==================== design 1
==> design_1/clocks.png <==
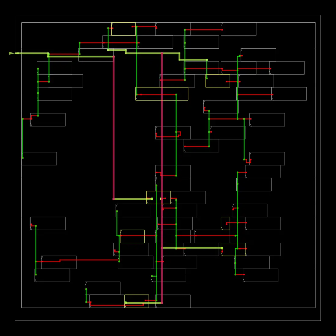
==> design_1/metal_density.png <==
(6 px per um) 13 x 13 tiles, from dark purple (low) to yellow (high), scaled to the fullest tile. Values are wire area over tile area, all layers added.
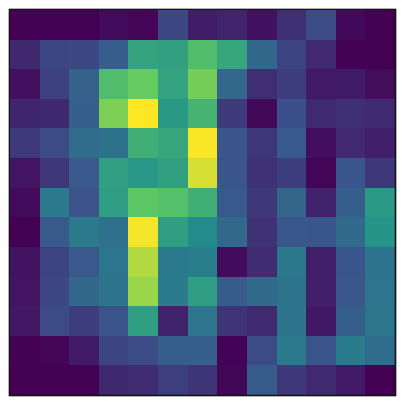
`config.mk`:
```
export PLATFORM = sky130hd
export DESIGN_NAME = lcd_scanout
export DESIGN_NICKNAME = d
export VERILOG_FILES = /design/src/rtl/lcd_scanout.sv
export SDC_FILE = /design/constraint.sdc
export NUM_CORES = 1
export LEC_CHECK = 0
export CORE_UTILIZATION = 49
export DETAILED_ROUTE_END_ITERATION = 7
export GPL_TIMING_DRIVEN = 0
export PLACE_DENSITY_LB_ADDON = 0.12
export SKIP_CTS_REPAIR_TIMING = 1
export SLEW_MARGIN = 20
export SYNTH_ARGS = -nofsm -noshare
export SYNTH_HDL_FRONTEND = slang
export SYNTH_SLANG_ARGS = --single-unit
export TNS_END_PERCENT = 30
```
`constraint.sdc`:
```
create_clock -name clk -period 2.3 [get_ports clk]
set_input_delay 0.46 -clock clk [delete_from_list [all_inputs] [get_ports clk]]
set_output_delay 0.46 -clock clk [all_outputs]
set_load 0.1 [all_outputs]
```
`src/rtl/lcd_scanout.sv`:
```
// lcd_scanout: raster timing generator and framebuffer scan-out for a 480x272 RGB panel.
// Reads 8-bit RGB332 words from a synchronous-read RAM, replicates each word over an
// 8x8 pixel block and drives RGB565 with DE/HSYNC/VSYNC through a fixed 3-stage pipe.
// Optional build macro: SCANOUT_BORDER_EN paints a one-pixel frame around the visible area.
module lcd_scanout #(
  parameter int H_ACTIVE    = 480,
  parameter int H_FP        = 8,
  parameter int H_SYNC      = 4,
  parameter int H_BP        = 43,
  parameter int V_ACTIVE    = 272,
  parameter int V_FP        = 8,
  parameter int V_SYNC      = 4,
  parameter int V_BP        = 12,
  parameter int FB_W_LOG2   = 5,
  parameter int FB_H_LOG2   = 5,
  parameter int SCALE_SHIFT = 3,
  parameter int ADDR_WIDTH  = 10
`ifdef SCANOUT_BORDER_EN
  ,
  parameter logic [15:0] BORDER_RGB565 = 16'hFFFF
`endif
) (
  input  logic                  clk,
  input  logic                  rst,
  output logic [ADDR_WIDTH-1:0] ram_addr,
  input  logic [7:0]            ram_dout,
  output logic                  lcd_de,
  output logic                  lcd_hsync,
  output logic                  lcd_vsync,
  output logic [15:0]           lcd_rgb,
  output logic                  frame_start
);

  localparam int H_TOTAL  = H_ACTIVE + H_FP + H_SYNC + H_BP;
  localparam int V_TOTAL  = V_ACTIVE + V_FP + V_SYNC + V_BP;
  localparam int HW       = $clog2(H_TOTAL);
  localparam int VW       = $clog2(V_TOTAL);
  localparam int FB_W_PIX = (1 << FB_W_LOG2) << SCALE_SHIFT;
  localparam int FB_H_PIX = (1 << FB_H_LOG2) << SCALE_SHIFT;

  localparam logic [HW-1:0] H_LAST   = HW'(H_TOTAL - 1);
  localparam logic [VW-1:0] V_LAST   = VW'(V_TOTAL - 1);
  localparam logic [HW-1:0] H_ACT    = HW'(H_ACTIVE);
  localparam logic [VW-1:0] V_ACT    = VW'(V_ACTIVE);
  localparam logic [HW-1:0] HS_START = HW'(H_ACTIVE + H_FP);
  localparam logic [HW-1:0] HS_END   = HW'(H_ACTIVE + H_FP + H_SYNC);
  localparam logic [VW-1:0] VS_START = VW'(V_ACTIVE + V_FP);
  localparam logic [VW-1:0] VS_END   = VW'(V_ACTIVE + V_FP + V_SYNC);
  localparam logic [HW-1:0] FB_X_END = HW'(FB_W_PIX);
  localparam logic [VW-1:0] FB_Y_END = VW'(FB_H_PIX);

  // Per-pixel control flags that travel alongside the RAM read so everything lines up.
  typedef struct packed {
    logic de;
    logic hs;
    logic vs;
    logic fs;
    logic fb;
`ifdef SCANOUT_BORDER_EN
    logic bd;
`endif
  } flags_t;

  localparam flags_t FLAGS_IDLE = '{
    de: 1'b0, hs: 1'b1, vs: 1'b1, fs: 1'b0, fb: 1'b0
`ifdef SCANOUT_BORDER_EN
    , bd: 1'b0
`endif
  };

  logic [HW-1:0] h_cnt;
  logic [VW-1:0] v_cnt;
  flags_t        s0, s1, s2;
  logic [15:0]   rgb_exp;
  logic [15:0]   pix_next;

  // Raster counters: pixel within line, line within frame, both wrapping.
  always_ff @(posedge clk) begin
    if (rst) begin
      h_cnt <= '0;
      v_cnt <= '0;
    end else if (h_cnt == H_LAST) begin
      h_cnt <= '0;
      v_cnt <= (v_cnt == V_LAST) ? '0 : v_cnt + 1'b1;
    end else begin
      h_cnt <= h_cnt + 1'b1;
    end
  end

  // Stage 0 decode of the current raster position into timing and region flags.
  always_comb begin
    s0    = FLAGS_IDLE;
    s0.de = (h_cnt < H_ACT) && (v_cnt < V_ACT);
    s0.hs = !((h_cnt >= HS_START) && (h_cnt < HS_END));
    s0.vs = !((v_cnt >= VS_START) && (v_cnt < VS_END));
    s0.fs = (h_cnt == '0) && (v_cnt == '0);
    s0.fb = (h_cnt < FB_X_END) && (v_cnt < FB_Y_END);
`ifdef SCANOUT_BORDER_EN
    s0.bd = (h_cnt == '0) || (h_cnt == H_ACT - 1'b1) ||
            (v_cnt == '0) || (v_cnt == V_ACT - 1'b1);
`endif
  end

  // Stages 1-2: issue the RAM address and carry the flags across the read latency.
  always_ff @(posedge clk) begin
    if (rst) begin
      ram_addr <= '0;
      s1       <= FLAGS_IDLE;
      s2       <= FLAGS_IDLE;
    end else begin
      ram_addr <= s0.fb ? {v_cnt[SCALE_SHIFT +: FB_H_LOG2], h_cnt[SCALE_SHIFT +: FB_W_LOG2]}
                        : '0;
      s1       <= s0;
      s2       <= s1;
    end
  end

  // RGB332 to RGB565 by bit replication, then choose fb data, border or black.
  always_comb begin
    rgb_exp  = {ram_dout[7:5], ram_dout[7:6],
                ram_dout[4:2], ram_dout[4:2],
                ram_dout[1:0], ram_dout[1:0], ram_dout[1]};
    pix_next = '0;
    if (s2.de && s2.fb) pix_next = rgb_exp;
`ifdef SCANOUT_BORDER_EN
    if (s2.de && s2.bd) pix_next = BORDER_RGB565;
`endif
  end

  // Stage 3 output registers driving the panel pins.
  always_ff @(posedge clk) begin
    if (rst) begin
      lcd_de      <= 1'b0;
      lcd_hsync   <= 1'b1;
      lcd_vsync   <= 1'b1;
      lcd_rgb     <= '0;
      frame_start <= 1'b0;
    end else begin
      lcd_de      <= s2.de;
      lcd_hsync   <= s2.hs;
      lcd_vsync   <= s2.vs;
      lcd_rgb     <= pix_next;
      frame_start <= s2.fs;
    end
  end

endmodule

```
==> Slide: Implementation Results <==
Key Metrics from the Run

Status
  • Status: finished clean

Synth
  • Syn Area/Cell: around 10 sq um
  • Seq share, synth: 54.0%
  • Adder Area Share: between 3 and 4%
  • Post-Syn Area: 1890 sq um
  • Cell with the most instances after synthesis: dfxtp_1
  • Synth Register Bits: 51
  • Gate Count Post-Synth: 188
  • EDFF count, synth: 0
  • Area share of the largest cell type after synthesis: 54.0%

Worst setup path
  • Setup Crit Path Kind: reg -> out
  • CP max stage delay: 1140 ps
  • Critical R2R Launch: h_cnt[3]
  • WP data required: 1840 ps

Pwr
  • Switching power: between 300 and 400 uW
  • Logic pwr share: 5.8%
  • Switching power share of the total: 21.1%
  • P_int: 1.28 mW
  • Peak supply drop: 322 uV
  • Flop pwr share: 55.7%

Finish
  • Comb. cell area: 757 sq um
  • Final core utilization: between 60 and 70%
  • Fraction of layout cells with a size suffix above 1: 13.2%
  • Top Layout Cells: 51 x dfxtp_1, 30 x clkdlybuf4s50_1, 21 x nor2_1, 14 x and3_1, 14 x buf_4
  • Area Growth Syn to Fin: 29.6%
  • Antenna diodes: 0
  • FF+latch area: 1020 sq um
  • Fin area: 2450 sq um

STA
  • Final setup viols: 0
  • Slew headroom: 34.9%
  • Clk_skew: 7.75 ps
  • Slew of the pin with the lowest slew margin: 974 ps
  • Setup ws final: 64.1 ps
  • Tmin final: 2240 ps
  • Max Transition Viols Final: 0

Hold path
  • Worst hold start: s2[2]
  • Hold path depth: 1
  • Hold Path Class: reg -> reg

Routing
  • DRC errors left: 0
  • DR top layer: met4
  • ANT nets after route: 0
  • DR iter-0 viols: 27
  • Metal2 WL: 1700 um
  • Met3 WL: between 150 and 200 um

GRT
  • Met3 Use GR: approximately 5.7%
  • Busiest grt layer: met2
  • Initial antenna violation count: 0
  • Vias in the first global route: 1326

Floorplan
  • # IOs: 40
  • Total die area: 4110 sq um
  • Die W: 64.1 um
  • Rows: 22
  • Die Y: ~64 um

Placed design
  • I/O Buffers: 39
  • Detailed Place HPWL: between 2000 and 3000 um
  • Post-placement cell area: ~2300 sq um
  • Dpl cells: 275

Clock network
  • H-tree depth: 2
  • CTS buffer count: 5

Job
  • Max_cap viols: 0
Notes on design_1/clocks.png above:
flop count: 51
Clk. pwr: 627 uW

Notes on design_1/metal_density.png above:
tiles over half the peak: 18%
nearly empty tiles: 10%
densest ninth of the die: center
fullest tile: 0.48
WL final: 3460 um
Global Route Usage Sum: 18.9%
routed vias: 1393
wire length per cell: 12.2 um

## sequential cells by signal (all words and copies together), names as in the netlist, 5 cells and up
register	count
lcd_rgb	8
h_cnt	10
s2	5
ram_addr	10
s1	5
v_cnt	9
## power groups by stage
stage	Clock (mW)	Combinational [mW]	Sequential, mW
after detailed placement	0	0.0944	0.927
after CTS	0.646	0.0950	0.906
after global routing	0.681	0.102	0.908
after global placement	0	0.0934	0.926
final	0.627	0.0937	0.906
after floorplan	0	0.0410	0.946
## layout make-up
class	instances	area share [%]
Buffer	13	3.57
Inverter	7	1.07
Clock buffer	6	3.37
Tap cell	48	2.45
Multi-Input combinational cell	117	30.9
Clock inverter	2	1.43
Sequential cell	51	41.6
Timing Repair Buffer	39	15.6
## logic make-up (layout without fill, tap and decap cells)
logic type      Yosys count  in the layout
compound gates            6              6
xor+xnor                 14             14
mux                       1              1
flops                    51             51
buf+inv                  20             67
fa+ha+maj                 5              5
simple gates             91             91
## through the flow
step	hold WS (ps)	TNS (ps)
2_1_floorplan	389	0
3_3_place_gp	394	0
4_1_cts	414	-267
5_1_grt	434	0
6_report	412	0
3_5_place_dp	393	0

==================== design 2
===== src/rtl/mult24_pkg.sv =====
// Shared types and helpers for the mantissa-multiplier arbiter.
package mult24_pkg;

    localparam int unsigned MANT_W  = 24;
    localparam int unsigned PROD_W  = 48;
    localparam int unsigned MAX_REQ = 8;
    localparam int unsigned MAX_IDW = 3;

    typedef logic [MANT_W-1:0] mant_t;
    typedef logic [PROD_W-1:0] prod_t;

    // One-hot grant: first valid requester after ptr, wrapping modulo n (n <= MAX_REQ).
    function automatic logic [MAX_REQ-1:0] next_rr(
        input logic [MAX_REQ-1:0] valid,
        input logic [MAX_IDW-1:0] ptr,
        input int unsigned        n
    );
        logic [MAX_REQ-1:0] grant;
        logic               found;
        int unsigned        idx;
        grant = '0;
        found = 1'b0;
        for (int unsigned k = 1; k <= MAX_REQ; k++) begin
            if (k <= n) begin
                idx = (32'(ptr) + k) % n;
                if (!found && valid[idx[MAX_IDW-1:0]]) begin
                    grant[idx[MAX_IDW-1:0]] = 1'b1;
                    found = 1'b1;
                end
            end
        end
        return grant;
    endfunction

endpackage


===== src/rtl/mult24_arbiter_rr_arbiter.sv =====
// Round-robin grant generator; the priority pointer moves only when a grant is taken.
module rr_arbiter
    import mult24_pkg::*;
#(
    parameter int unsigned N = 4
) (
    input  logic         clk,
    input  logic         rst_n,
    input  logic [N-1:0] req,
    input  logic         advance,
    output logic [N-1:0] grant
);

    localparam int unsigned PW = (N > 1) ? $clog2(N) : 1;

    logic [PW-1:0] ptr;
    logic [PW-1:0] gidx;

    always_comb begin
        grant = N'(next_rr(MAX_REQ'(req), MAX_IDW'(ptr), N));
    end

    // One-hot to index for the pointer update.
    always_comb begin
        gidx = '0;
        for (int unsigned i = 0; i < N; i++) begin
            if (grant[i]) gidx = PW'(i);
        end
    end

    always_ff @(posedge clk) begin
        if (!rst_n) begin
            ptr <= PW'(N - 1);
        end else if (advance) begin
            ptr <= gidx;
        end
    end

endmodule


===== src/rtl/mult24_arbiter.sv =====
// Shares one external 24x24 multiplier among NREQ requesters through a two-stage
// operand/response pipeline with valid/ready on both sides.
module mult24_arbiter
    import mult24_pkg::*;
#(
    parameter  int unsigned NREQ = 4,
    localparam int unsigned IDW  = $clog2(NREQ)
) (
    input  logic                         clk,
    input  logic                         rst_n,
    input  logic [NREQ-1:0]              req_valid,
    output logic [NREQ-1:0]              req_ready,
    input  logic [NREQ-1:0][MANT_W-1:0]  req_a,
    input  logic [NREQ-1:0][MANT_W-1:0]  req_b,
    output logic [MANT_W-1:0]            mul_a,
    output logic [MANT_W-1:0]            mul_b,
    input  logic [PROD_W-1:0]            mul_result,
    output logic                         resp_valid,
    input  logic                         resp_ready,
    output logic [IDW-1:0]               resp_id,
    output logic [PROD_W-1:0]            resp_result
);

    logic            s1_v;
    logic [IDW-1:0]  s1_id;
    logic [NREQ-1:0] grant;
    logic [IDW-1:0]  gidx;
    mant_t           sel_a;
    mant_t           sel_b;
    logic            s2_adv;
    logic            s1_free;
    logic            accept;

    always_comb begin
        s2_adv    = s1_v & (~resp_valid | resp_ready);
        s1_free   = ~s1_v | s2_adv;
        accept    = rst_n & s1_free & (|grant);
        req_ready = rst_n ? (grant & {NREQ{s1_free}}) : '0;
    end

    rr_arbiter #(
        .N (NREQ)
    ) u_rr (
        .clk     (clk),
        .rst_n   (rst_n),
        .req     (req_valid),
        .advance (accept),
        .grant   (grant)
    );

    // Grant is one-hot, so a priority-free mux picks the winner's operands.
    always_comb begin
        sel_a = '0;
        sel_b = '0;
        gidx  = '0;
        for (int unsigned i = 0; i < NREQ; i++) begin
            if (grant[i]) begin
                sel_a = req_a[i];
                sel_b = req_b[i];
                gidx  = IDW'(i);
            end
        end
    end

    // S1: operands presented to the shared multiplier.
    always_ff @(posedge clk) begin
        if (!rst_n) begin
            mul_a <= '0;
            mul_b <= '0;
            s1_id <= '0;
            s1_v  <= 1'b0;
        end else if (accept) begin
            mul_a <= sel_a;
            mul_b <= sel_b;
            s1_id <= gidx;
            s1_v  <= 1'b1;
        end else if (s2_adv) begin
            s1_v  <= 1'b0;
        end
    end

    // S2: captured product, held until the consumer takes it.
    always_ff @(posedge clk) begin
        if (!rst_n) begin
            resp_result <= '0;
            resp_id     <= '0;
            resp_valid  <= 1'b0;
        end else if (s2_adv) begin
            resp_result <= mul_result;
            resp_id     <= s1_id;
            resp_valid  <= 1'b1;
        end else if (resp_ready) begin
            resp_valid  <= 1'b0;
        end
    end

endmodule


===== config.mk =====
export PLATFORM = sky130hd
export DESIGN_NAME = mult24_arbiter
export DESIGN_NICKNAME = d
export VERILOG_FILES = /design/src/rtl/mult24_pkg.sv /design/src/rtl/mult24_arbiter_rr_arbiter.sv /design/src/rtl/mult24_arbiter.sv
export SDC_FILE = /design/constraint.sdc
export NUM_CORES = 1
export LEC_CHECK = 0
export CAP_MARGIN = 20
export CORE_AREA = 2 2 135 137
export CTS_BUF_LIST = sky130_fd_sc_hd__clkbuf_8
export DETAILED_ROUTE_END_ITERATION = 10
export DIE_AREA = 0 0 137 139
export PLACE_DENSITY = 0.75
export SYNTH_ARGS = -nofsm -noshare
export SYNTH_HDL_FRONTEND = slang
export SYNTH_HIERARCHICAL = 1
export SYNTH_SLANG_ARGS = --single-unit

===== constraint.sdc =====
create_clock -name clk -period 3.3 [get_ports clk]
set_input_delay 0.495 -clock clk [delete_from_list [all_inputs] [get_ports clk]]
set_output_delay 0.495 -clock clk [all_outputs]
set_load 0.1 [all_outputs]

==> design_2/metal_density.png <==
(3 px per um) 27 x 28 tiles, from dark purple (low) to yellow (high), scaled to the fullest tile. Values are wire area over tile area, all layers added.
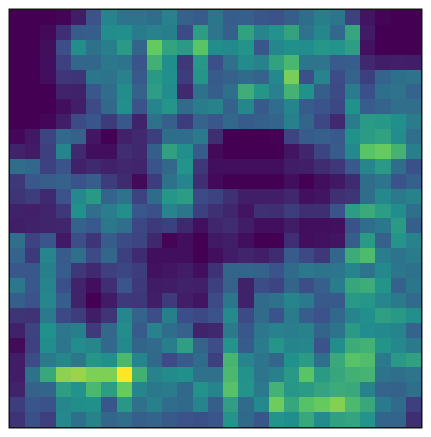
tiles over half the peak: 16%
fullest tile: 0.64
nearly empty tiles: 6.6%

==> design_2/placement_by_type.png <==
(3 px per um)
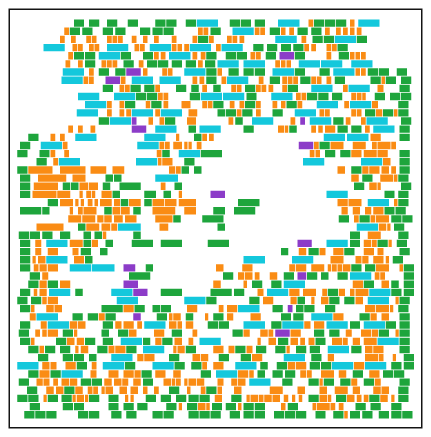
legend:
  combinational and other logic:
    color: orange
    cells: 501
  clock drivers and dummy loads:
    color: purple
    cells: 16
  other buffers and delay cells:
    color: green
    cells: 397
  flops:
    color: cyan
    cells: 104

## worst register-to-register path, delay by kind of cell (launching register included)
family	cells	cell delay, ps
AOI/OAI and AO/OA	3	640
adders and majority gates	1	260
buffers and inverters	4	570
DFF	1	370
muxes	1	530
and+or+nand+nor	3	710
## routing by layer
layer | up-vias | GRT usage (%) | wire length, um
met2 | 250 | 40.8 | 11600
met1 | 3083 | 29.3 | 9590
met5 | - | 0 | 0
met4 | 0 | 8.25 | 579
met3 | 40 | 3.47 | 1460
li1 | 3140 | - | -
## cell usage in the layout, fill, tap and decap left out, types with 9 or more instances in the layout
master           netlist  layout
nand3_1               50      50
nand3b_1              48      48
clkdlybuf4s50_1        0     335
a32o_1                48      48
clkbuf_8               0      10
buf_4                  4      47
nand2b_1              49      48
o211ai_1              29      29
buf_12                 0      13
nand2_1               11       9
inv_1                 53      49
o211ai_2              20      20
a21oi_1              101     101
dfxtp_1              104     101
o21ai_0               53      53
## cell families (layout without fill, tap and decap cells)
logic type,Yosys count,in the layout,synth area share (%)
buf+inv,125,467,9.23
fa+ha+maj,8,8,1.75
simple gates,175,175,19.4
flops,104,104,36.4
mux,5,5,1.88
compound gates,259,259,31.3
==> Slide: Implementation Results <==
Key Metrics from the Run

Synth
  • FFs w/ async S/R, synth: 0%
  • Yosys warning total: 6
  • Cell with the most instances after synthesis: dfxtp_1
  • Area share of the largest cell type after synthesis: a little over a third
  • EDFF count, synth: 0
  • Yosys chip area: roughly 5700 sq um
  • Synth area leader: dfxtp_1

Pwr
  • P_int: 5.15 mW
  • Overall power: 11.1 mW
  • Power per cell area: 1120 nW/um^2
  • Clk. pwr: 770 uW
  • Lkg Pwr: 3.66 nW
  • Switching power: 5.96 mW
  • Flop pwr share: between 10% and 20%
  • Top Consumer: combinational logic
  • Combinational power: 8.53 mW
  • Sequential power: 1.81 mW

STA
  • Final setup TNS: 0 ps
  • Slew headroom: between 30% and 40%
  • Fin crit share: a little over nine tenths

Worst setup path
  • R2R depth: 12
  • Cell mode on critical path: buf_12
  • Setup Crit Path Kind: reg -> out
  • Critical path cell sequence: inv_4 -> ha_4 -> mux4_2 -> nor4b_4 -> a22o_2 -> or2_4 -> buf_12 -> and3_4 -> buf_12
  • CP startpoint: u_rr/ptr[1]
  • Setup slack, reg-to-reg: 160 ps
  • WP data required: 2800 ps
  • CP max stage delay: between 500 and 600 ps
  • Arrival @ worst endpoint: 2760 ps
  • WP depth: 9
  • FF-to-FF End: mul_b[23]
  • Kind of end point of the critical path: output port

Clock network
  • H-tree depth: 3
  • Setup Fix Bufs, Post-CTS: 1
  • CTS tree: yes
  • CTS resizes: 5
  • CTS buffer count: 9
  • Clock latency (worst-skew pair): 380 ps

Floorplan
  • Die Y: 139 um
  • Rows: 49
  • FP Core Util: 32.4%
  • # IOs: 350
  • Total die area: 19000 sq um

GRT
  • Vias in the first global route: 6247
  • Initial antenna violation count: 0
  • Global-route wire length before repair: approximately 35000 um
  • Gr ovfl total: 0
  • Global Route Usage Sum: about a quarter

Finish
  • Clk_buf instances: 10
  • Final core utilization: 56.3%
  • Max reg flops: about 48
  • Area Growth Syn to Fin: 73.7%
  • Area-dominant class: buffers
  • Nets: around 1300
  • Combinational share of cell area: 32.0%
  • FF+latch area: roughly 2100 sq um

Placed design
  • Detailed Place HPWL: 17400 um
  • Dpl cells: roughly 1200
  • Pre-CTS setup slack: -97.0 ps

Routing
  • DR vias/cell: 5.22
  • Wire length per cell: 18.7 um

Hold path
  • Hold path depth: 2

Status
  • Status: finished clean

==================== design 3
==> design_3/clocks.png <==
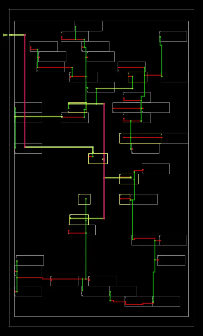
==> design_3/layer_met3.png <==
(6 px per um) Cells faint in the background.
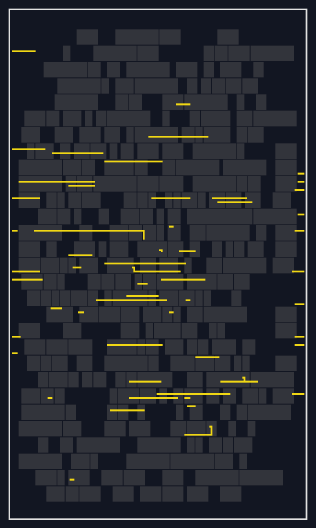
--- src/rtl/hdmi_timing_gen.sv ---
// Raster timing generator for the HDMI pixel clock domain: sync/DE, raster position, line/frame strobes.
// Every output is registered from next-state decode, so flags line up with the h_count/v_count shown alongside them.
module hdmi_timing_gen #(
   parameter int H_ACTIVE = 640,
   parameter int H_FP     = 16,
   parameter int H_SYNC   = 96,
   parameter int H_BP     = 48,
   parameter int V_ACTIVE = 480,
   parameter int V_FP     = 10,
   parameter int V_SYNC   = 2,
   parameter int V_BP     = 33
) (
   input  logic       clk_hdmi,
   input  logic       rst,
   input  logic       en,
   output logic       HDMI_DE,
   output logic       HDMI_HSYNC,
   output logic       HDMI_VSYNC,
   output logic [9:0] h_count,
   output logic [9:0] v_count,
   output logic       line_start,
   output logic       frame_start,
   output logic [7:0] frame_count
);

   localparam int H_TOTAL = H_ACTIVE + H_FP + H_SYNC + H_BP;
   localparam int V_TOTAL = V_ACTIVE + V_FP + V_SYNC + V_BP;

   localparam logic [9:0] H_FP_START   = 10'(H_ACTIVE);
   localparam logic [9:0] H_SYNC_START = 10'(H_ACTIVE + H_FP);
   localparam logic [9:0] H_BP_START   = 10'(H_ACTIVE + H_FP + H_SYNC);
   localparam logic [9:0] H_LAST       = 10'(H_TOTAL - 1);

   localparam logic [9:0] V_FP_START   = 10'(V_ACTIVE);
   localparam logic [9:0] V_SYNC_START = 10'(V_ACTIVE + V_FP);
   localparam logic [9:0] V_BP_START   = 10'(V_ACTIVE + V_FP + V_SYNC);
   localparam logic [9:0] V_LAST       = 10'(V_TOTAL - 1);

   typedef enum logic [1:0] {HS_ACT, HS_FP, HS_SYNC, HS_BP} h_state_t;
   typedef enum logic [1:0] {VS_ACT, VS_FP, VS_SYNC, VS_BP} v_state_t;

   h_state_t   h_state, h_state_nxt;
   v_state_t   v_state, v_state_nxt;
   logic [9:0] h_nxt, v_nxt;
   logic       h_wrap;
   logic       de_nxt, hsync_nxt, vsync_nxt, ls_nxt, fs_nxt;

   always_comb begin
      h_nxt       = h_count;
      v_nxt       = v_count;
      h_wrap      = 1'b0;
      h_state_nxt = h_state;
      v_state_nxt = v_state;

      if (en) begin
         if (h_count == H_LAST) begin
            h_nxt  = '0;
            h_wrap = 1'b1;
         end else begin
            h_nxt = h_count + 10'd1;
         end
         if (h_wrap) begin
            v_nxt = (v_count == V_LAST) ? 10'd0 : v_count + 10'd1;
         end
      end

      // State changes are keyed on the pixel/line that starts each region.
      if (h_nxt == 10'd0)             h_state_nxt = HS_ACT;
      else if (h_nxt == H_FP_START)   h_state_nxt = HS_FP;
      else if (h_nxt == H_SYNC_START) h_state_nxt = HS_SYNC;
      else if (h_nxt == H_BP_START)   h_state_nxt = HS_BP;

      if (v_nxt == 10'd0)             v_state_nxt = VS_ACT;
      else if (v_nxt == V_FP_START)   v_state_nxt = VS_FP;
      else if (v_nxt == V_SYNC_START) v_state_nxt = VS_SYNC;
      else if (v_nxt == V_BP_START)   v_state_nxt = VS_BP;

      de_nxt    = (h_state_nxt == HS_ACT) && (v_state_nxt == VS_ACT);
      hsync_nxt = (h_state_nxt != HS_SYNC);
      vsync_nxt = (v_state_nxt != VS_SYNC);
      // Strobes need en so a held position never re-issues them.
      ls_nxt    = en && (h_nxt == 10'd0);
      fs_nxt    = ls_nxt && (v_nxt == 10'd0);
   end

   always_ff @(posedge clk_hdmi) begin
      if (rst) begin
         h_count     <= H_LAST;
         v_count     <= V_LAST;
         h_state     <= HS_BP;
         v_state     <= VS_BP;
         HDMI_DE     <= 1'b0;
         HDMI_HSYNC  <= 1'b1;
         HDMI_VSYNC  <= 1'b1;
         line_start  <= 1'b0;
         frame_start <= 1'b0;
         frame_count <= 8'd0;
      end else begin
         h_count     <= h_nxt;
         v_count     <= v_nxt;
         h_state     <= h_state_nxt;
         v_state     <= v_state_nxt;
         HDMI_DE     <= de_nxt;
         HDMI_HSYNC  <= hsync_nxt;
         HDMI_VSYNC  <= vsync_nxt;
         line_start  <= ls_nxt;
         frame_start <= fs_nxt;
         if (fs_nxt) frame_count <= frame_count + 8'd1;
      end
   end

endmodule

--- config.mk ---
export PLATFORM = sky130hd
export DESIGN_NAME = hdmi_timing_gen
export DESIGN_NICKNAME = d
export VERILOG_FILES = /design/src/rtl/hdmi_timing_gen.sv
export SDC_FILE = /design/constraint.sdc
export NUM_CORES = 1
export LEC_CHECK = 0
export CORE_ASPECT_RATIO = 1.75
export CORE_UTILIZATION = 57
export CTS_CLUSTER_DIAMETER = 200
export DETAILED_ROUTE_END_ITERATION = 12
export PLACE_DENSITY = 0.84
export SETUP_SLACK_MARGIN = 0.05
export SYNTH_ARGS = -nofsm -noshare
export SYNTH_HDL_FRONTEND = slang
export SYNTH_SLANG_ARGS = --single-unit
--- constraint.sdc ---
create_clock -name clk_hdmi -period 8.6 [get_ports clk_hdmi]
set_input_delay 2.15 -clock clk_hdmi [delete_from_list [all_inputs] [get_ports clk_hdmi]]
set_output_delay 2.15 -clock clk_hdmi [all_outputs]
set_load 0.02 [all_outputs]
==> Slide: Implementation Results <==
Key Metrics from the Run

Synth
  • Ys cells: roughly 270
  • Mux frac, synth: between 1.5 and 2%
  • FFs w/ async S/R, synth: 0%
  • Seq share, synth: 33.2%
  • Syn nets: about 280
  • Post-Syn Area: roughly 2200 sq um
  • Syn Area/Cell: around 8.2 sq um
  • Yosys chip area: approximately 2200 sq um

GRT
  • Global-route wire length before repair: between 9000 and 10000 um
  • Gr ovfl total: 0
  • Pin count of the biggest net entering global routing: 29

Clock network
  • CTS resizes: 0
  • Clock latency (worst-skew pair): a little under 300 ps
  • CTS max path bufs: 2
  • Clk slew on worst S/H paths: around 70 ps
  • CTS Hold Bufs: 0

Finish
  • Buffer share of cell area: 13.2%
  • Combinational share of cell area: 50.9%
  • Clk_buf instances: 5
  • Number of logic gates: 204
  • Layout fillers: 295
  • Area-dominant class: combinational gates
  • Comb. cell area: 1350 sq um
  • Antenna diodes: 0

Placed design
  • RePlAce Congestion: 0.886
  • I/O Buffers: 35
  • Detailed Place HPWL: 3860 um
  • Pre-CTS setup slack: 2830 ps
  • Post-placement cell area: around 2500 sq um

Routing
  • WL final: ~5400 um
  • ANT nets after route: 0
  • DRC errors left: 0
  • Drt pass-1 iters: 4

STA
  • RSZ-0062 raised after global routing: no
  • Final setup viols: 0
  • Final setup TNS: 0 ps
  • Slew headroom: 35.3%
  • Slew of the pin with the lowest slew margin: 967 ps
  • FMAX: 180 MHz

Worst setup path
  • Crit path max-delay family: simple AND/OR/NAND/NOR gates
  • Setup slack, reg-to-reg: a little under 5000 ps
  • Slowest-stage cell, CP: or4_1
  • Critical path destination: frame_count[4]
  • Critical R2R Launch: h_count[1]
  • FF-to-FF End: frame_count[4]
  • CP startpoint: en
  • CP bufs+invs: 1

Floorplan
  • Rows: 29
  • Die W: 49.3 um
  • FP Core Util: between 60 and 70%

Hold path
  • Hold Path Class: reg -> reg
  • Worst hold start: frame_count[7]
  • Hold EP: frame_count[7]

Pwr
  • Peak supply drop: 210 uV
  • Power per cell area: 259 nW/um^2
  • Lkg Pwr: roughly 0.93 nW

Status
  • Status: finished clean

Job
  • OpenROAD warnings: 27
About design_3/clocks.png:
Clk. pwr: 151 uW
flop count: 37
CTS buffer count: 5

About design_3/layer_met3.png:
wire length on this layer: 236 um
nets with wire on the layer: 41
share of all routed wire: 4.4%
main direction: horizontal
longest straight run: 18.2 um
met3 Use GR: 5.07%
routed vias: 2184

-- routing by layer --
metal / share of wire, % / global-route usage (%) / routed length (um)
met4: 3.8 / 20.6 / 204
met5: 0 / 0 / 0
met2: 53 / 50.2 / 2860
met1: 39 / 28.1 / 2090
met3: 4.4 / 5.07 / 235
-- synthesized netlist by cell type, types with 6 or more instances --
master / number / area, sq um
xor2_1: 7 / 61.3
o31ai_1: 10 / 75.1
inv_1: 10 / 37.5
nor3_1: 6 / 30.0
and3_1: 6 / 37.5
nand4_1: 6 / 37.5
o21ai_0: 13 / 65.1
or4_1: 7 / 52.6
nor2_1: 22 / 82.6
nand2_1: 17 / 63.8
xnor2_1: 9 / 78.8
or3_1: 6 / 37.5
a21oi_1: 14 / 70.1
nand3_1: 11 / 55.1
dfxtp_1: 37 / 741
clkbuf_1: 13 / 48.8
-- power by group --
part	internal (mW)	switching, mW	total [mW]	leakage (nW)
Sequential	0.194	0.0517	0.246	0.301
Combinational	0.129	0.161	0.290	0.573
Clock	0.0867	0.0641	0.151	0.0543
Total	0.410	0.277	0.687	0.928

==================== design 4
==> design_4/metal_density.png <==
(4 px per um) 17 x 17 tiles, from dark purple (low) to yellow (high), scaled to the fullest tile. Values are wire area over tile area, all layers added.
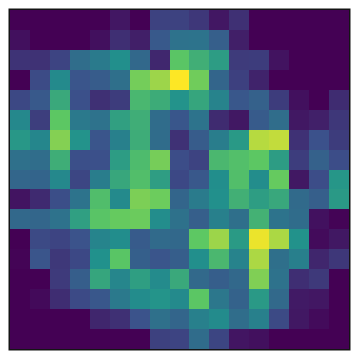
==> design_4/layer_met3.png <==
(4 px per um) Cells faint in the background.
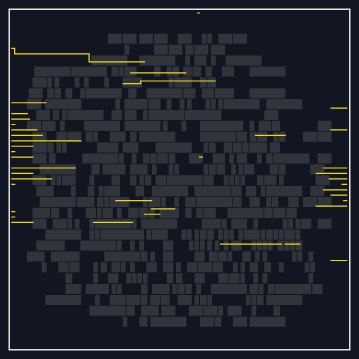
<file path="src/rtl/disparity_row_scheduler.sv">
// disparity_row_scheduler: steps a loaded WIN-row band through a per-pixel disparity core, one column at a time.
// Latency: 3 cycles plus core latency per column (CORE_RST, START, WAIT..., EMIT); an empty row takes 2 cycles.
// Backpressure: EMIT holds the result beat until disp_ready; no new row is accepted until the current row completes.
module disparity_row_scheduler #(
  parameter int IMG_W     = 64,
  parameter int DISP_BITS = 6,
  parameter int COL_BITS  = 6,
  parameter int TIMEOUT   = 256
) (
  input  logic                 clk,
  input  logic                 rst,
  input  logic                 row_valid,
  output logic                 row_ready,
  input  logic [COL_BITS:0]    cfg_num_cols,
  output logic                 core_rst,
  output logic                 core_start,
  output logic [COL_BITS-1:0]  core_col,
  input  logic                 core_done,
  input  logic [DISP_BITS-1:0] core_disp,
  output logic                 disp_valid,
  input  logic                 disp_ready,
  output logic [DISP_BITS-1:0] disp_data,
  output logic [COL_BITS-1:0]  disp_col,
  output logic                 disp_last,
  output logic                 disp_timeout,
  output logic                 row_done,
  output logic [7:0]           err_count
);

  // The timer only has to reach TIMEOUT-1; one spare bit keeps the compare simple for any TIMEOUT.
  localparam int TMR_BITS = $clog2(TIMEOUT) + 1;
  localparam logic [TMR_BITS-1:0] TMR_LAST = TMR_BITS'(TIMEOUT - 1);
  localparam logic [TMR_BITS-1:0] TMR_ONE  = TMR_BITS'(1);
  localparam logic [COL_BITS-1:0] COL_ONE  = COL_BITS'(1);
  localparam logic [COL_BITS:0]   N_ONE    = (COL_BITS + 1)'(1);
  localparam logic [COL_BITS:0]   IMG_W_N  = (COL_BITS + 1)'(IMG_W);

  typedef enum logic [2:0] {
    S_IDLE,
    S_CORE_RST,
    S_START,
    S_WAIT,
    S_EMIT,
    S_ROW_DONE
  } state_t;

  state_t                 state;
  state_t                 state_nxt;
  logic [COL_BITS-1:0]    col;
  logic [COL_BITS:0]      num_cols;
  logic [COL_BITS:0]      cfg_clamped;
  logic [TMR_BITS-1:0]    timer;
  logic [DISP_BITS-1:0]   disp_data_q;
  logic                   disp_timeout_q;
  logic [7:0]             err_q;
  // Keeps row_ready low while reset is held even though the FSM already sits in IDLE.
  logic                   armed;
  logic                   accept;
  logic                   col_last;
  logic                   tmo_hit;

  // Row acceptance, last-column and timeout decode shared by the FSM and the datapath.
  always_comb begin
    accept      = (state == S_IDLE) && armed && row_valid;
    col_last    = ({1'b0, col} == (num_cols - N_ONE));
    tmo_hit     = (timer == TMR_LAST);
    cfg_clamped = (cfg_num_cols > IMG_W_N) ? IMG_W_N : cfg_num_cols;
  end

  // State register.
  always_ff @(posedge clk or posedge rst) begin
    if (rst) begin
      state <= S_IDLE;
    end else begin
      state <= state_nxt;
    end
  end

  // Next-state logic; a done from the core wins over a timeout in the same cycle.
  always_comb begin
    state_nxt = state;
    case (state)
      S_IDLE: begin
        if (accept) begin
          state_nxt = (cfg_num_cols == '0) ? S_ROW_DONE : S_CORE_RST;
        end
      end
      S_CORE_RST: state_nxt = S_START;
      S_START:    state_nxt = S_WAIT;
      S_WAIT: begin
        if (core_done || tmo_hit) begin
          state_nxt = S_EMIT;
        end
      end
      S_EMIT: begin
        if (disp_ready) begin
          state_nxt = col_last ? S_ROW_DONE : S_CORE_RST;
        end
      end
      S_ROW_DONE: state_nxt = S_IDLE;
      default:    state_nxt = S_IDLE;
    endcase
  end

  // Outputs decoded from state; core_rst also follows rst directly so a mid-row reset re-arms the core.
  always_comb begin
    row_ready    = (state == S_IDLE) && armed;
    core_rst     = rst || (state == S_CORE_RST);
    core_start   = (state == S_START) || (state == S_WAIT);
    core_col     = col;
    disp_valid   = (state == S_EMIT);
    disp_data    = disp_data_q;
    disp_col     = col;
    disp_last    = (state == S_EMIT) && col_last;
    disp_timeout = disp_timeout_q;
    row_done     = (state == S_ROW_DONE);
    err_count    = err_q;
  end

  // Row bookkeeping: latch the clamped column count on accept and advance col on each non-final handshake.
  always_ff @(posedge clk or posedge rst) begin
    if (rst) begin
      armed    <= 1'b0;
      num_cols <= '0;
      col      <= '0;
    end else begin
      armed <= 1'b1;
      if (accept) begin
        num_cols <= cfg_clamped;
        col      <= '0;
      end else if ((state == S_EMIT) && disp_ready && !col_last) begin
        col <= col + COL_ONE;
      end
    end
  end

  // Per-column watchdog: cleared in START, counts every WAIT cycle.
  always_ff @(posedge clk or posedge rst) begin
    if (rst) begin
      timer <= '0;
    end else if (state == S_START) begin
      timer <= '0;
    end else if (state == S_WAIT) begin
      timer <= timer + TMR_ONE;
    end
  end

  // Result capture: core value on done, forced zero plus timeout flag and error count otherwise.
  always_ff @(posedge clk or posedge rst) begin
    if (rst) begin
      disp_data_q    <= '0;
      disp_timeout_q <= 1'b0;
      err_q          <= '0;
    end else if (state == S_WAIT) begin
      if (core_done) begin
        disp_data_q    <= core_disp;
        disp_timeout_q <= 1'b0;
      end else if (tmo_hit) begin
        disp_data_q    <= '0;
        disp_timeout_q <= 1'b1;
        if (err_q != 8'hFF) begin
          err_q <= err_q + 8'd1;
        end
      end
    end
  end

endmodule

</file>
<file path="config.mk">
export PLATFORM = sky130hd
export DESIGN_NAME = disparity_row_scheduler
export DESIGN_NICKNAME = d
export VERILOG_FILES = /design/src/rtl/disparity_row_scheduler.sv
export SDC_FILE = /design/constraint.sdc
export NUM_CORES = 1
export LEC_CHECK = 0
export ABC_AREA = 1
export CAP_MARGIN = 40
export CORE_MARGIN = 4
export CORE_UTILIZATION = 40
export DETAILED_ROUTE_END_ITERATION = 10
export GPL_ROUTABILITY_DRIVEN = 0
export HOLD_SLACK_MARGIN = 0.08
export PLACE_DENSITY = 0.65
export SKIP_CTS_REPAIR_TIMING = 1
export SLEW_MARGIN = 0
export SYNTH_ARGS = -nofsm -noshare
export SYNTH_HDL_FRONTEND = slang
export SYNTH_SLANG_ARGS = --single-unit
</file>
<file path="constraint.sdc">
create_clock -name clk -period 1.9 [get_ports clk]
set_input_delay 0.38 -clock clk [delete_from_list [all_inputs] [get_ports clk]]
set_output_delay 0.38 -clock clk [all_outputs]
set_load 0.01 [all_outputs]
</file>
==> Slide: Implementation Results <==
Key Metrics from the Run

Status
  • Status: complete, but fails checks
  • Failing checks: negative setup slack

Clock network
  • Clk slew on worst S/H paths: ~80 ps
  • Root Driver: clkbuf_8
  • H-tree depth: 2

Synth
  • Yosys simple share: 33.2%
  • Syn Area/Cell: 7.82 sq um
  • Adder Area Share: 2.66%
  • Seq share, synth: 43.6%
  • Syn nets: 324
  • Ys cells: between 300 and 400
  • Mux frac, synth: 0%
  • Top cells by area: dfrtp_1 44%, nand2_1 13%, nand3_1 6.2%
  • Ao+oa area frac: 5.95%

Pwr
  • Peak supply drop: between 600 and 700 uV
  • Overall power: around 4.3 mW

Finish
  • Largest register by flop count: timer
  • Combinational share of cell area: 34.6%
  • Max reg flops: 9
  • Clk_buf instances: 5
  • Clk tree area frac: around 4.1%
  • Number of logic gates: about 210
  • Non-clk bufs: 85
  • Non-CTS inverters: 43
  • Fin area: 3370 sq um
  • Layout fillers: 534
  • Top Layout Cells: 82 x nand2_1, 44 x clkdlybuf4s50_1, 41 x dfrtp_1, 34 x inv_1, 34 x buf_4
  • Nets: 407
  • Flop count: ~41
  • Seq/total area: 30.4%
  • Comb. cell area: 1170 sq um
  • Area-dominant class: combinational gates
  • Fraction of layout cells with a size suffix above 1: 22.1%

STA
  • FMAX: 481 MHz
  • Max Transition Viols Final: 0
  • RSZ-0062 raised after global routing: yes
  • Fin crit share: 110%
  • Setup ws final: -181 ps
  • Clk_skew: 5.34 ps
  • Final setup viols: 1

GRT
  • Gr ovfl total: 0
  • Pin count of the biggest net entering global routing: roughly 42
  • Vias in the first global route: 2180

Job
  • Max_cap viols: 0

Floorplan
  • Die Y: 84.7 um
  • Total die area: 7180 sq um
  • Tap cell count: 72
  • Die W: 84.7 um
  • # IOs: 51

Routing
  • DRC errors left: 0
  • DR iter-0 viols: 81
  • DR vias/cell: 4.73
  • Drt pass-1 iters: 4

Worst setup path
  • R2R depth: 10
  • Critical path destination: disp_last
  • CP max stage delay: 390 ps
  • FF-to-FF End: err_count[3]
  • Max Fanout on Critical Path: 5
  • WP data required: roughly 1500 ps
  • Setup Crit Path Kind: reg -> out
  • Critical path cell sequence: inv_2 -> ha_4 -> inv_1 -> nand2_2 -> nand2_1 -> nand2_1 -> nand2_1 -> nand2_1 -> nor2_2 -> nand3_2 -> inv_1 -> buf_2
Notes on design_4/metal_density.png above:
densest ninth of the die: center
fullest tile: 0.40
mean over tiles: 0.13
tiles over half the peak: 23%
emptiest ninth of the die: north-east
routed vias: 2161
Global Route Usage Sum: 16.6%
WL final: 5700 um
wire length per cell: 12.5 um

Notes on design_4/layer_met3.png above:
share of all routed wire: 4.8%
main direction: horizontal
wire length on this layer: 276 um
longest straight run: 18.6 um
nets with wire on the layer: 36
met3 Use GR: 4.12%

metal layers:
metal | up-vias | share of wire, % | global-route usage (%)
met4 | 0 | 1.9 | 5.61
met1 | 997 | 45 | 19.9
met3 | 7 | 4.8 | 4.12
met2 | 45 | 48 | 29.0
li1 | 1112 | - | -
met5 | - | 0 | 0
cells in the mapped netlist (all sizes together):
cell and instances:
inv 42, nor2 28, a211oi 2, buf 9, xor2 9, nand2 92, nor3 6, a21oi 5
nand3 29, nand3b 1, clkinv 1, conb 1, xnor2 3, nor4 1, or2 1, o21ai 14
o22ai 3, nand4 8, dfrtp 41, ha 5
worst max-delay path: cells and delay by family (launching register included):
family | cells | cell delay [ps]
adder cells (fa/ha/maj) | 1 | 180
AND/OR/NAND/NOR | 7 | 530
buffers and inverters | 4 | 300
flip-flops | 1 | 390
through the flow:
stage	hold WS [ps]	worst slack, ps
2_1_floorplan	466	168
3_3_place_gp	464	-343
3_5_place_dp	457	-399
4_1_cts	470	-750
5_1_grt	516	-299
6_report	476	-181
power by group:
group	internal [mW]	switching, mW
clock	0.529	0.321
sequential	1.13	0.235
combinational	1.01	1.09
total	2.67	1.65

==================== design 5
### config.mk
export PLATFORM = sky130hd
export DESIGN_NAME = parking_gate_ctrl
export DESIGN_NICKNAME = d
export VERILOG_FILES = /design/src/rtl/parking_gate_ctrl.sv
export SDC_FILE = /design/constraint.sdc
export NUM_CORES = 1
export LEC_CHECK = 0
export CORE_MARGIN = 2
export CORE_UTILIZATION = 43
export DETAILED_ROUTE_END_ITERATION = 8
export SYNTH_ARGS = -nofsm -noshare
export SYNTH_HDL_FRONTEND = slang
export SYNTH_SLANG_ARGS = --single-unit
### constraint.sdc
create_clock -name clk -period 2.6 [get_ports clk]
set_clock_uncertainty 0.1 [all_clocks]
set_input_delay 0.52 -clock clk [delete_from_list [all_inputs] [get_ports clk]]
set_output_delay 0.52 -clock clk [all_outputs]
set_load 0.05 [all_outputs]
### src/rtl/parking_gate_ctrl.sv
// Shared entry/exit barrier sequencer with lot occupancy tracking and a
// two-digit multiplexed active-low 7-segment readout (free / occupied).
module parking_gate_ctrl #(
    parameter int CAPACITY     = 8,
    parameter int OPEN_TIMEOUT = 50000000,
    parameter int CLOSE_CYCLES = 25000000,
    parameter int REFRESH_DIV  = 100000
) (
    input  logic       clk,
    input  logic       rst_n,
    input  logic       entry_req,
    input  logic       exit_req,
    input  logic       car_passed,
    output logic       gate_open,
    output logic       dir_exit,
    output logic       full,
    output logic [3:0] occupancy,
    output logic [6:0] seg,
    output logic [7:0] an
);

    // One timer serves both the open window and the closed hold window.
    localparam int TIMER_MAX = (OPEN_TIMEOUT > CLOSE_CYCLES) ? OPEN_TIMEOUT : CLOSE_CYCLES;
    localparam int TW        = (TIMER_MAX > 1) ? $clog2(TIMER_MAX + 1) : 1;
    localparam int SW        = (REFRESH_DIV > 1) ? $clog2(REFRESH_DIV) : 1;

    localparam logic [TW-1:0] OPEN_LAST  = TW'(OPEN_TIMEOUT - 1);
    localparam logic [TW-1:0] CLOSE_LAST = TW'(CLOSE_CYCLES - 1);
    localparam logic [SW-1:0] SCAN_LAST  = SW'(REFRESH_DIV - 1);
    localparam logic [3:0]    CAP4       = 4'(CAPACITY);

    localparam logic [7:0] AN_DIGIT0 = 8'b1111_1110;
    localparam logic [7:0] AN_DIGIT1 = 8'b1111_1101;
    localparam logic [6:0] SEG_ZERO  = 7'b100_0000;

    typedef enum logic [1:0] {
        IDLE       = 2'd0,
        OPEN_ENTRY = 2'd1,
        OPEN_EXIT  = 2'd2,
        HOLD       = 2'd3
    } state_t;

    state_t          state_reg, state_next;
    logic [TW-1:0]   timer_reg, timer_next;
    logic [3:0]      occ_reg, occ_next;

    logic [SW-1:0]   scan_reg, scan_next;
    logic            digit_sel_reg, digit_sel_next;
    logic [7:0]      an_reg, an_next;
    logic [6:0]      seg_reg, seg_next;
    logic [3:0]      digit_val;

    // Active-low {g,f,e,d,c,b,a} pattern for a decimal digit; blank otherwise.
    function automatic logic [6:0] seg_decode(input logic [3:0] v);
        logic [6:0] s;
        case (v)
            4'd0:    s = 7'b1000000;
            4'd1:    s = 7'b1111001;
            4'd2:    s = 7'b0100100;
            4'd3:    s = 7'b0110000;
            4'd4:    s = 7'b0011001;
            4'd5:    s = 7'b0010010;
            4'd6:    s = 7'b0000010;
            4'd7:    s = 7'b1111000;
            4'd8:    s = 7'b0000000;
            4'd9:    s = 7'b0010000;
            default: s = 7'b1111111;
        endcase
        return s;
    endfunction

    assign full      = (occ_reg == CAP4);
    assign occupancy = occ_reg;
    assign an        = an_reg;
    assign seg       = seg_reg;

    // Gate arbitration, open/hold timing and occupancy counting.
    always_comb begin
        state_next = state_reg;
        timer_next = timer_reg;
        occ_next   = occ_reg;
        gate_open  = 1'b0;
        dir_exit   = 1'b0;
        case (state_reg)
            IDLE: begin
                timer_next = '0;
                // Exit wins so a full lot can always drain.
                if (exit_req && (occ_reg != 4'd0)) begin
                    state_next = OPEN_EXIT;
                end else if (entry_req && !full) begin
                    state_next = OPEN_ENTRY;
                end
            end
            OPEN_ENTRY, OPEN_EXIT: begin
                gate_open = 1'b1;
                dir_exit  = (state_reg == OPEN_EXIT);
                if (car_passed) begin
                    if (state_reg == OPEN_EXIT) begin
                        occ_next = (occ_reg != 4'd0) ? occ_reg - 4'd1 : occ_reg;
                    end else begin
                        occ_next = (occ_reg < CAP4) ? occ_reg + 4'd1 : occ_reg;
                    end
                    state_next = HOLD;
                    timer_next = '0;
                end else if (timer_reg == OPEN_LAST) begin
                    state_next = HOLD;
                    timer_next = '0;
                end else begin
                    timer_next = timer_reg + 1'b1;
                end
            end
            HOLD: begin
                if (timer_reg == CLOSE_LAST) begin
                    state_next = IDLE;
                    timer_next = '0;
                end else begin
                    timer_next = timer_reg + 1'b1;
                end
            end
            default: begin
                state_next = IDLE;
                timer_next = '0;
            end
        endcase
    end

    // FSM, timer and occupancy registers.
    always_ff @(posedge clk or negedge rst_n) begin
        if (!rst_n) begin
            state_reg <= IDLE;
            timer_reg <= '0;
            occ_reg   <= 4'd0;
        end else begin
            state_reg <= state_next;
            timer_reg <= timer_next;
            occ_reg   <= occ_next;
        end
    end

    // Display scan: pick the digit for the coming period from the post-edge
    // occupancy so the readout never lags the counter.
    always_comb begin
        scan_next      = scan_reg + 1'b1;
        digit_sel_next = digit_sel_reg;
        if (scan_reg == SCAN_LAST) begin
            scan_next      = '0;
            digit_sel_next = ~digit_sel_reg;
        end
        digit_val = digit_sel_next ? occ_next : (CAP4 - occ_next);
        an_next   = digit_sel_next ? AN_DIGIT1 : AN_DIGIT0;
        seg_next  = seg_decode(digit_val);
    end

    // Display registers; an and seg always move together.
    always_ff @(posedge clk or negedge rst_n) begin
        if (!rst_n) begin
            scan_reg      <= '0;
            digit_sel_reg <= 1'b0;
            an_reg        <= AN_DIGIT0;
            seg_reg       <= SEG_ZERO;
        end else begin
            scan_reg      <= scan_next;
            digit_sel_reg <= digit_sel_next;
            an_reg        <= an_next;
            seg_reg       <= seg_next;
        end
    end

endmodule

==> design_5/placement_by_type.png <==
(6 px per um)
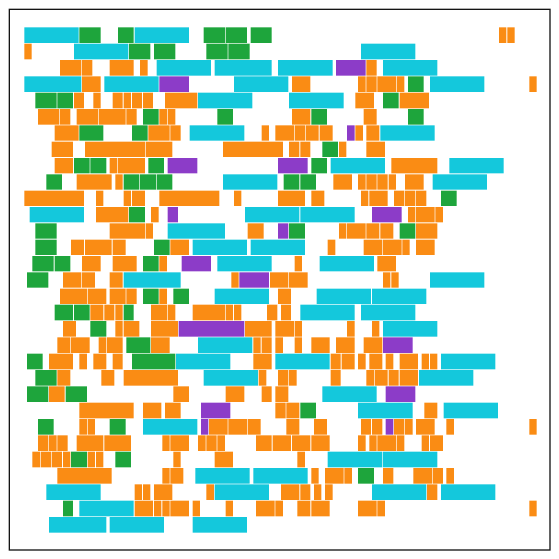
legend:
  clock drivers and dummy loads:
    color: purple
    cells: 16
  other buffers and delay cells:
    color: green
    cells: 60
  combinational and other logic:
    color: orange
    cells: 258
  flops:
    color: cyan
    cells: 58

==> design_5/metal_density.png <==
(4 px per um) 18 x 18 tiles, from dark purple (low) to yellow (high), scaled to the fullest tile. Values are wire area over tile area, all layers added.
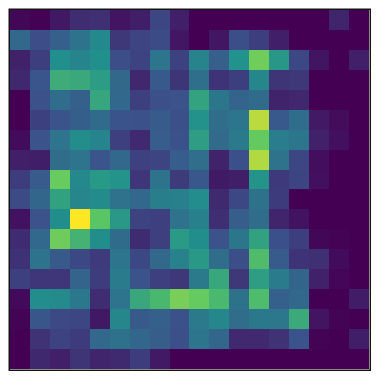
emptiest ninth of the die: north-east
mean over tiles: 0.12
tiles over half the peak: 11%
fullest tile: 0.48

==> design_5/clocks.png <==
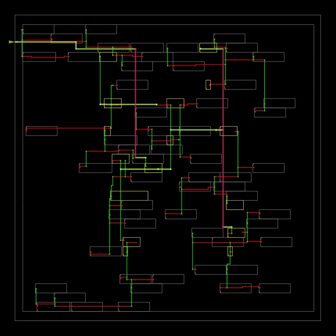
Clock Sink Count: 58
flop count: 58
Clk. pwr: 803 uW
CTS buffer count: 9
clk_buf instances: 13

## cell families (layout without fill, tap and decap cells)
group                    count (synthesis)  count (layout)  share of synthesized area, %
adder cells (fa/ha/maj)                 12              12                          4.74
flip-flops                              58              58                          45.9
AND-OR/OR-AND                           32              32                          6.43
multiplexers                             4               4                          1.46
XOR/XNOR                                43              43                          13.3
other                                    1               6                         0.118
buffers and inverters                   31              94                          4.54
AND/OR/NAND/NOR                        143             143                          23.6
## repair_timing
item                       in CTS  in global routing
resized                         2                 18
pin swaps                       1                  6
setup endpoints to repair       5                 32
gates cloned                    0                  1
buffers inserted                3                  5
## cell usage in the layout (no fill, tap or decap), drive strengths merged, types with 3 or more instances in the layout
cell and instances:
nand3 27, dfrtp 56, nand2b 5, ha 12
inv 17, nor4 5, clkinv 3, buf 43
conb 6, clkdlybuf4s50 16, a21oi 5, nor2 48
nand4b 3, o21ai 11, nand4 6, clkbuf 13
xnor2 22, or2 3, nand2 21, xor2 21
or3 3, and3 6
## layout make-up
cell class                      instances  area share (%)
Multi-Input combinational cell        240            42.4
Sequential cell                        58            35.8
Timing Repair Buffer                   60            12.5
Clock buffer                           13            3.66
Tap cell                               99            3.04
Inverter                               18            1.69
Clock inverter                          3           0.984
==> Slide: Implementation Results <==
Key Metrics from the Run

Finish
  • Area Growth Syn to Fin: 28.4%
  • Nets: between 400 and 500
  • Fraction of layout cells with a size suffix above 1: a little under a quarter

Routing
  • Metal-1 WL: 3060 um
  • DR iter-0 viols: around 110
  • Routed vias: 2415
  • DRC errors left: 0

Clock network
  • CTS max path bufs: 2
  • Clock latency (worst-skew pair): around 330 ps
  • H-tree depth: 3

Worst setup path
  • R2R depth: 7
  • Critical path destination: seg[4]
  • Kind of end point of the critical path: flop
  • Setup slack, reg-to-reg: between 40 and 50 ps
  • FF-to-FF End: seg[4]
  • Startpoint Class: flop

Placed design
  • I/O Buffers: 20
  • Pre-CTS setup slack: -251 ps
  • Post-placement cell area: 3730 sq um

GRT
  • M1 GR Usage: between 20% and 30%
  • Vias in the first global route: about 2400
  • Gr ovfl total: 0
  • Global Route Usage Sum: between 10% and 20%

Pwr
  • Power per cell area: between 1000 and 1500 nW/um^2
  • Overall power: 5.11 mW
  • Logic pwr share: 61.5%
  • Top Consumer: combinational logic

STA
  • Tmin final: 2560 ps
  • Setup ws final: 45.0 ps
  • Max Transition Viols Final: 0
  • FMAX: 391 MHz
  • Fin crit share: 98.3%
  • Slew headroom: 64.2%

Synth
  • Synth cell types: between 50 and 60
  • Post-Syn Area: 3170 sq um
  • Ys cells: ~320

Job
  • Max_cap viols: 0

Hold path
  • Hold Path Class: in -> async

Floorplan
  • Die W: 89.9 um
  • FP Core Util: about 44%

Status
  • Status: finished clean

==================== design 6
==> design_6/clocks.png <==
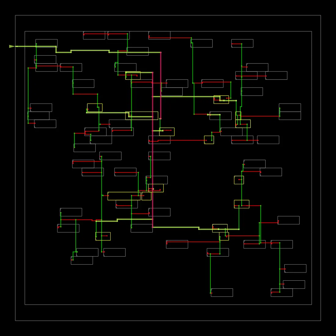
[src/rtl/temporizador_bcd.sv]
// BCD countdown timer HH:MM:SS with alarm, feeding the VGA display stage.
// Ports: CLK, RST (sync, active-low), LOAD/START/STOP/ACK pulses, HORA_IN/MIN_IN/SEG_IN; HORAT/MINT/SEGT, ALARMA, RUNNING, ERR.
module temporizador_bcd #(
  parameter int TICK_DIV   = 100_000_000,
  parameter int ALARM_SECS = 10
) (
  input  logic       CLK,
  input  logic       RST,
  input  logic       LOAD,
  input  logic [7:0] HORA_IN,
  input  logic [7:0] MIN_IN,
  input  logic [7:0] SEG_IN,
  input  logic       START,
  input  logic       STOP,
  input  logic       ACK,
  output logic [7:0] HORAT,
  output logic [7:0] MINT,
  output logic [7:0] SEGT,
  output logic       ALARMA,
  output logic       RUNNING,
  output logic       ERR
);

  localparam int PW = $clog2(TICK_DIV + 1);
  localparam int AW = $clog2(ALARM_SECS + 1);

  typedef enum logic [1:0] {
    IDLE,
    RUN,
    PAUSA,
    ALARM
  } state_t;

  state_t        state;
  logic [PW-1:0] pre;
  logic [AW-1:0] acnt;

  logic          tick;
  logic          nonzero;
  logic          load_ok;
  logic [23:0]   nxt;

  // Digit-wise borrow chain; tens of sec/min wrap to 5, all others to 9.
  function automatic logic [23:0] bcd_dec(input logic [23:0] t);
    logic [23:0] r;
    logic        b;
    r = t;
    b = 1'b1;
    for (int i = 0; i < 6; i++) begin
      if (b) begin
        if (r[4*i +: 4] == 4'd0) begin
          r[4*i +: 4] = (i == 1 || i == 3) ? 4'd5 : 4'd9;
        end else begin
          r[4*i +: 4] = r[4*i +: 4] - 4'd1;
          b = 1'b0;
        end
      end
    end
    return r;
  endfunction

  assign tick    = (pre == PW'(TICK_DIV - 1));
  assign nonzero = ({HORAT, MINT, SEGT} != 24'h0);
  assign nxt     = bcd_dec({HORAT, MINT, SEGT});

  assign load_ok = (HORA_IN[3:0] <= 4'd9) &&
                   (HORA_IN <= 8'h23) &&
                   (MIN_IN[3:0] <= 4'd9) &&
                   (MIN_IN[7:4] <= 4'd5) &&
                   (SEG_IN[3:0] <= 4'd9) &&
                   (SEG_IN[7:4] <= 4'd5);

  always_ff @(posedge CLK) begin
    if (!RST) begin
      state   <= IDLE;
      pre     <= '0;
      acnt    <= '0;
      HORAT   <= 8'h00;
      MINT    <= 8'h00;
      SEGT    <= 8'h00;
      ALARMA  <= 1'b0;
      RUNNING <= 1'b0;
      ERR     <= 1'b0;
    end else begin
      ERR <= 1'b0;
      unique case (state)
        IDLE, PAUSA: begin
          // START masks LOAD even when the zero count makes it a no-op.
          if (START) begin
            if (nonzero) begin
              state   <= RUN;
              RUNNING <= 1'b1;
              pre     <= '0;
            end
          end else if (LOAD) begin
            if (load_ok) begin
              HORAT <= HORA_IN;
              MINT  <= MIN_IN;
              SEGT  <= SEG_IN;
              state <= PAUSA;
            end else begin
              ERR <= 1'b1;
            end
          end
        end
        RUN: begin
          if (STOP) begin
            state   <= PAUSA;
            RUNNING <= 1'b0;
          end else if (tick) begin
            pre                  <= '0;
            {HORAT, MINT, SEGT}  <= nxt;
            if (nxt == 24'h0) begin
              state   <= ALARM;
              RUNNING <= 1'b0;
              ALARMA  <= 1'b1;
              acnt    <= '0;
            end
          end else begin
            pre <= pre + 1'b1;
          end
        end
        ALARM: begin
          if (ACK) begin
            state  <= IDLE;
            ALARMA <= 1'b0;
          end else if (tick) begin
            pre <= '0;
            if (acnt == AW'(ALARM_SECS - 1)) begin
              state  <= IDLE;
              ALARMA <= 1'b0;
            end else begin
              acnt <= acnt + 1'b1;
            end
          end else begin
            pre <= pre + 1'b1;
          end
        end
        default: state <= IDLE;
      endcase
    end
  end

endmodule

[config.mk]
export PLATFORM = sky130hd
export DESIGN_NAME = temporizador_bcd
export DESIGN_NICKNAME = d
export VERILOG_FILES = /design/src/rtl/temporizador_bcd.sv
export SDC_FILE = /design/constraint.sdc
export NUM_CORES = 1
export LEC_CHECK = 0
export CAP_MARGIN = 30
export CORE_MARGIN = 3
export CORE_UTILIZATION = 41
export CTS_CLUSTER_SIZE = 10
export DETAILED_ROUTE_END_ITERATION = 10
export GPL_TIMING_DRIVEN = 1
export MAX_ROUTING_LAYER = met4
export PLACE_DENSITY = 0.65
export SLEW_MARGIN = 20
export SYNTH_ARGS = -nofsm -noshare
export SYNTH_HDL_FRONTEND = slang
export SYNTH_SLANG_ARGS = --single-unit
[constraint.sdc]
create_clock -name CLK -period 3.5 [get_ports CLK]
set_input_delay 0.35 -clock CLK [delete_from_list [all_inputs] [get_ports CLK]]
set_output_delay 0.35 -clock CLK [all_outputs]
set_load 0.02 [all_outputs]
==> Slide: Implementation Results <==
Key Metrics from the Run

Clock network
  • CTS buffer count: 9
  • CTS Hold Bufs: 0
  • CTS max path bufs: 2
  • Root Driver: clkbuf_8
  • CTS resizes: 0
  • Setup Fix Bufs, Post-CTS: 0
  • Clock latency (worst-skew pair): 360 ps

Finish
  • Antenna diodes: 0
  • Fin area: approximately 4700 sq um
  • Top Layout Cells: 63 x nand2_1, 60 x dfxtp_1, 56 x clkdlybuf4s50_1, 47 x nor2_1, 40 x a21oi_1
  • Final Non-Filler Cells: 678
  • Seq/total area: between 20% and 30%
  • Fraction of layout cells with a size suffix above 1: 8.70%
  • Flop count: roughly 60
  • Most frequent logic cell in the layout: nand2_1
  • Clk tree area frac: 4.76%
  • Nets: 580
  • Layout fillers: 872
  • Buffer share of cell area: 13.8%

Synth
  • FFs w/ async S/R, synth: 0%
  • Synth Register Bits: 60
  • Yosys warning total: 0
  • Area share of the largest cell type after synthesis: between 30% and 40%
  • Commonest cells post-synth: 63 x nand2_1, 60 x dfxtp_1, 47 x nor2_1
  • Syn nets: 538
  • EDFF count, synth: 0
  • Post-Syn Area: 3880 sq um
  • Synth area leader: dfxtp_1
  • Yosys chip area: 3880 sq um

STA
  • Fin crit share: 84.3%
  • Final setup TNS: 0 ps
  • Tmin final: ~3000 ps
  • Hold WS: 522 ps
  • Setup ws final: 549 ps
  • Max Transition Viols Final: 0
  • FMAX: 339 MHz
  • Slew headroom: around 34%
  • Final setup viols: 0
  • RSZ-0062 raised after global routing: no

Status
  • Status: finished clean

Routing
  • Met3 WL: 811 um
  • Wire length per cell: roughly 17 um
  • Drt pass-1 iters: 5
  • WL final: 11800 um
  • DR top layer: met4
  • Metal2 WL: 5130 um
  • DRC errors left: 0

Pwr
  • P_int: 1.14 mW
  • Logic pwr share: around 6.3%
  • Sequential power: 686 uW
  • Lkg Pwr: 1.53 nW
  • Combinational power: 94.5 uW
  • Peak supply drop: 167 uV
  • Switching power share of the total: between 20 and 25%
  • Power per cell area: 320 nW/um^2

Floorplan
  • Rows: 34
  • FP Core Util: between 40% and 50%
  • Total die area: 10700 sq um
  • Die Y: 103 um

Worst setup path
  • Max Fanout on Critical Path: 8
  • Setup Crit Path Kind: reg -> reg
  • WP data required: between 3000 and 4000 ps

GRT
  • Pin count of the biggest net entering global routing: 33
  • Met3 Use GR: under 10%
  • M1 GR Usage: between 30% and 40%
  • Gr ovfl total: 0
  • Global Route Usage Sum: 23.3%

Placed design
  • Post-placement cell area: between 4000 and 5000 sq um

Hold path
  • Hold EP: acnt[1]
About design_6/clocks.png:
Clock Sink Count: 60
clk_buf instances: 9
Clk. pwr: 725 uW

==> worst max path at each step <==
stage | cells after the start | slack (ps) | endpoint | start
global placement | 6 | 670 | acnt[2] | MINT[1]
global route | 6 | 390 | HORAT[4] | pre[20]
finish | 6 | 550 | acnt[2] | MINT[0]
floorplan | 9 | 950 | HORAT[1] | SEGT[4]
CTS | 6 | 550 | HORAT[4] | pre[20]
detailed placement | 6 | 600 | HORAT[4] | pre[20]
==> critical path: stages, from the launching register on <==
cell and delay (ps):
dfxtp_1 410, or4_1 720, or4_1 610, o21ai_1 260, nand4_1 170, nor4_1 510, a211oi_1 140
==> flip-flops by register name, summed over array words and instances, names as in the netlist <==
| register | cells |
|---|---|
| SEGT | 8 |
| ALARMA | 1 |
| HORAT | 8 |
| pre | 27 |
| state | 2 |
| ERR | 1 |
| acnt | 4 |
| RUNNING | 1 |
| MINT | 8 |
==> cells by family (layout without fill, tap and decap cells) <==
group | Yosys count | count (layout) | synth area share [%]
xor+xnor | 21 | 21 | 4.73
fa+ha+maj | 3 | 3 | 0.966
flops | 60 | 60 | 30.9
mux | 5 | 5 | 1.32
simple gates | 228 | 228 | 31.3
compound gates | 143 | 143 | 24.5
buf+inv | 45 | 92 | 6.31

==================== design 7
File: src/rtl/pulse_stretcher_if.sv
// Strobe-in / stretched-level-out signal bundle for pulse_stretcher.
// Parameters must match the MAX_WIDTH / PEND_MAX of the attached pulse_stretcher.
interface pulse_stretcher_if #(
   parameter int MAX_WIDTH = 255,
   parameter int PEND_MAX  = 15
);
   localparam int WW = $clog2(MAX_WIDTH + 1);
   localparam int PW = $clog2(PEND_MAX + 1);

   // There is no valid/ready pair here: every cycle with pulse_in high is one
   // request that the stretcher always absorbs (launched, queued or dropped
   // with overflow). There is no back-pressure, and width_in matters only on
   // the cycle a pulse launches.
   logic          pulse_in;
   logic [WW-1:0] width_in;
   logic          output_signal;
   logic          busy;
   logic [PW-1:0] pending;
   logic          overflow;

   modport master (
      output pulse_in, width_in,
      input  output_signal, busy, pending, overflow
   );

   modport slave (
      input  pulse_in, width_in,
      output output_signal, busy, pending, overflow
   );
endinterface

File: src/rtl/pulse_stretcher.sv
// Stretches single-cycle strobes into held pulses of programmable width with a forced low gap;
// strobes arriving mid-pulse are queued in order. Define PULSE_STRETCHER_RETRIGGER_EN for retrigger mode.
module pulse_stretcher #(
   parameter int MAX_WIDTH = 255,
   parameter int GAP       = 1,
   parameter int PEND_MAX  = 15
) (
   input  logic             clk,
   input  logic             rst,
   pulse_stretcher_if.slave bus,
   output logic [1:0]       state_o
);
   localparam int WW = $clog2(MAX_WIDTH + 1);
   localparam int PW = $clog2(PEND_MAX + 1);
   localparam int GW = (GAP > 0) ? $clog2(GAP + 1) : 1;

   typedef enum logic [1:0] {
      S_IDLE = 2'd0,
      S_HIGH = 2'd1,
      S_GAP  = 2'd2
   } state_e;

   state_e        state_q, state_d;
   logic [WW-1:0] cnt_q, cnt_d;
   logic [GW-1:0] gap_q, gap_d;
   logic [PW-1:0] pend_q, pend_d;
   logic          ovf_q, ovf_d;

   logic [WW-1:0] width_clamped;
   logic          launch_window;
   logic          launch;

   always_comb begin
      width_clamped = bus.width_in;
      if (bus.width_in > WW'(MAX_WIDTH)) width_clamped = WW'(MAX_WIDTH);
   end

   always_ff @(posedge clk) begin
      if (rst) begin
         state_q <= S_IDLE;
         cnt_q   <= '0;
         gap_q   <= '0;
         pend_q  <= '0;
         ovf_q   <= 1'b0;
      end else begin
         state_q <= state_d;
         cnt_q   <= cnt_d;
         gap_q   <= gap_d;
         pend_q  <= pend_d;
         ovf_q   <= ovf_d;
      end
   end

   always_comb begin
      state_d       = state_q;
      cnt_d         = cnt_q;
      gap_d         = gap_q;
      pend_d        = pend_q;
      ovf_d         = 1'b0;
      launch_window = 1'b0;
      launch        = 1'b0;

      case (state_q)
         S_HIGH: begin
            cnt_d = cnt_q - WW'(1);
            if (cnt_q == WW'(1)) begin
               if (GAP > 0) begin
                  state_d = S_GAP;
                  gap_d   = GW'(GAP);
               end else begin
                  state_d = S_IDLE;
               end
            end
         end
         S_GAP: begin
            gap_d = gap_q - GW'(1);
            if (gap_q == GW'(1)) state_d = S_IDLE;
         end
         default: ;
      endcase

`ifdef PULSE_STRETCHER_RETRIGGER_EN
      // Any strobe during the gap cuts it short; a zero-width strobe never truncates a running pulse.
      launch_window = (state_q == S_IDLE) || (state_q == S_GAP);
      launch        = launch_window && bus.pulse_in;
      if ((state_q == S_HIGH) && bus.pulse_in && (width_clamped != '0)) begin
         state_d = S_HIGH;
         cnt_d   = width_clamped;
      end
      pend_d = '0;
`else
      launch_window = (state_q == S_IDLE) ||
                      ((state_q == S_GAP) && (gap_q == GW'(1))) ||
                      ((state_q == S_HIGH) && (cnt_q == WW'(1)) && (GAP == 0));
      launch        = launch_window && (bus.pulse_in || (pend_q != '0));

      // Queued requests launch first; a strobe on that same cycle takes the freed slot.
      if (launch && (pend_q != '0)) begin
         if (!bus.pulse_in) pend_d = pend_q - PW'(1);
      end else if (bus.pulse_in && !launch) begin
         if (pend_q == PW'(PEND_MAX)) ovf_d = 1'b1;
         else                         pend_d = pend_q + PW'(1);
      end
`endif

      if (launch) begin
         gap_d = '0;
         if (width_clamped != '0) begin
            state_d = S_HIGH;
            cnt_d   = width_clamped;
         end else begin
            state_d = S_IDLE;
            cnt_d   = '0;
         end
      end
   end

   always_comb begin
      bus.output_signal = (state_q == S_HIGH);
      bus.busy          = (state_q != S_IDLE);
      bus.pending       = pend_q;
      bus.overflow      = ovf_q;
      state_o           = state_q;
   end
endmodule

File: src/flat_wrapper.sv
// flat-port wrapper written by rule: the top's interface ports become plain ports
module pulse_stretcher_flat 
#(
   parameter int MAX_WIDTH = 255,
   parameter int GAP       = 1,
   parameter int PEND_MAX  = 15
)
  (clk, rst, state_o, bus_pulse_in, bus_width_in, bus_output_signal, bus_busy, bus_pending, bus_overflow);
  pulse_stretcher_if #(.MAX_WIDTH(MAX_WIDTH), .PEND_MAX(PEND_MAX)) bus_i ();
  input  logic clk;
  input  logic rst;
  output logic [1:0] state_o;
  input wire logic [$bits(bus_i.pulse_in)-1:0] bus_pulse_in;
  input wire logic [$bits(bus_i.width_in)-1:0] bus_width_in;
  output wire logic [$bits(bus_i.output_signal)-1:0] bus_output_signal;
  output wire logic [$bits(bus_i.busy)-1:0] bus_busy;
  output wire logic [$bits(bus_i.pending)-1:0] bus_pending;
  output wire logic [$bits(bus_i.overflow)-1:0] bus_overflow;
  assign bus_i.pulse_in = bus_pulse_in;
  assign bus_i.width_in = bus_width_in;
  assign bus_output_signal = bus_i.output_signal;
  assign bus_busy = bus_i.busy;
  assign bus_pending = bus_i.pending;
  assign bus_overflow = bus_i.overflow;
  pulse_stretcher #(.MAX_WIDTH(MAX_WIDTH), .GAP(GAP), .PEND_MAX(PEND_MAX)) u_core (.clk(clk), .rst(rst), .bus(bus_i), .state_o(state_o));
endmodule
File: config.mk
export PLATFORM = sky130hd
export DESIGN_NAME = pulse_stretcher_flat
export DESIGN_NICKNAME = d
export VERILOG_FILES = /design/src/rtl/pulse_stretcher_if.sv /design/src/rtl/pulse_stretcher.sv /design/src/flat_wrapper.sv
export SDC_FILE = /design/constraint.sdc
export NUM_CORES = 1
export LEC_CHECK = 0
export CORE_ASPECT_RATIO = 0.9
export CORE_MARGIN = 4
export CORE_UTILIZATION = 40
export CTS_BUF_LIST = sky130_fd_sc_hd__clkbuf_8
export DETAILED_ROUTE_END_ITERATION = 10
export MAX_ROUTING_LAYER = met4
export PLACE_DENSITY = 0.74
export RECOVER_POWER = 100
export SYNTH_ARGS = -nofsm -noshare
export SYNTH_HDL_FRONTEND = slang
export SYNTH_SLANG_ARGS = --single-unit
File: constraint.sdc
create_clock -name clk -period 1.9 [get_ports clk]
set_input_delay 0.38 -clock clk [delete_from_list [all_inputs] [get_ports clk]]
set_output_delay 0.38 -clock clk [all_outputs]
set_load 0.02 [all_outputs]
==> design_7/placement_by_type.png <==
(8 px per um)
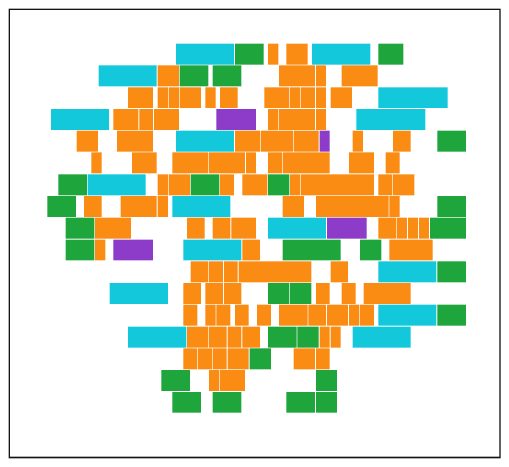
legend:
  clock drivers and dummy loads:
    color: purple
    cells: 4
  other buffers and delay cells:
    color: green
    cells: 28
  combinational and other logic:
    color: orange
    cells: 99
  flops:
    color: cyan
    cells: 16

==> Slide: Implementation Results <==
Key Metrics from the Run

Status
  • Status: finished clean

Routing
  • Routed vias: 958
  • DR iter-0 viols: 28

Finish
  • Buffer share of cell area: 19.4%
  • Fin area: 1400 sq um
  • FF+latch area: between 300 and 400 sq um
  • Final Non-Filler Cells: 175
  • Area Growth Syn to Fin: 37.4%

Clock network
  • Clk slew on worst S/H paths: 70 ps
  • H-tree depth: 1
  • CTS max path bufs: 2

STA
  • Fin crit share: 97.5%

Worst setup path
  • Kind of end point of the critical path: flop
  • Cell mode on critical path: ha_4
  • Slowest-stage cell, CP: dfxtp_4

Synth
  • Syn Area/Cell: 8.41 sq um
  • XORs/XNORs by Area: 6.03%

GRT
  • Initial antenna violation count: 0
==> timing repair <==
item                                    in CTS  in global routing
gates resized                                1                  3
setup buffers                                0                  2
endpoints found under the setup margin       1                  4
pin swaps                                    0                  3
==> cell usage in the layout (no fill, tap or decap), types with 2 or more instances in the layout <==
cell / n
nor4_1: 3
nor4_2: 2
o21ai_0: 3
dfxtp_4: 2
nand3_1: 4
nand2_1: 6
dfxtp_1: 14
a21o_1: 2
nor3_1: 6
inv_1: 7
xor2_1: 2
ha_4: 3
ha_1: 3
nand2b_1: 2
buf_4: 8
nor2_1: 12
xnor2_1: 5
a211oi_1: 8
a21oi_1: 7
clkbuf_8: 3
clkdlybuf4s50_1: 17
a211oi_2: 2
nand4_1: 2
o22ai_1: 2
==> flip-flops by register name, indices dropped and copies added, names as in the netlist <==
| signal | count |
|---|---|
| u_core.state_o | 2 |
| u_core.bus.pending | 4 |
| u_core.cnt_q | 8 |
| u_core.gap_q | 1 |
| u_core.bus.overflow | 1 |
==> report_power, final <==
group / switching [mW] / total [mW] / internal (mW)
clock network: 0.120 / 0.263 / 0.143
logic: 0.775 / 1.52 / 0.744
registers: 0.159 / 0.639 / 0.480

==================== design 8
==> design_8/layer_met3.png <==
(8 px per um) Cells faint in the background.
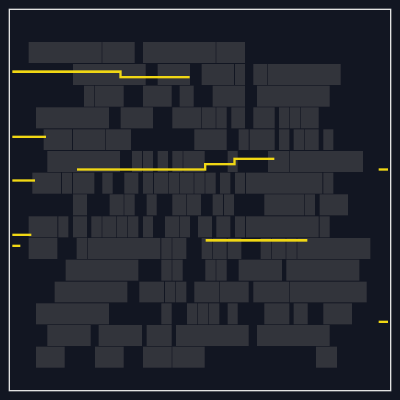
==> design_8/placement_by_type.png <==
(10 px per um)
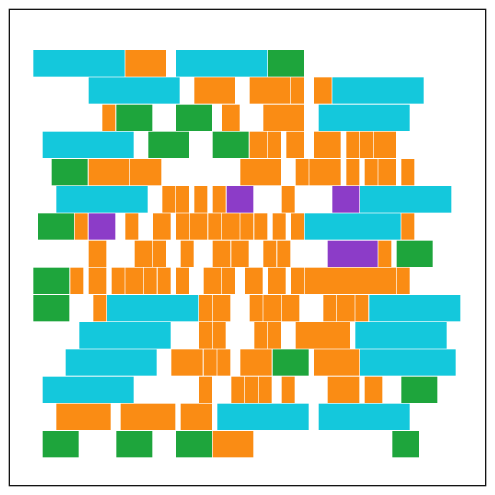
===== src/rtl/uart_pkg.sv =====
// Shared UART definitions: transmit FSM encoding, parity-type constants and
// the default payload width.
package uart_pkg;

    localparam int DATA_WIDTH_DEF = 8;

    localparam logic PAR_ODD  = 1'b1;
    localparam logic PAR_EVEN = 1'b0;

    typedef enum logic [2:0] {
        IDLE   = 3'd0,
        START  = 3'd1,
        DATA   = 3'd2,
        PARITY = 3'd3,
        STOP   = 3'd4
    } tx_state_t;

endpackage : uart_pkg


===== src/rtl/uart_tx_parity_gen.sv =====
// Combinational parity over the latched payload; the receive-side checker
// expects exactly this polarity (even: ^data, odd: ~^data).
module uart_tx_parity_gen
    import uart_pkg::*;
#(
    parameter int DATA_WIDTH = DATA_WIDTH_DEF
) (
    input  logic [DATA_WIDTH-1:0] data,
    input  logic                  par_typ,
    output logic                  par_bit
);

    assign par_bit = (par_typ == PAR_ODD) ? ~^data : ^data;

endmodule : uart_tx_parity_gen


===== src/rtl/uart_tx_frame.sv =====
// UART transmit framer: start bit, DATA_WIDTH bits LSB first, optional parity,
// stop bit. One serial bit per CLK cycle; TX_OUT and BUSY come straight from flops.
module uart_tx_frame
    import uart_pkg::*;
#(
    parameter int DATA_WIDTH = DATA_WIDTH_DEF
) (
    input  logic                  CLK,
    input  logic                  RST,
    input  logic [DATA_WIDTH-1:0] P_DATA,
    input  logic                  DATA_VALID,
    input  logic                  PAR_EN,
    input  logic                  PAR_TYP,
    output logic                  TX_OUT,
    output logic                  BUSY
);

    localparam int CNT_W = (DATA_WIDTH > 1) ? $clog2(DATA_WIDTH) : 1;
    localparam logic [CNT_W-1:0] LAST_BIT = CNT_W'(DATA_WIDTH - 1);

    tx_state_t             state;
    logic [DATA_WIDTH-1:0] data_r;
    logic                  par_en_r;
    logic                  par_typ_r;
    logic [CNT_W-1:0]      bit_cnt;
    logic [CNT_W-1:0]      next_idx;
    logic                  par_bit;

    // Parity depends only on the latched copy, so late input changes cannot leak in.
    uart_tx_parity_gen #(
        .DATA_WIDTH (DATA_WIDTH)
    ) u_parity (
        .data    (data_r),
        .par_typ (par_typ_r),
        .par_bit (par_bit)
    );

    assign next_idx = bit_cnt + 1'b1;

    // TX_OUT is loaded with the value of the state being entered, so the pin
    // always reflects the current state without any combinational output path.
    always_ff @(posedge CLK or negedge RST) begin
        // NOTE: sequential state uses non-blocking (<=) so every flop samples
        // pre-edge values regardless of statement order.
        if (!RST) begin
            // NOTE: every register, including the payload copy, is reset so an
            // abandoned frame leaves no stale data or parity behind.
            state     <= IDLE;
            TX_OUT    <= 1'b1;
            BUSY      <= 1'b0;
            data_r    <= '0;
            par_en_r  <= 1'b0;
            par_typ_r <= PAR_EVEN;
            bit_cnt   <= '0;
        end else begin
            case (state)
                IDLE: begin
                    TX_OUT <= 1'b1;
                    BUSY   <= 1'b0;
                    if (DATA_VALID) begin
                        data_r    <= P_DATA;
                        par_en_r  <= PAR_EN;
                        par_typ_r <= PAR_TYP;
                        state     <= START;
                        TX_OUT    <= 1'b0;
                        BUSY      <= 1'b1;
                    end
                end
                START: begin
                    state   <= DATA;
                    TX_OUT  <= data_r[0];
                    bit_cnt <= '0;
                end
                DATA: begin
                    if (bit_cnt == LAST_BIT) begin
                        bit_cnt <= '0;
                        if (par_en_r) begin
                            state  <= PARITY;
                            TX_OUT <= par_bit;
                        end else begin
                            state  <= STOP;
                            TX_OUT <= 1'b1;
                        end
                    end else begin
                        bit_cnt <= next_idx;
                        TX_OUT  <= data_r[next_idx];
                    end
                end
                PARITY: begin
                    state  <= STOP;
                    TX_OUT <= 1'b1;
                end
                STOP: begin
                    state  <= IDLE;
                    TX_OUT <= 1'b1;
                    BUSY   <= 1'b0;
                end
                default: begin
                    state   <= IDLE;
                    TX_OUT  <= 1'b1;
                    BUSY    <= 1'b0;
                    bit_cnt <= '0;
                end
            endcase
        end
    end

endmodule : uart_tx_frame


===== config.mk =====
export PLATFORM = sky130hd
export DESIGN_NAME = uart_tx_frame
export DESIGN_NICKNAME = d
export VERILOG_FILES = /design/src/rtl/uart_pkg.sv /design/src/rtl/uart_tx_parity_gen.sv /design/src/rtl/uart_tx_frame.sv
export SDC_FILE = /design/constraint.sdc
export NUM_CORES = 1
export LEC_CHECK = 0
export ABC_AREA = 1
export CORE_MARGIN = 2
export CORE_UTILIZATION = 52
export CTS_CLUSTER_DIAMETER = 200
export DETAILED_ROUTE_END_ITERATION = 6
export GPL_TIMING_DRIVEN = 0
export PLACE_DENSITY = 0.77
export SLEW_MARGIN = 20
export SYNTH_ARGS = -nofsm -noshare
export SYNTH_HDL_FRONTEND = slang
export SYNTH_SLANG_ARGS = --single-unit

===== constraint.sdc =====
create_clock -name CLK -period 1.65 [get_ports CLK]
set_input_delay 0.165 -clock CLK [delete_from_list [all_inputs] [get_ports CLK]]
set_output_delay 0.165 -clock CLK [all_outputs]
set_load 0.01 [all_outputs]

==> Slide: Implementation Results <==
Key Metrics from the Run

Status
  • Status: finished clean

GRT
  • Vias in the first global route: 660
  • Global Route Usage Sum: 18.5%

Pwr
  • Switching power: approximately 1 mW
  • P_int: roughly 1.4 mW

Finish
  • Buffer share of cell area: 13.1%
  • Flop count: 18
  • Non-CTS inverters: 18
  • Seq/total area: 37.4%

Clock network
  • Clk slew on worst S/H paths: 100 ps
  • Clock Sink Count: 18
  • CTS Hold Bufs: 0

STA
  • Fin crit share: 90.7%
  • Tmin final: 1500 ps
  • Max Transition Viols Final: 0

Routing
  • Wire length per cell: 10.9 um
  • ANT nets after route: 0

Worst setup path
  • R2R depth: 10
  • WP data required: 1480 ps

Synth
  • Top_reg_cell synth: dfrtp_1
  • Yosys chip area: 983 sq um
  • Commonest cells post-synth: 27 x nand2_1, 17 x dfrtp_1, 17 x inv_1

Floorplan
  • Tap cell count: 25

Placed design
  • Detailed Place HPWL: 1320 um
  • RePlAce Congestion: 0.822
About design_8/layer_met3.png:
nets with wire on the layer: 9
wire length on this layer: 71.6 um

About design_8/placement_by_type.png:
legend:
  clock drivers and dummy loads:
    color: purple
    cells: 4
  other buffers and delay cells:
    color: green
    cells: 16
  combinational and other logic:
    color: orange
    cells: 94
  flops:
    color: cyan
    cells: 18

-- flip-flops by register name, summed over array words and instances, names as in the netlist --
signal / cells
bit_cnt: 3
TX_OUT: 1
BUSY: 1
par_typ_r: 1
state: 3
data_r: 8
par_en_r: 1
-- per-layer routing --
| metal | up-vias | GRT usage, % |
|---|---|---|
| li1 | 403 | - |
| met1 | 342 | 25.1 |
| met2 | 13 | 28.6 |
| met3 | 0 | 6.79 |
| met4 | 0 | 3.33 |
| met5 | - | 0 |
-- worst max path at each step --
stage,depth (start not counted),startpoint,slack [ps],to
finish,1,TX_OUT,150,TX_OUT
CTS,10,bit_cnt[0],10,TX_OUT
global placement,10,bit_cnt[0],20,TX_OUT
floorplan,10,bit_cnt[0],140,TX_OUT
detailed placement,10,bit_cnt[0],-4,TX_OUT
global route,10,bit_cnt[0],30,TX_OUT
-- placed cells by master (no fill, tap or decap), drive strengths merged, types with 2 or more instances in the layout --
| cell type | count |
|---|---|
| ha | 2 |
| clkbuf | 4 |
| nand2 | 28 |
| dfrtp | 17 |
| xnor2 | 3 |
| nor2 | 9 |
| inv | 18 |
| o21ai | 4 |
| a21oi | 8 |
| buf | 2 |
| clkdlybuf4s50 | 14 |
| nand3 | 10 |
| mux2 | 7 |

==================== design 9
==> design_9/placement_by_type.png <==
(1.5 px per um)
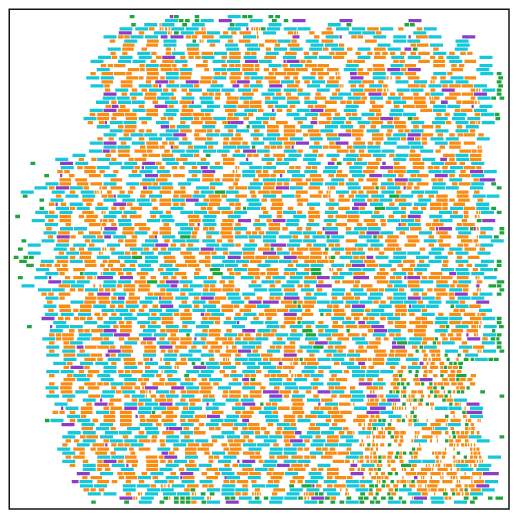
==> design_9/clocks.png <==
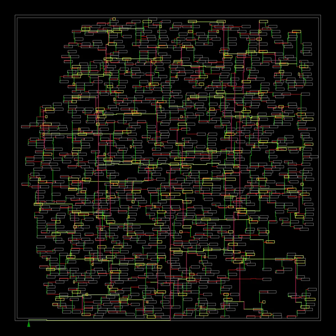
**src/rtl/regfile_pkg.sv**
```systemverilog
// Shared defaults and types for the scoreboarded register file.
// The zero register is hardwired and is excluded from both writes and reservations.
package regfile_pkg;

  localparam int unsigned XLEN_DEF  = 32;
  localparam int unsigned NREGS_DEF = 32;
  localparam int unsigned AW_DEF    = $clog2(NREGS_DEF);

  typedef logic [AW_DEF-1:0] reg_addr_t;

  localparam reg_addr_t ZERO_REG = reg_addr_t'(1'b0);

endpackage

```
**src/rtl/reg_scoreboard.sv**
```systemverilog
// Busy-bit scoreboard: one pending flag per architectural register plus a registered population count.
// The next-state vector is exported so the read ports can forward post-edge busy state.
module reg_scoreboard
  import regfile_pkg::*;
#(
  parameter int NREGS = NREGS_DEF
) (
  input  logic                       clk,
  input  logic                       rst_n,
  input  logic                       wr_en,
  input  logic [$clog2(NREGS)-1:0]   wr_addr,
  input  logic                       rsv_en,
  input  logic [$clog2(NREGS)-1:0]   rsv_addr,
  input  logic                       flush,
  output logic [NREGS-1:0]           busy,
  output logic [NREGS-1:0]           busy_next,
  output logic [$clog2(NREGS):0]     busy_cnt
);

  localparam int AW = $clog2(NREGS);
  localparam logic [AW-1:0]    ZERO_ADDR = AW'(ZERO_REG);
  localparam logic [NREGS-1:0] ONE_HOT0  = {{(NREGS-1){1'b0}}, 1'b1};

  logic [NREGS-1:0] busy_r;
  logic [AW:0]      busy_cnt_r;
  logic [NREGS-1:0] wr_mask_s;
  logic [NREGS-1:0] rsv_mask_s;
  logic [NREGS-1:0] busy_next_s;

  function automatic logic [AW:0] popcount(input logic [NREGS-1:0] v);
    logic [AW:0] cnt;
    cnt = {(AW+1){1'b0}};
    for (int i = 0; i < NREGS; i++) begin
      cnt = cnt + {{AW{1'b0}}, v[i]};
    end
    return cnt;
  endfunction

  // A reservation is applied after the write clear so a same-cycle reserve wins; flush drops it.
  assign wr_mask_s   = (wr_en && (wr_addr != ZERO_ADDR)) ? (ONE_HOT0 << wr_addr) : {NREGS{1'b0}};
  assign rsv_mask_s  = (rsv_en && !flush && (rsv_addr != ZERO_ADDR)) ? (ONE_HOT0 << rsv_addr)
                                                                      : {NREGS{1'b0}};
  assign busy_next_s = ((flush ? {NREGS{1'b0}} : busy_r) & ~wr_mask_s) | rsv_mask_s;

  // Busy bits and their count advance together so the count always matches the stored vector.
  always_ff @(posedge clk or negedge rst_n) begin
    if (!rst_n) begin
      busy_r     <= {NREGS{1'b0}};
      busy_cnt_r <= {(AW+1){1'b0}};
    end else begin
      busy_r     <= busy_next_s;
      busy_cnt_r <= popcount(busy_next_s);
    end
  end

  assign busy      = busy_r;
  assign busy_next = busy_next_s;
  assign busy_cnt  = busy_cnt_r;

endmodule

```
**src/rtl/reg_file_sb.sv**
```systemverilog
// Register file with NRD registered read ports, optional write forwarding and a busy scoreboard.
// Forwarding covers both data and busy state, so a bypassing read sees the post-edge view.
module reg_file_sb
  import regfile_pkg::*;
#(
  parameter int XLEN   = XLEN_DEF,
  parameter int NREGS  = NREGS_DEF,
  parameter int NRD    = 2,
  parameter int BYPASS = 1
) (
  input  logic                         clk_i,
  input  logic                         rst_ni,
  input  logic [NRD*$clog2(NREGS)-1:0] rd_addr_i,
  output logic [NRD*XLEN-1:0]          rd_data_o,
  output logic [NRD-1:0]               rd_busy_o,
  input  logic                         wr_en_i,
  input  logic [$clog2(NREGS)-1:0]     wr_addr_i,
  input  logic [XLEN-1:0]              wr_data_i,
  input  logic                         rsv_en_i,
  input  logic [$clog2(NREGS)-1:0]     rsv_addr_i,
  input  logic                         flush_i,
  output logic [$clog2(NREGS):0]       busy_cnt_o
);

  localparam int AW = $clog2(NREGS);
  localparam logic [AW-1:0] ZERO_ADDR = AW'(ZERO_REG);

  logic [XLEN-1:0]     regs_r [NREGS];
  logic [NRD*XLEN-1:0] rd_data_r;
  logic [NRD-1:0]      rd_busy_r;
  logic [NRD*XLEN-1:0] rd_data_s;
  logic [NRD-1:0]      rd_busy_s;
  logic [NREGS-1:0]    busy_s;
  logic [NREGS-1:0]    busy_next_s;
  logic                wr_ok_s;

  assign wr_ok_s = wr_en_i && (wr_addr_i != ZERO_ADDR);

  reg_scoreboard #(.NREGS(NREGS)) u_sb (
    .clk       (clk_i),
    .rst_n     (rst_ni),
    .wr_en     (wr_en_i),
    .wr_addr   (wr_addr_i),
    .rsv_en    (rsv_en_i),
    .rsv_addr  (rsv_addr_i),
    .flush     (flush_i),
    .busy      (busy_s),
    .busy_next (busy_next_s),
    .busy_cnt  (busy_cnt_o)
  );

  // Read-port muxing; x0 is never written, so its storage stays at zero.
  always_comb begin
    rd_data_s = {(NRD*XLEN){1'b0}};
    rd_busy_s = {NRD{1'b0}};
    for (int p = 0; p < NRD; p++) begin
      if ((BYPASS != 0) && wr_ok_s && (rd_addr_i[p*AW +: AW] == wr_addr_i)) begin
        rd_data_s[p*XLEN +: XLEN] = wr_data_i;
      end else begin
        rd_data_s[p*XLEN +: XLEN] = regs_r[rd_addr_i[p*AW +: AW]];
      end
      rd_busy_s[p] = (BYPASS != 0) ? busy_next_s[rd_addr_i[p*AW +: AW]]
                                   : busy_s[rd_addr_i[p*AW +: AW]];
    end
  end

  // Storage array update.
  always_ff @(posedge clk_i or negedge rst_ni) begin
    if (!rst_ni) begin
      for (int i = 0; i < NREGS; i++) begin
        regs_r[i] <= {XLEN{1'b0}};
      end
    end else if (wr_ok_s) begin
      regs_r[wr_addr_i] <= wr_data_i;
    end
  end

  // Registered read outputs.
  always_ff @(posedge clk_i or negedge rst_ni) begin
    if (!rst_ni) begin
      rd_data_r <= {(NRD*XLEN){1'b0}};
      rd_busy_r <= {NRD{1'b0}};
    end else begin
      rd_data_r <= rd_data_s;
      rd_busy_r <= rd_busy_s;
    end
  end

  assign rd_data_o = rd_data_r;
  assign rd_busy_o = rd_busy_r;

endmodule

```
**config.mk**
```make
export PLATFORM = sky130hd
export DESIGN_NAME = reg_file_sb
export DESIGN_NICKNAME = d
export VERILOG_FILES = /design/src/rtl/regfile_pkg.sv /design/src/rtl/reg_scoreboard.sv /design/src/rtl/reg_file_sb.sv
export SDC_FILE = /design/constraint.sdc
export NUM_CORES = 2
export LEC_CHECK = 0
export CORE_MARGIN = 2
export CORE_UTILIZATION = 55
export DETAILED_ROUTE_END_ITERATION = 6
export PLACE_DENSITY = 0.74
export SLEW_MARGIN = 10
export SYNTH_ARGS = -nofsm -noshare
export SYNTH_HDL_FRONTEND = slang
export SYNTH_SLANG_ARGS = --single-unit
export TNS_END_PERCENT = 30
```
**constraint.sdc**
```tcl
create_clock -name clk_i -period 7.7 [get_ports clk_i]
set_clock_uncertainty 0.15 [all_clocks]
set_input_delay 1.54 -clock clk_i [delete_from_list [all_inputs] [get_ports clk_i]]
set_output_delay 1.54 -clock clk_i [all_outputs]
set_load 0.03 [all_outputs]
```
==> Slide: Implementation Results <==
Key Metrics from the Run

GRT
  • Pin count of the biggest net entering global routing: 168
  • Initial antenna violation count: 2
  • Met3 Use GR: 4.47%
  • Gr ovfl total: 0

Pwr
  • Peak supply drop: 183 uV
  • Switching power: around 4.6 mW
  • Combinational power: about 3.7 mW

Job
  • Max_cap viols: 0

Status
  • Status: finished clean

Finish
  • Nets: 3764
  • Antenna diodes: 0
  • Area Growth Syn to Fin: 11.6%

Floorplan
  • Tap cell count: ~1400

STA
  • Final setup viols: 0

Routing
  • WL final: roughly 160000 um
  • DRC errors left: 0

Synth
  • Commonest cells post-synth: 1128 x dfrtp_1, 992 x mux2_2, 644 x mux4_2
  • Ao+oa area frac: 1.74%
  • Synth Register Bits: 1128

Worst setup path
  • Startpoint Class: input port
## Picture notes: design_9/placement_by_type.png
legend:
  other buffers and delay cells:
    color: green
    cells: 256
  flops:
    color: cyan
    cells: 1128
  clock drivers and dummy loads:
    color: purple
    cells: 218
  combinational and other logic:
    color: orange
    cells: 2172
Seq/total area: 42.7%
fin area: 66100 sq um
Rows: 120
Core Footprint: 107000 sq um

## Picture notes: design_9/clocks.png
Clk. pwr: 5.95 mW
clock latency (worst-skew pair): 710 ps
flop count: 1128
Clock Sink Count: 1128

==> final timing paths <==
path,endpoint,slack (ps),cells past startpoint
max in group asynchronous,regs_r[846],4970,3
worst max register to register,u_sb.busy_cnt[4],2050,16
worst min-delay path,regs_r[1005],250,0
worst min register to register,regs_r[1005],250,0
min in group asynchronous,u_sb.busy_cnt[1],690,1
worst max-delay path,u_sb.busy_cnt[4],440,18
==> sequential cells by signal, indices dropped and copies added, names as in the netlist <==
name,count
regs_r,1024
u_sb.busy_cnt,6
rd_data_o,64
rd_busy_o,2
u_sb.busy,32
==> metal layers <==
layer,part of all wire (%),wire (um)
met5,0.0088,14
met4,3.1,4910
met3,6.6,10500
met2,47,75400
met1,43,67900
==> through the flow <==
stage / area [sq um] / worst slack (ps) / cells / utilization, % / power, mW
5_1_grt: 66100 / 252 / 5177 / 61.8 / 18.1
3_3_place_gp: 62100 / -231 / 4959 / 58.0 / 11.4
3_5_place_dp: 62100 / -270 / 4959 / 58.0 / 11.5
2_1_floorplan: 59200 / 302 / 3712 / - / 10.4
4_1_cts: 66100 / 497 / 5177 / 61.8 / 17.5
6_report: 66100 / 436 / 5177 / 61.8 / 17.4

==================== design 10
==> design_10/metal_density.png <==
(10 px per um) 8 x 8 tiles, from dark purple (low) to yellow (high), scaled to the fullest tile. Values are wire area over tile area, all layers added.
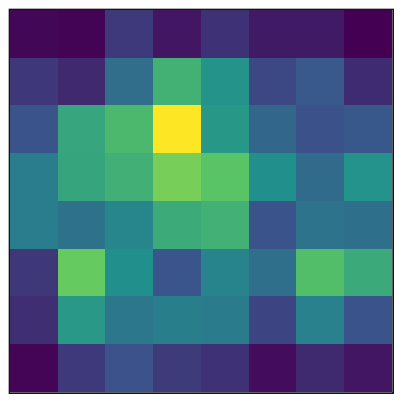
==> design_10/clocks.png <==
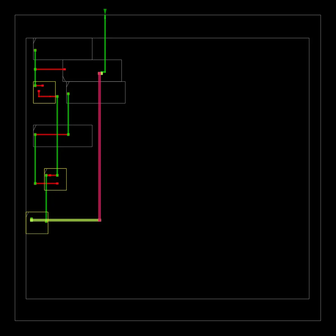
==> design_10/sizes.png <==
(8 px per um)
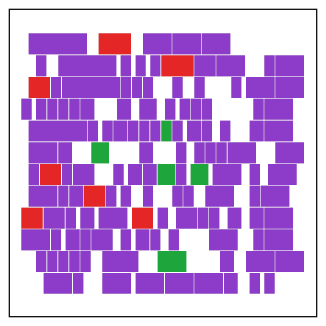
[src/rtl/mc_controller.sv]
`default_nettype none
// ============================================================================
// Module      : mc_controller
// Description : Multicycle RISC-V (RV32I subset) main controller. A 12-state
//               FSM sequences lw, sw, R-type, I-type ALU, beq and jal through
//               the shared-ALU datapath. Unknown opcodes trap into HALT.
// Ports       : clk, reset        - clock, synchronous active-high reset
//               op/funct3/funct7b5- instruction fields for decode
//               zero              - ALU zero flag (branch resolution)
//               mem_ready         - memory handshake (wait-state build only)
//               PCWrite..ImmSrc   - datapath enables and mux selects
//               halted            - illegal opcode trapped
// Config      : define MC_CTRL_MEM_WAIT_EN to let FETCH, MEMREAD and MEMWRITE
//               stall while mem_ready=0; otherwise mem_ready is ignored.
// Revision    : 1.0 - initial release
// ============================================================================
module mc_controller (
    input  logic       clk,
    input  logic       reset,
    input  logic [6:0] op,
    input  logic [2:0] funct3,
    input  logic       funct7b5,
    input  logic       zero,
    input  logic       mem_ready,
    output logic       PCWrite,
    output logic       AdrSrc,
    output logic       MemWrite,
    output logic       IRWrite,
    output logic       RegWrite,
    output logic [1:0] ResultSrc,
    output logic [1:0] ALUSrcA,
    output logic [1:0] ALUSrcB,
    output logic [2:0] ALUControl,
    output logic [1:0] ImmSrc,
    output logic       halted
);

    localparam logic [3:0] S_FETCH    = 4'd0;
    localparam logic [3:0] S_DECODE   = 4'd1;
    localparam logic [3:0] S_MEMADR   = 4'd2;
    localparam logic [3:0] S_MEMREAD  = 4'd3;
    localparam logic [3:0] S_MEMWB    = 4'd4;
    localparam logic [3:0] S_MEMWRITE = 4'd5;
    localparam logic [3:0] S_EXECR    = 4'd6;
    localparam logic [3:0] S_EXECI    = 4'd7;
    localparam logic [3:0] S_ALUWB    = 4'd8;
    localparam logic [3:0] S_BEQ      = 4'd9;
    localparam logic [3:0] S_JAL      = 4'd10;
    localparam logic [3:0] S_HALT     = 4'd11;

    localparam logic [6:0] OP_LW   = 7'b0000011;
    localparam logic [6:0] OP_SW   = 7'b0100011;
    localparam logic [6:0] OP_R    = 7'b0110011;
    localparam logic [6:0] OP_I    = 7'b0010011;
    localparam logic [6:0] OP_BEQ  = 7'b1100011;
    localparam logic [6:0] OP_JAL  = 7'b1101111;

`ifdef MC_CTRL_MEM_WAIT_EN
    localparam logic C_WAIT_EN = 1'b1;
`else
    localparam logic C_WAIT_EN = 1'b0;
`endif

    logic [3:0] r_state;
    logic [3:0] w_next_state;
    logic       w_mem_stall;
    logic       w_pc_update;
    logic       w_branch;
    logic       w_ir_write;
    logic       w_reg_write;
    logic       w_mem_write;

    // Memory-facing states hold while the memory has not completed.
    assign w_mem_stall = C_WAIT_EN & ~mem_ready;

    // ------------------------------------------------------------------
    // State register (the only sequential element)
    // ------------------------------------------------------------------
    always_ff @(posedge clk) begin
        if (reset) begin
            r_state <= S_FETCH;
        end else begin
            r_state <= w_next_state;
        end
    end

    // ------------------------------------------------------------------
    // Next-state logic
    // ------------------------------------------------------------------
    always_comb begin
        w_next_state = r_state;
        case (r_state)
            S_FETCH:    w_next_state = w_mem_stall ? S_FETCH : S_DECODE;
            S_DECODE: begin
                case (op)
                    OP_LW, OP_SW: w_next_state = S_MEMADR;
                    OP_R:         w_next_state = S_EXECR;
                    OP_I:         w_next_state = S_EXECI;
                    OP_BEQ:       w_next_state = S_BEQ;
                    OP_JAL:       w_next_state = S_JAL;
                    default:      w_next_state = S_HALT;
                endcase
            end
            S_MEMADR:   w_next_state = (op == OP_SW) ? S_MEMWRITE : S_MEMREAD;
            S_MEMREAD:  w_next_state = w_mem_stall ? S_MEMREAD : S_MEMWB;
            S_MEMWRITE: w_next_state = w_mem_stall ? S_MEMWRITE : S_FETCH;
            S_EXECR,
            S_EXECI,
            S_JAL:      w_next_state = S_ALUWB;
            S_MEMWB,
            S_ALUWB,
            S_BEQ:      w_next_state = S_FETCH;
            S_HALT:     w_next_state = S_HALT;
            default:    w_next_state = S_FETCH;
        endcase
    end

    // ------------------------------------------------------------------
    // Output logic
    // ------------------------------------------------------------------
    always_comb begin
        w_pc_update = 1'b0;
        w_branch    = 1'b0;
        w_ir_write  = 1'b0;
        w_reg_write = 1'b0;
        w_mem_write = 1'b0;
        AdrSrc      = 1'b0;
        ResultSrc   = 2'b00;
        ALUSrcA     = 2'b00;
        ALUSrcB     = 2'b00;
        ALUControl  = 3'b000;
        halted      = 1'b0;

        case (r_state)
            S_FETCH: begin
                // IR load and PC+4 only on the cycle the fetch completes.
                w_ir_write  = ~w_mem_stall;
                w_pc_update = ~w_mem_stall;
                ALUSrcB     = 2'b10;
                ResultSrc   = 2'b10;
            end
            S_DECODE: begin
                ALUSrcA = 2'b01;
                ALUSrcB = 2'b01;
            end
            S_MEMADR: begin
                ALUSrcA = 2'b10;
                ALUSrcB = 2'b01;
            end
            S_MEMREAD: AdrSrc = 1'b1;
            S_MEMWB: begin
                ResultSrc   = 2'b01;
                w_reg_write = 1'b1;
            end
            S_MEMWRITE: begin
                AdrSrc      = 1'b1;
                w_mem_write = 1'b1;
            end
            S_EXECR,
            S_EXECI: begin
                ALUSrcA = 2'b10;
                ALUSrcB = (r_state == S_EXECI) ? 2'b01 : 2'b00;
                case (funct3)
                    3'b000:  ALUControl = (op[5] & funct7b5) ? 3'b001 : 3'b000;
                    3'b010:  ALUControl = 3'b101;
                    3'b110:  ALUControl = 3'b011;
                    3'b111:  ALUControl = 3'b010;
                    default: ALUControl = 3'b000;
                endcase
            end
            S_ALUWB: w_reg_write = 1'b1;
            S_BEQ: begin
                ALUSrcA    = 2'b10;
                ALUControl = 3'b001;
                w_branch   = 1'b1;
            end
            S_JAL: begin
                ALUSrcA     = 2'b01;
                ALUSrcB     = 2'b10;
                w_pc_update = 1'b1;
            end
            S_HALT:  halted = 1'b1;
            default: ;
        endcase
    end

    // Architectural enables are suppressed while reset is held so a
    // reset arriving mid-instruction cannot commit any partial state.
    assign PCWrite  = ~reset & (w_pc_update | (w_branch & zero));
    assign IRWrite  = ~reset & w_ir_write;
    assign RegWrite = ~reset & w_reg_write;
    assign MemWrite = ~reset & w_mem_write;

    // Immediate format follows the opcode regardless of state.
    always_comb begin
        case (op)
            OP_SW:   ImmSrc = 2'b01;
            OP_BEQ:  ImmSrc = 2'b10;
            OP_JAL:  ImmSrc = 2'b11;
            default: ImmSrc = 2'b00;
        endcase
    end

endmodule
`default_nettype wire

[config.mk]
export PLATFORM = sky130hd
export DESIGN_NAME = mc_controller
export DESIGN_NICKNAME = d
export VERILOG_FILES = /design/src/rtl/mc_controller.sv
export SDC_FILE = /design/constraint.sdc
export NUM_CORES = 1
export LEC_CHECK = 0
export ABC_AREA = 1
export CORE_UTILIZATION = 38
export DETAILED_ROUTE_END_ITERATION = 10
export GPL_ROUTABILITY_DRIVEN = 0
export PLACE_DENSITY = 0.8
export SYNTH_ARGS = -nofsm -noshare
export SYNTH_HDL_FRONTEND = slang
export SYNTH_SLANG_ARGS = --single-unit
export TNS_END_PERCENT = 1
[constraint.sdc]
create_clock -name clk -period 2.55 [get_ports clk]
set_input_delay 0.51 -clock clk [delete_from_list [all_inputs] [get_ports clk]]
set_output_delay 0.51 -clock clk [all_outputs]
set_load 0.01 [all_outputs]
==> Slide: Implementation Results <==
Key Metrics from the Run

Worst setup path
  • Crit path max-delay family: buffers and inverters
  • WP data required: 2040 ps
  • Critical path cell sequence: clkdlybuf4s50_1 -> nand3_2 -> o21bai_1 -> inv_1 -> clkdlybuf4s50_1
  • Max Fanout on Critical Path: 4
  • R2R depth: 9
  • Setup Crit Path Kind: in -> out
  • Slowest-stage cell, CP: clkdlybuf4s50_1
  • FF-to-FF End: r_state[0]

Synth
  • Yosys chip area: around 500 sq um
  • Mux frac, synth: 0%
  • Yosys simple share: 51.4%
  • Synth area leader: inv_1
  • Adder Area Share: 0%
  • Ao+oa area frac: about an eighth

Clock network
  • Root Driver: clkbuf_4
  • CTS max path bufs: 2
  • CTS tree: yes

Hold path
  • Hold path depth: 4
  • Hold Path Class: reg -> reg

Floorplan
  • Core Footprint: 1160 sq um
  • Tap cell count: 14
  • # IOs: 32

Pwr
  • Flop pwr share: a little over 20%
  • Clock power share: 16.9%
  • Switching power share of the total: 39.9%
  • Switching power: 179 uW

STA
  • Max Transition Viols Final: 0
  • Slew headroom: 84.6%
  • Final Hold Vio Count: 0
  • Hold WS: 713 ps
  • Setup ws final: 75.7 ps
  • RSZ-0062 raised after global routing: no
  • FMAX: between 400 and 500 MHz

Placed design
  • Dpl cells: roughly 140
  • Post-placement cell area: between 800 and 900 sq um
  • Pre-CTS setup slack: 42.0 ps

GRT
  • Gr ovfl total: 0
  • Initial antenna violation count: 0
  • Global-route wire length before repair: roughly 2100 um
  • Pin count of the biggest net entering global routing: 7

Finish
  • Comb. cell area: 327 sq um
  • Largest register by flop count: r_state
  • Top Layout Cells: 29 x clkdlybuf4s50_1, 25 x inv_1, 23 x nand2_1, 16 x nor2_1, 10 x nand3_1
  • Antenna diodes: 0
  • Fin area: between 800 and 900 sq um
  • Number of logic gates: 68
  • Fraction of layout cells with a size suffix above 1: 9.02%
  • Combinational share of cell area: 37.9%
  • FF+latch area: 80.1 sq um
  • Clk_buf instances: 3

Routing
  • Drt pass-1 iters: 4
  • Met3 WL: 123 um

Status
  • Status: finished clean

Job
  • OpenROAD warnings: 27
About design_10/metal_density.png:
tiles over half the peak: 27%
fullest tile: 0.44
mean over tiles: 0.15
wire length per cell: 9.11 um
Global Route Usage Sum: 20.7%
WL final: 1340 um
routed vias: 698

About design_10/clocks.png:
CTS buffer count: 3
Clock Sink Count: 4
clock latency (worst-skew pair): 230 ps
Clk. pwr: 75.8 uW

About design_10/sizes.png:
legend:
  _2 cells:
    color: green
    cells: 5
    share: 3.8%
    most_used: nand2_2
  _3 and _4 cells:
    color: red
    cells: 7
    share: 5.3%
    most_used: clkbuf_4
  _0 and _1 cells:
    color: purple
    cells: 121
    share: 91%
    most_used: clkdlybuf4s50_1

## synth_stat cells (all sizes together)
master and n:
nand4 1, inv 26, dfxtp 4, o21ai 1
o211ai 1, nand2 25, nor2 19, nand3b 1
a21oi 6, o31ai 1, nand3 11, o21bai 1
a211oi 1
## metal layers
metal,track usage [%],vias to the layer above
met1,21.6,295
li1,-,371
met5,0,-
met3,2.33,2
met4,16.1,0
met2,36.9,30
## worst max-delay path by stage
stage                     start   endpoint  slack [ps]  cells past startpoint
after CTS                 op[5]  ImmSrc[1]          40                      5
after detailed placement  op[0]  ImmSrc[0]          40                      8
after global placement    op[0]  ImmSrc[0]          50                      8
after global routing      op[5]  ImmSrc[1]           9                      5
final                     op[5]  ImmSrc[1]          80                      5
after floorplan           op[4]  ImmSrc[0]        1030                      3
## power groups by stage
stage	clock network [mW]	registers (mW)	logic, mW
after floorplan	0	0.0902	0.152
after global placement	0	0.0931	0.277
after detailed placement	0	0.0926	0.282
after CTS	0.0781	0.0916	0.283
after global routing	0.0803	0.0940	0.309
final	0.0758	0.0923	0.281
## tightest hold or removal path: stages (launching register included)
cell     delay [ps]
dfxtp_1         350
nand2_2         120
nor2_4           60
nand2_2          70
a21oi_1          50

==================== design 11
==> design_11/placement_by_type.png <==
(3 px per um)
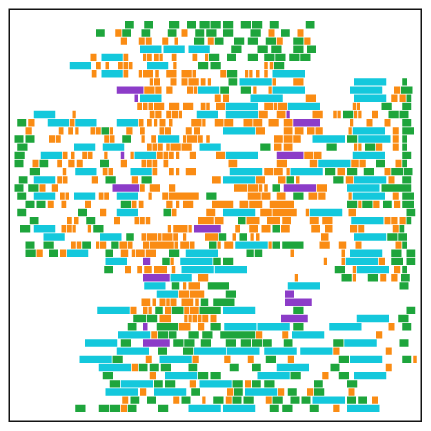
==> design_11/clocks.png <==
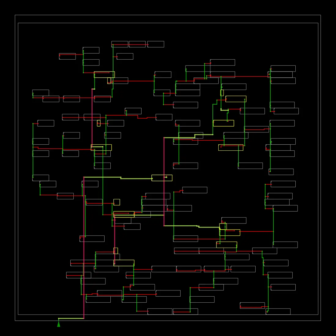
[src/rtl/lsu_pkg.sv]
// Shared definitions for the load/store unit: RV32I width codes, FSM states and
// the request legality check used at accept time.
package lsu_pkg;

  localparam logic [2:0] F3_B  = 3'b000;
  localparam logic [2:0] F3_H  = 3'b001;
  localparam logic [2:0] F3_W  = 3'b010;
  localparam logic [2:0] F3_BU = 3'b100;
  localparam logic [2:0] F3_HU = 3'b101;

  typedef enum logic [2:0] {
    S_IDLE,
    S_RD,
    S_RMW_RD,
    S_WR,
    S_RESP
  } lsu_state_e;

  // Illegal width codes always fault; misalignment faults only when trapping.
  function automatic logic lsu_req_error(input logic       is_store,
                                         input logic [2:0] funct3,
                                         input logic [1:0] offset,
                                         input logic       trap_misaligned);
    logic illegal;
    logic misaligned;
    illegal    = 1'b0;
    misaligned = 1'b0;
    case (funct3)
      F3_B:  illegal = 1'b0;
      F3_H:  misaligned = offset[0];
      F3_W:  misaligned = (offset != 2'b00);
      F3_BU: illegal = is_store;
      F3_HU: begin
        illegal    = is_store;
        misaligned = offset[0];
      end
      default: illegal = 1'b1;
    endcase
    return illegal | (trap_misaligned & misaligned);
  endfunction

endpackage

[src/rtl/lsu_byte_lane.sv]
// Byte-lane steering: extracts and sign/zero-extends a load result from a memory
// word, and merges store data into a memory word for read-modify-write.
module lsu_byte_lane
  import lsu_pkg::*;
(
  input  logic [31:0] i_word,
  input  logic [1:0]  i_offset,
  input  logic [2:0]  i_funct3,
  input  logic [31:0] i_wdata,
  output logic [31:0] o_extract,
  output logic [31:0] o_merged
);

  logic [7:0]  w_byte;
  logic [15:0] w_half;
  logic [4:0]  w_byte_base;
  logic [4:0]  w_half_base;

  assign w_byte_base = {i_offset, 3'b000};
  assign w_half_base = {i_offset[1], 4'b0000};
  assign w_byte      = i_word[w_byte_base +: 8];
  assign w_half      = i_word[w_half_base +: 16];

  always_comb begin
    o_extract = i_word;
    case (i_funct3)
      F3_B:    o_extract = {{24{w_byte[7]}}, w_byte};
      F3_BU:   o_extract = {24'd0, w_byte};
      F3_H:    o_extract = {{16{w_half[15]}}, w_half};
      F3_HU:   o_extract = {16'd0, w_half};
      default: o_extract = i_word;
    endcase
  end

  always_comb begin
    o_merged = i_word;
    case (i_funct3)
      F3_B:    o_merged[w_byte_base +: 8]  = i_wdata[7:0];
      F3_H:    o_merged[w_half_base +: 16] = i_wdata[15:0];
      default: o_merged = i_wdata;
    endcase
  end

endmodule

[src/rtl/load_store_unit.sv]
// Data-memory initiator: accepts one byte-addressed load/store at a time and
// sequences word reads, read-modify-writes and writes against the memory.
module load_store_unit
  import lsu_pkg::*;
#(
  parameter int WORD_ADDR_BITS  = 30,
  parameter bit TRAP_MISALIGNED = 1'b1
) (
  input  logic        clk,
  input  logic        rst_n,
  input  logic        lsu_req_valid,
  output logic        lsu_req_ready,
  input  logic        lsu_is_store,
  input  logic [2:0]  lsu_funct3,
  input  logic [31:0] lsu_addr,
  input  logic [31:0] lsu_wdata,
  output logic        lsu_resp_valid,
  output logic [31:0] lsu_rdata,
  output logic        lsu_error,
  output logic [31:0] mem_access_addr,
  output logic [31:0] mem_in,
  output logic        mem_write_en,
  output logic        mem_read_en,
  input  logic [31:0] mem_out
);

  lsu_state_e                r_state;
  logic                      r_err;
  logic [2:0]                r_f3;
  logic [1:0]                r_off;
  logic [WORD_ADDR_BITS-1:0] r_waddr;
  logic [31:0]               r_wdata;
  logic [31:0]               r_rdata;

  logic                      w_accept;
  logic                      w_req_err;
  logic [1:0]                w_off_eff;
  logic [31:0]               w_extract;
  logic [31:0]               w_merged;

  assign w_accept  = lsu_req_valid & lsu_req_ready;
  assign w_req_err = lsu_req_error(lsu_is_store, lsu_funct3, lsu_addr[1:0], TRAP_MISALIGNED);

  // Natural-boundary alignment; a no-op for legal aligned requests when trapping.
  always_comb begin
    w_off_eff = lsu_addr[1:0];
    case (lsu_funct3)
      F3_H, F3_HU: w_off_eff = {lsu_addr[1], 1'b0};
      F3_W:        w_off_eff = 2'b00;
      default:     w_off_eff = lsu_addr[1:0];
    endcase
  end

  lsu_byte_lane u_lane (
    .i_word    (mem_out),
    .i_offset  (r_off),
    .i_funct3  (r_f3),
    .i_wdata   (r_wdata),
    .o_extract (w_extract),
    .o_merged  (w_merged)
  );

  always_ff @(posedge clk) begin
    if (!rst_n) begin
      r_state <= S_IDLE;
    end else begin
      case (r_state)
        S_IDLE: begin
          if (w_accept) begin
            if (w_req_err)              r_state <= S_RESP;
            else if (!lsu_is_store)     r_state <= S_RD;
            else if (lsu_funct3 == F3_W) r_state <= S_WR;
            else                        r_state <= S_RMW_RD;
          end
        end
        S_RD:     r_state <= S_RESP;
        S_RMW_RD: r_state <= S_WR;
        S_WR:     r_state <= S_RESP;
        S_RESP:   r_state <= S_IDLE;
        default:  r_state <= S_IDLE;
      endcase
    end
  end

  // Request capture and datapath registers; outputs are masked by state instead of reset.
  always_ff @(posedge clk) begin
    if (r_state == S_IDLE && w_accept) begin
      r_err   <= w_req_err;
      r_f3    <= lsu_funct3;
      r_off   <= w_off_eff;
      r_waddr <= lsu_addr[WORD_ADDR_BITS+1:2];
      r_wdata <= lsu_wdata;
      r_rdata <= 32'd0;
    end else if (r_state == S_RD) begin
      r_rdata <= w_extract;
    end else if (r_state == S_RMW_RD) begin
      r_wdata <= w_merged;
    end
  end

  // Strobes are qualified by rst_n so an asserted reset suppresses the pending write edge.
  assign lsu_req_ready   = rst_n & (r_state == S_IDLE);
  assign lsu_resp_valid  = rst_n & (r_state == S_RESP);
  assign lsu_rdata       = lsu_resp_valid ? r_rdata : 32'd0;
  assign lsu_error       = lsu_resp_valid & r_err;
  assign mem_read_en     = rst_n & ((r_state == S_RD) || (r_state == S_RMW_RD));
  assign mem_write_en    = rst_n & (r_state == S_WR);
  assign mem_access_addr = (mem_read_en | mem_write_en) ? 32'(r_waddr) : 32'd0;
  assign mem_in          = mem_write_en ? r_wdata : 32'd0;

endmodule

[config.mk]
export PLATFORM = sky130hd
export DESIGN_NAME = load_store_unit
export DESIGN_NICKNAME = d
export VERILOG_FILES = /design/src/rtl/lsu_pkg.sv /design/src/rtl/lsu_byte_lane.sv /design/src/rtl/load_store_unit.sv
export SDC_FILE = /design/constraint.sdc
export NUM_CORES = 1
export LEC_CHECK = 0
export CAP_MARGIN = 0
export CORE_UTILIZATION = 30
export CTS_CLUSTER_SIZE = 40
export DETAILED_ROUTE_END_ITERATION = 6
export PLACE_DENSITY = 0.68
export SYNTH_ARGS = -nofsm -noshare
export SYNTH_HDL_FRONTEND = slang
export SYNTH_SLANG_ARGS = --single-unit
[constraint.sdc]
create_clock -name clk -period 3.2 [get_ports clk]
set_clock_uncertainty 0.05 [all_clocks]
set_input_delay 0.96 -clock clk [delete_from_list [all_inputs] [get_ports clk]]
set_output_delay 0.96 -clock clk [all_outputs]
set_load 0.01 [all_outputs]
==> Slide: Implementation Results <==
Key Metrics from the Run

Pwr
  • Sequential power: 1.59 mW
  • P_int: 2.41 mW
  • Logic pwr share: ~17%
  • Switching power share of the total: about a quarter

STA
  • Final setup TNS: 0 ps
  • Tmin final: 3150 ps
  • Fin crit share: between 90% and 100%
  • Slew headroom: between 30% and 40%
  • FMAX: 317 MHz

Synth
  • EDFF count, synth: 68
  • Top_reg_cell synth: edfxtp_1
  • Synth Register Bits: 103
  • Synth cell types: 52
  • Yosys simple share: between 20% and 30%
  • Yosys chip area: 5460 sq um
  • FFs w/ async S/R, synth: 0%

Finish
  • Most frequent logic cell in the layout: clkdlybuf4s50_1
  • Non-clk bufs: between 200 and 250
  • Area-dominant class: sequential cells
  • Antenna diodes: 0
  • Buffer share of cell area: 27.2%
  • Fraction of layout cells with a size suffix above 1: between 10% and 20%
  • Non-CTS inverters: 13
  • Biggest regs: r_rdata: 32 flops, r_wdata: 32 flops, r_waddr: 30 flops

GRT
  • Global Route Usage Sum: 19.0%
  • Vias in the first global route: 4552
  • M1 GR Usage: 25.6%

Floorplan
  • Die W: 137 um
  • # IOs: 204

Hold path
  • Worst hold start: r_rdata[9]
  • Hold Path Class: reg -> reg

Placed design
  • Detailed Place HPWL: between 10000 and 15000 um
  • I/O Buffers: 201

Routing
  • Routed vias: 4874
  • DR iter-0 viols: about 520
  • WL final: 18000 um
  • DR top layer: met4
  • ANT nets after route: 0

Worst setup path
  • Setup slack, reg-to-reg: 770 ps
  • Critical path cell sequence: clkdlybuf4s15_2 -> nor2b_4 -> and3_4 -> buf_12 -> buf_16 -> and2_1 -> clkdlybuf4s15_2
  • Startpoint Class: input port
  • Kind of end point of the critical path: output port
  • Setup Crit Path Kind: in -> out

Status
  • Status: finished clean
Notes on design_11/placement_by_type.png above:
legend:
  combinational and other logic:
    color: orange
    cells: 396
  clock drivers and dummy loads:
    color: purple
    cells: 16
  flops:
    color: cyan
    cells: 103
  other buffers and delay cells:
    color: green
    cells: 229
Core Footprint: 17500 sq um
Rows: 48
final core utilization: 46.0%
Seq/total area: 34.0%
fin area: 8060 sq um

Notes on design_11/clocks.png above:
clock latency (worst-skew pair): 350 ps
CTS buffer count: 9
Clock Sink Count: 103
Clk. pwr: 1.10 mW
clk_buf instances: 9

[synthesized netlist by cell type (2+ instances only)]
cell type  instances  area (sq um)
a21oi_1           34           170
buf_1              2          7.51
nand2_1           35           131
o21ai_0           32           160
mux2i_4            2          45.0
nor3b_2            2          25.0
inv_1             12          45.0
a221oi_1          25           219
nor2b_1            2          12.5
nand3b_1           2          15.0
and2_1            96           601
dfxtp_1           35           701
nor2_1            46           173
buf_4              3          22.5
ha_1               5          62.6
or3_1              7          43.8
mux2i_1           18           180
buf_2             15          75.1
a22o_1             8          70.1
edfxtp_1          68          2040
clkbuf_1          19          71.3
a221o_1            7          70.1
nand3_1            9          45.0
a21o_1             8          60.1
o22ai_1            7          43.8
a211oi_1           8          60.1
nand2b_1           4          25.0
and3_1             3          18.8
[repair_timing]
| action | 4_1_cts | 5_1_grt |
|---|---|---|
| hold buffers | 0 | 0 |
| pin swaps | 1 | 0 |
| gates cloned | 2 | 0 |
| endpoints found under the hold margin | 0 | 0 |
| gates resized | 130 | 10 |
| endpoints found under the setup margin | 99 | 21 |
| buffers inserted | 1 | 2 |

==================== design 12
==> design_12/sizes.png <==
(2 px per um)
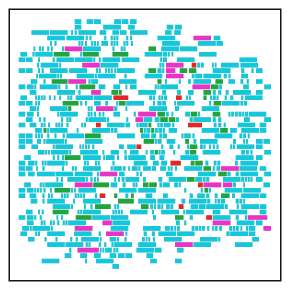
==> design_12/layer_met3.png <==
(3 px per um) Cells faint in the background.
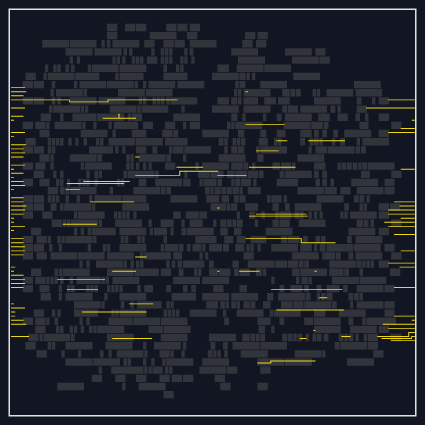
==> design_12/placement_by_type.png <==
(3 px per um)
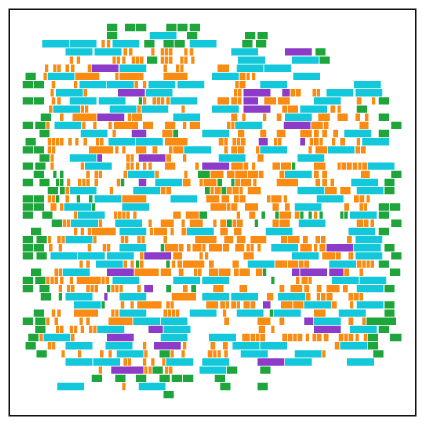
File: config.mk
export PLATFORM = sky130hd
export DESIGN_NAME = seq_sub32
export DESIGN_NICKNAME = d
export VERILOG_FILES = /design/src/rtl/seq_sub32.sv
export SDC_FILE = /design/constraint.sdc
export NUM_CORES = 1
export LEC_CHECK = 0
export CAP_MARGIN = 10
export CORE_MARGIN = 4
export CORE_UTILIZATION = 40
export DETAILED_ROUTE_END_ITERATION = 16
export GPL_TIMING_DRIVEN = 0
export MAX_ROUTING_LAYER = met4
export SETUP_SLACK_MARGIN = 0.05
export SYNTH_ARGS = -nofsm -noshare
export SYNTH_HDL_FRONTEND = slang
export SYNTH_SLANG_ARGS = --single-unit
File: constraint.sdc
create_clock -name clk -period 10.6 [get_ports clk]
set_input_delay 2.12 -clock clk [delete_from_list [all_inputs] [get_ports clk]]
set_output_delay 2.12 -clock clk [all_outputs]
set_load 0.05 [all_outputs]
File: src/rtl/seq_sub32.sv
// Sequential 32-bit subtractor: D = A - B - Bin, processed one nibble per cycle, LSB first.
// Optional signed-overflow output OVF is enabled by defining SEQ_SUB32_OVF_EN.
module seq_sub32 (
  input  logic        clk,
  input  logic        rst_n,
  input  logic        in_valid,
  output logic        in_ready,
  input  logic [31:0] A,
  input  logic [31:0] B,
  input  logic        Bin,
  output logic [31:0] D,
  output logic        Bout,
  output logic        out_valid,
  input  logic        out_ready
`ifdef SEQ_SUB32_OVF_EN
  ,
  output logic        OVF
`endif
);

  typedef enum logic [1:0] {StIdle, StRun, StDone} state_e;

  state_e      state_q, state_d;
  logic [31:0] a_q, b_q;
  logic [31:0] acc_q, acc_next;
  logic [31:0] d_q;
  logic        bout_q;
  logic [2:0]  cnt_q;
  logic        borrow_q;

  logic        accept;
  logic        step;
  logic        last;
  logic [4:0]  nib_lsb;
  logic [3:0]  nib_a, nib_b;
  logic [4:0]  nib_full;
  logic        nib_borrow;

  // Next-state and handshake outputs
  always_comb begin
    state_d   = state_q;
    in_ready  = 1'b0;
    out_valid = 1'b0;
    unique case (state_q)
      StIdle: begin
        in_ready = 1'b1;
        if (in_valid) state_d = StRun;
      end
      StRun: begin
        if (cnt_q == 3'd7) state_d = StDone;
      end
      StDone: begin
        out_valid = 1'b1;
        if (out_ready) state_d = StIdle;
      end
      default: state_d = StIdle;
    endcase
  end

  always_ff @(posedge clk or negedge rst_n) begin
    if (!rst_n) state_q <= StIdle;
    else        state_q <= state_d;
  end

  // Nibble datapath: 5-bit result, bit 4 is the borrow into the next nibble
  always_comb begin
    accept     = (state_q == StIdle) && in_valid;
    step       = (state_q == StRun);
    last       = step && (cnt_q == 3'd7);
    nib_lsb    = {cnt_q, 2'b00};
    nib_a      = a_q[nib_lsb +: 4];
    nib_b      = b_q[nib_lsb +: 4];
    nib_full   = {1'b0, nib_a} - {1'b0, nib_b} - {4'b0000, borrow_q};
    nib_borrow = nib_full[4];
    acc_next   = acc_q;
    acc_next[nib_lsb +: 4] = nib_full[3:0];
  end

  always_ff @(posedge clk or negedge rst_n) begin
    if (!rst_n) begin
      a_q      <= '0;
      b_q      <= '0;
      acc_q    <= '0;
      d_q      <= '0;
      bout_q   <= 1'b0;
      cnt_q    <= '0;
      borrow_q <= 1'b0;
    end else if (accept) begin
      a_q      <= A;
      b_q      <= B;
      borrow_q <= Bin;
      cnt_q    <= '0;
    end else if (step) begin
      acc_q    <= acc_next;
      borrow_q <= nib_borrow;
      cnt_q    <= cnt_q + 3'd1;
      if (last) begin
        d_q    <= acc_next;
        bout_q <= nib_borrow;
      end
    end
  end

  assign D    = d_q;
  assign Bout = bout_q;

`ifdef SEQ_SUB32_OVF_EN
  logic ovf_q;

  always_ff @(posedge clk or negedge rst_n) begin
    if (!rst_n) begin
      ovf_q <= 1'b0;
    end else if (last) begin
      ovf_q <= (a_q[31] != b_q[31]) && (acc_next[31] != a_q[31]);
    end
  end

  assign OVF = ovf_q;
`endif

endmodule

==> Slide: Implementation Results <==
Key Metrics from the Run

Status
  • Status: finished clean

Floorplan
  • # IOs: 104

STA
  • RSZ-0062 raised after global routing: no
  • Final setup viols: 0

Clock network
  • CTS tree: yes
  • Clock latency (worst-skew pair): 420 ps
  • H-tree depth: 4
  • Root Driver: clkbuf_16

Synth
  • Ao+oa area frac: 6.96%
  • Commonest cells post-synth: 249 x nand2_1, 135 x dfrtp_1, 30 x nor2_1, 30 x o21ai_0, 26 x a21oi_1
  • Gate Count Post-Synth: 674
  • Post-Syn Area: around 6500 sq um
  • EDFF count, synth: 0
  • Top cells by area: dfrtp_1 52%, nand2_1 14%, mux4_2 4.9%
  • Mux frac, synth: ~11%
  • Syn Area/Cell: 9.58 sq um
  • XORs/XNORs by Area: 0.543%
  • Adder Area Share: 2.75%
  • Seq share, synth: 52.3%

Placed design
  • RePlAce Congestion: approximately 0.89
  • Detailed Place HPWL: 12000 um

Hold path
  • Hold Path Class: reg -> reg
  • Hold path depth: 2

Worst setup path
  • Arrival @ worst endpoint: between 2000 and 2500 ps
  • CP bufs+invs: 1
  • CP startpoint: state_q[1]
  • Startpoint Class: flop
  • WP depth: 2
  • Critical path cell sequence: nor2_1 -> clkdlybuf4s50_1

Routing
  • Drt pass-1 iters: 5
  • Met3 WL: 790 um
  • Wire length per cell: about 16 um

Finish
  • Fraction of layout cells with a size suffix above 1: 11.4%

GRT
  • Initial antenna violation count: 0
  • Gr ovfl total: 0

Pwr
  • Lkg Pwr: 3.90 nW

Job
  • OpenROAD warnings: 30
Notes on design_12/sizes.png above:
legend:
  _2 cells:
    color: green
    cells: 56
    share: 6.9%
    most_used: mux2_2
  _3 and _4 cells:
    color: red
    cells: 11
    share: 1.4%
    most_used: clkinvlp_4
  _6 and larger:
    color: magenta
    cells: 25
    share: 3.1%
    most_used: clkbuf_16
  _0 and _1 cells:
    color: cyan
    cells: 718
    share: 89%
    most_used: nand2_1
setup ws final: 6440 ps
Area Growth Syn to Fin: 29.6%
Non-clk bufs: 143
fin area: 8360 sq um

Notes on design_12/layer_met3.png above:
nets with wire on the layer: 92
wire length on this layer: 791 um
routed vias: 5150
WL final: 16200 um
met3 Use GR: 3.69%

Notes on design_12/placement_by_type.png above:
legend:
  other buffers and delay cells:
    color: green
    cells: 143
  combinational and other logic:
    color: orange
    cells: 500
  flops:
    color: cyan
    cells: 135
  clock drivers and dummy loads:
    color: purple
    cells: 32
Seq/total area: 40.4%
final core utilization: 52.8%

[stage by stage]
step / cell area (sq um) / hold slack (ps)
floorplan: 6450 / 440
global placement: 7750 / 454
detailed placement: 7780 / 460
CTS: 8360 / 475
global route: 8360 / 490
finish: 8360 / 469
[layout make-up]
| type | count | area (sq um) | area share (%) |
|---|---|---|---|
| Sequential cell | 135 | 3380 | 40.4 |
| Multi-Input combinational cell | 490 | 2870 | 34.3 |
| Timing Repair Buffer | 104 | 1060 | 12.7 |
| Clock buffer | 22 | 484 | 5.79 |
| Tap cell | 216 | 270 | 3.23 |
| Buffer | 39 | 168 | 2.00 |
| Clock inverter | 10 | 96.3 | 1.15 |
| Inverter | 10 | 37.5 | 0.449 |
[worst min-delay path: stages, from the launching register on]
cell and delay (ps):
dfrtp_1 330, nand2_1 40, o21ai_0 50
[power by group]
group          internal (mW)  switching [mW]  total (mW)
clock                  0.347           0.224       0.571
combinational          0.608            1.05        1.66
sequential             0.738           0.119       0.857
[sequential cells by signal, summed over array words and instances, names as in the netlist]
register and flops:
D 32, a_q 32, acc_q 32, b_q 32
cnt_q 3, state_q 2, Bout 1, borrow_q 1


==> notes/layouts.md <==
Pictures saved along the way, in no particular order.

Clock wiring as the flow saved it.
Plate I
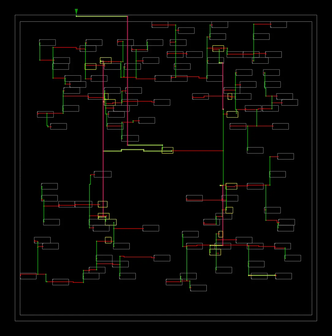
Plate II
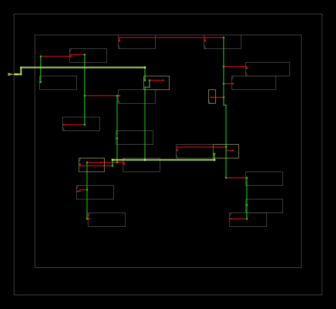
Plate III
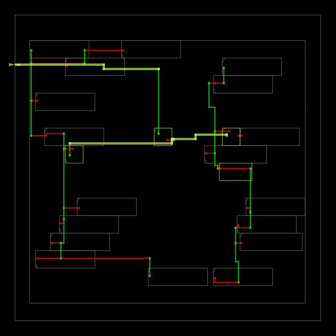
Plate IV
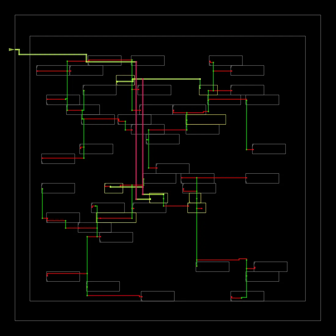
Plate V
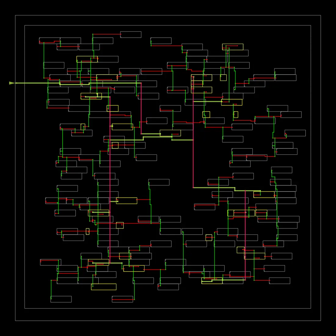
Design 12 is Plate V.
Design 4 is Plate IV.
Design 2 is Plate I.
Design 7 is Plate II.
Design 8 is Plate III.
- most clock buffers: Plate V
- most sequential cells: Plate V


## Gallery

Placement by cell class.
(a)
(8 px per um)
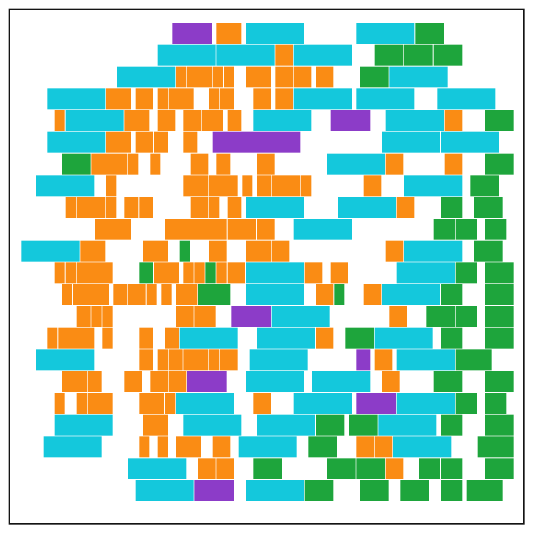
(b)
(8 px per um)
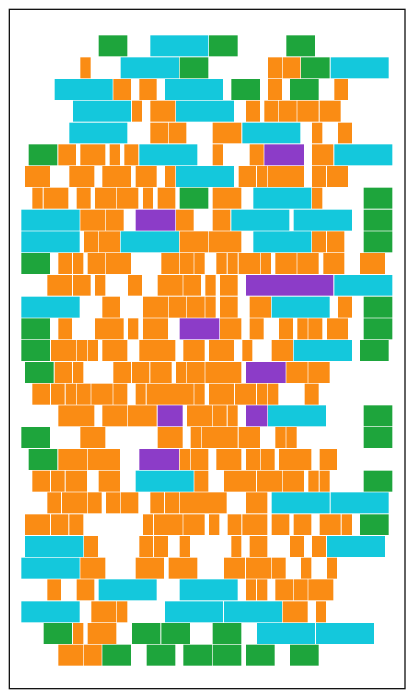
(c)
(6 px per um)
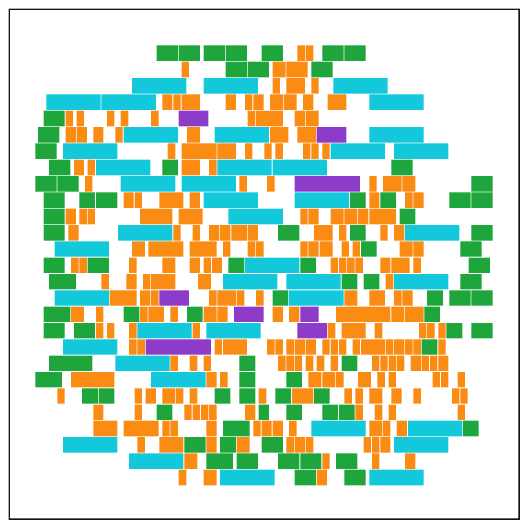
(d)
(12 px per um)
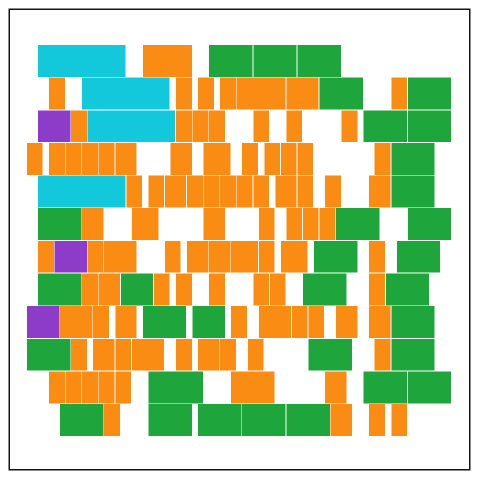
(e)
(4 px per um)
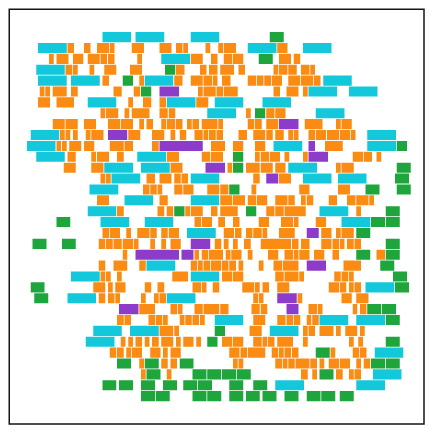
(e): design 6
(c): design 4
(d): design 10
(b): design 3
(a): design 1
- most cells: (e)
- smallest die: (d)

Key to (b):
legend:
  clock drivers and dummy loads:
    color: purple
    cells: 8
  other buffers and delay cells:
    color: green
    cells: 35
  flops:
    color: cyan
    cells: 37
  combinational and other logic:
    color: orange
    cells: 214

Power and IR drop assume default switching activity.
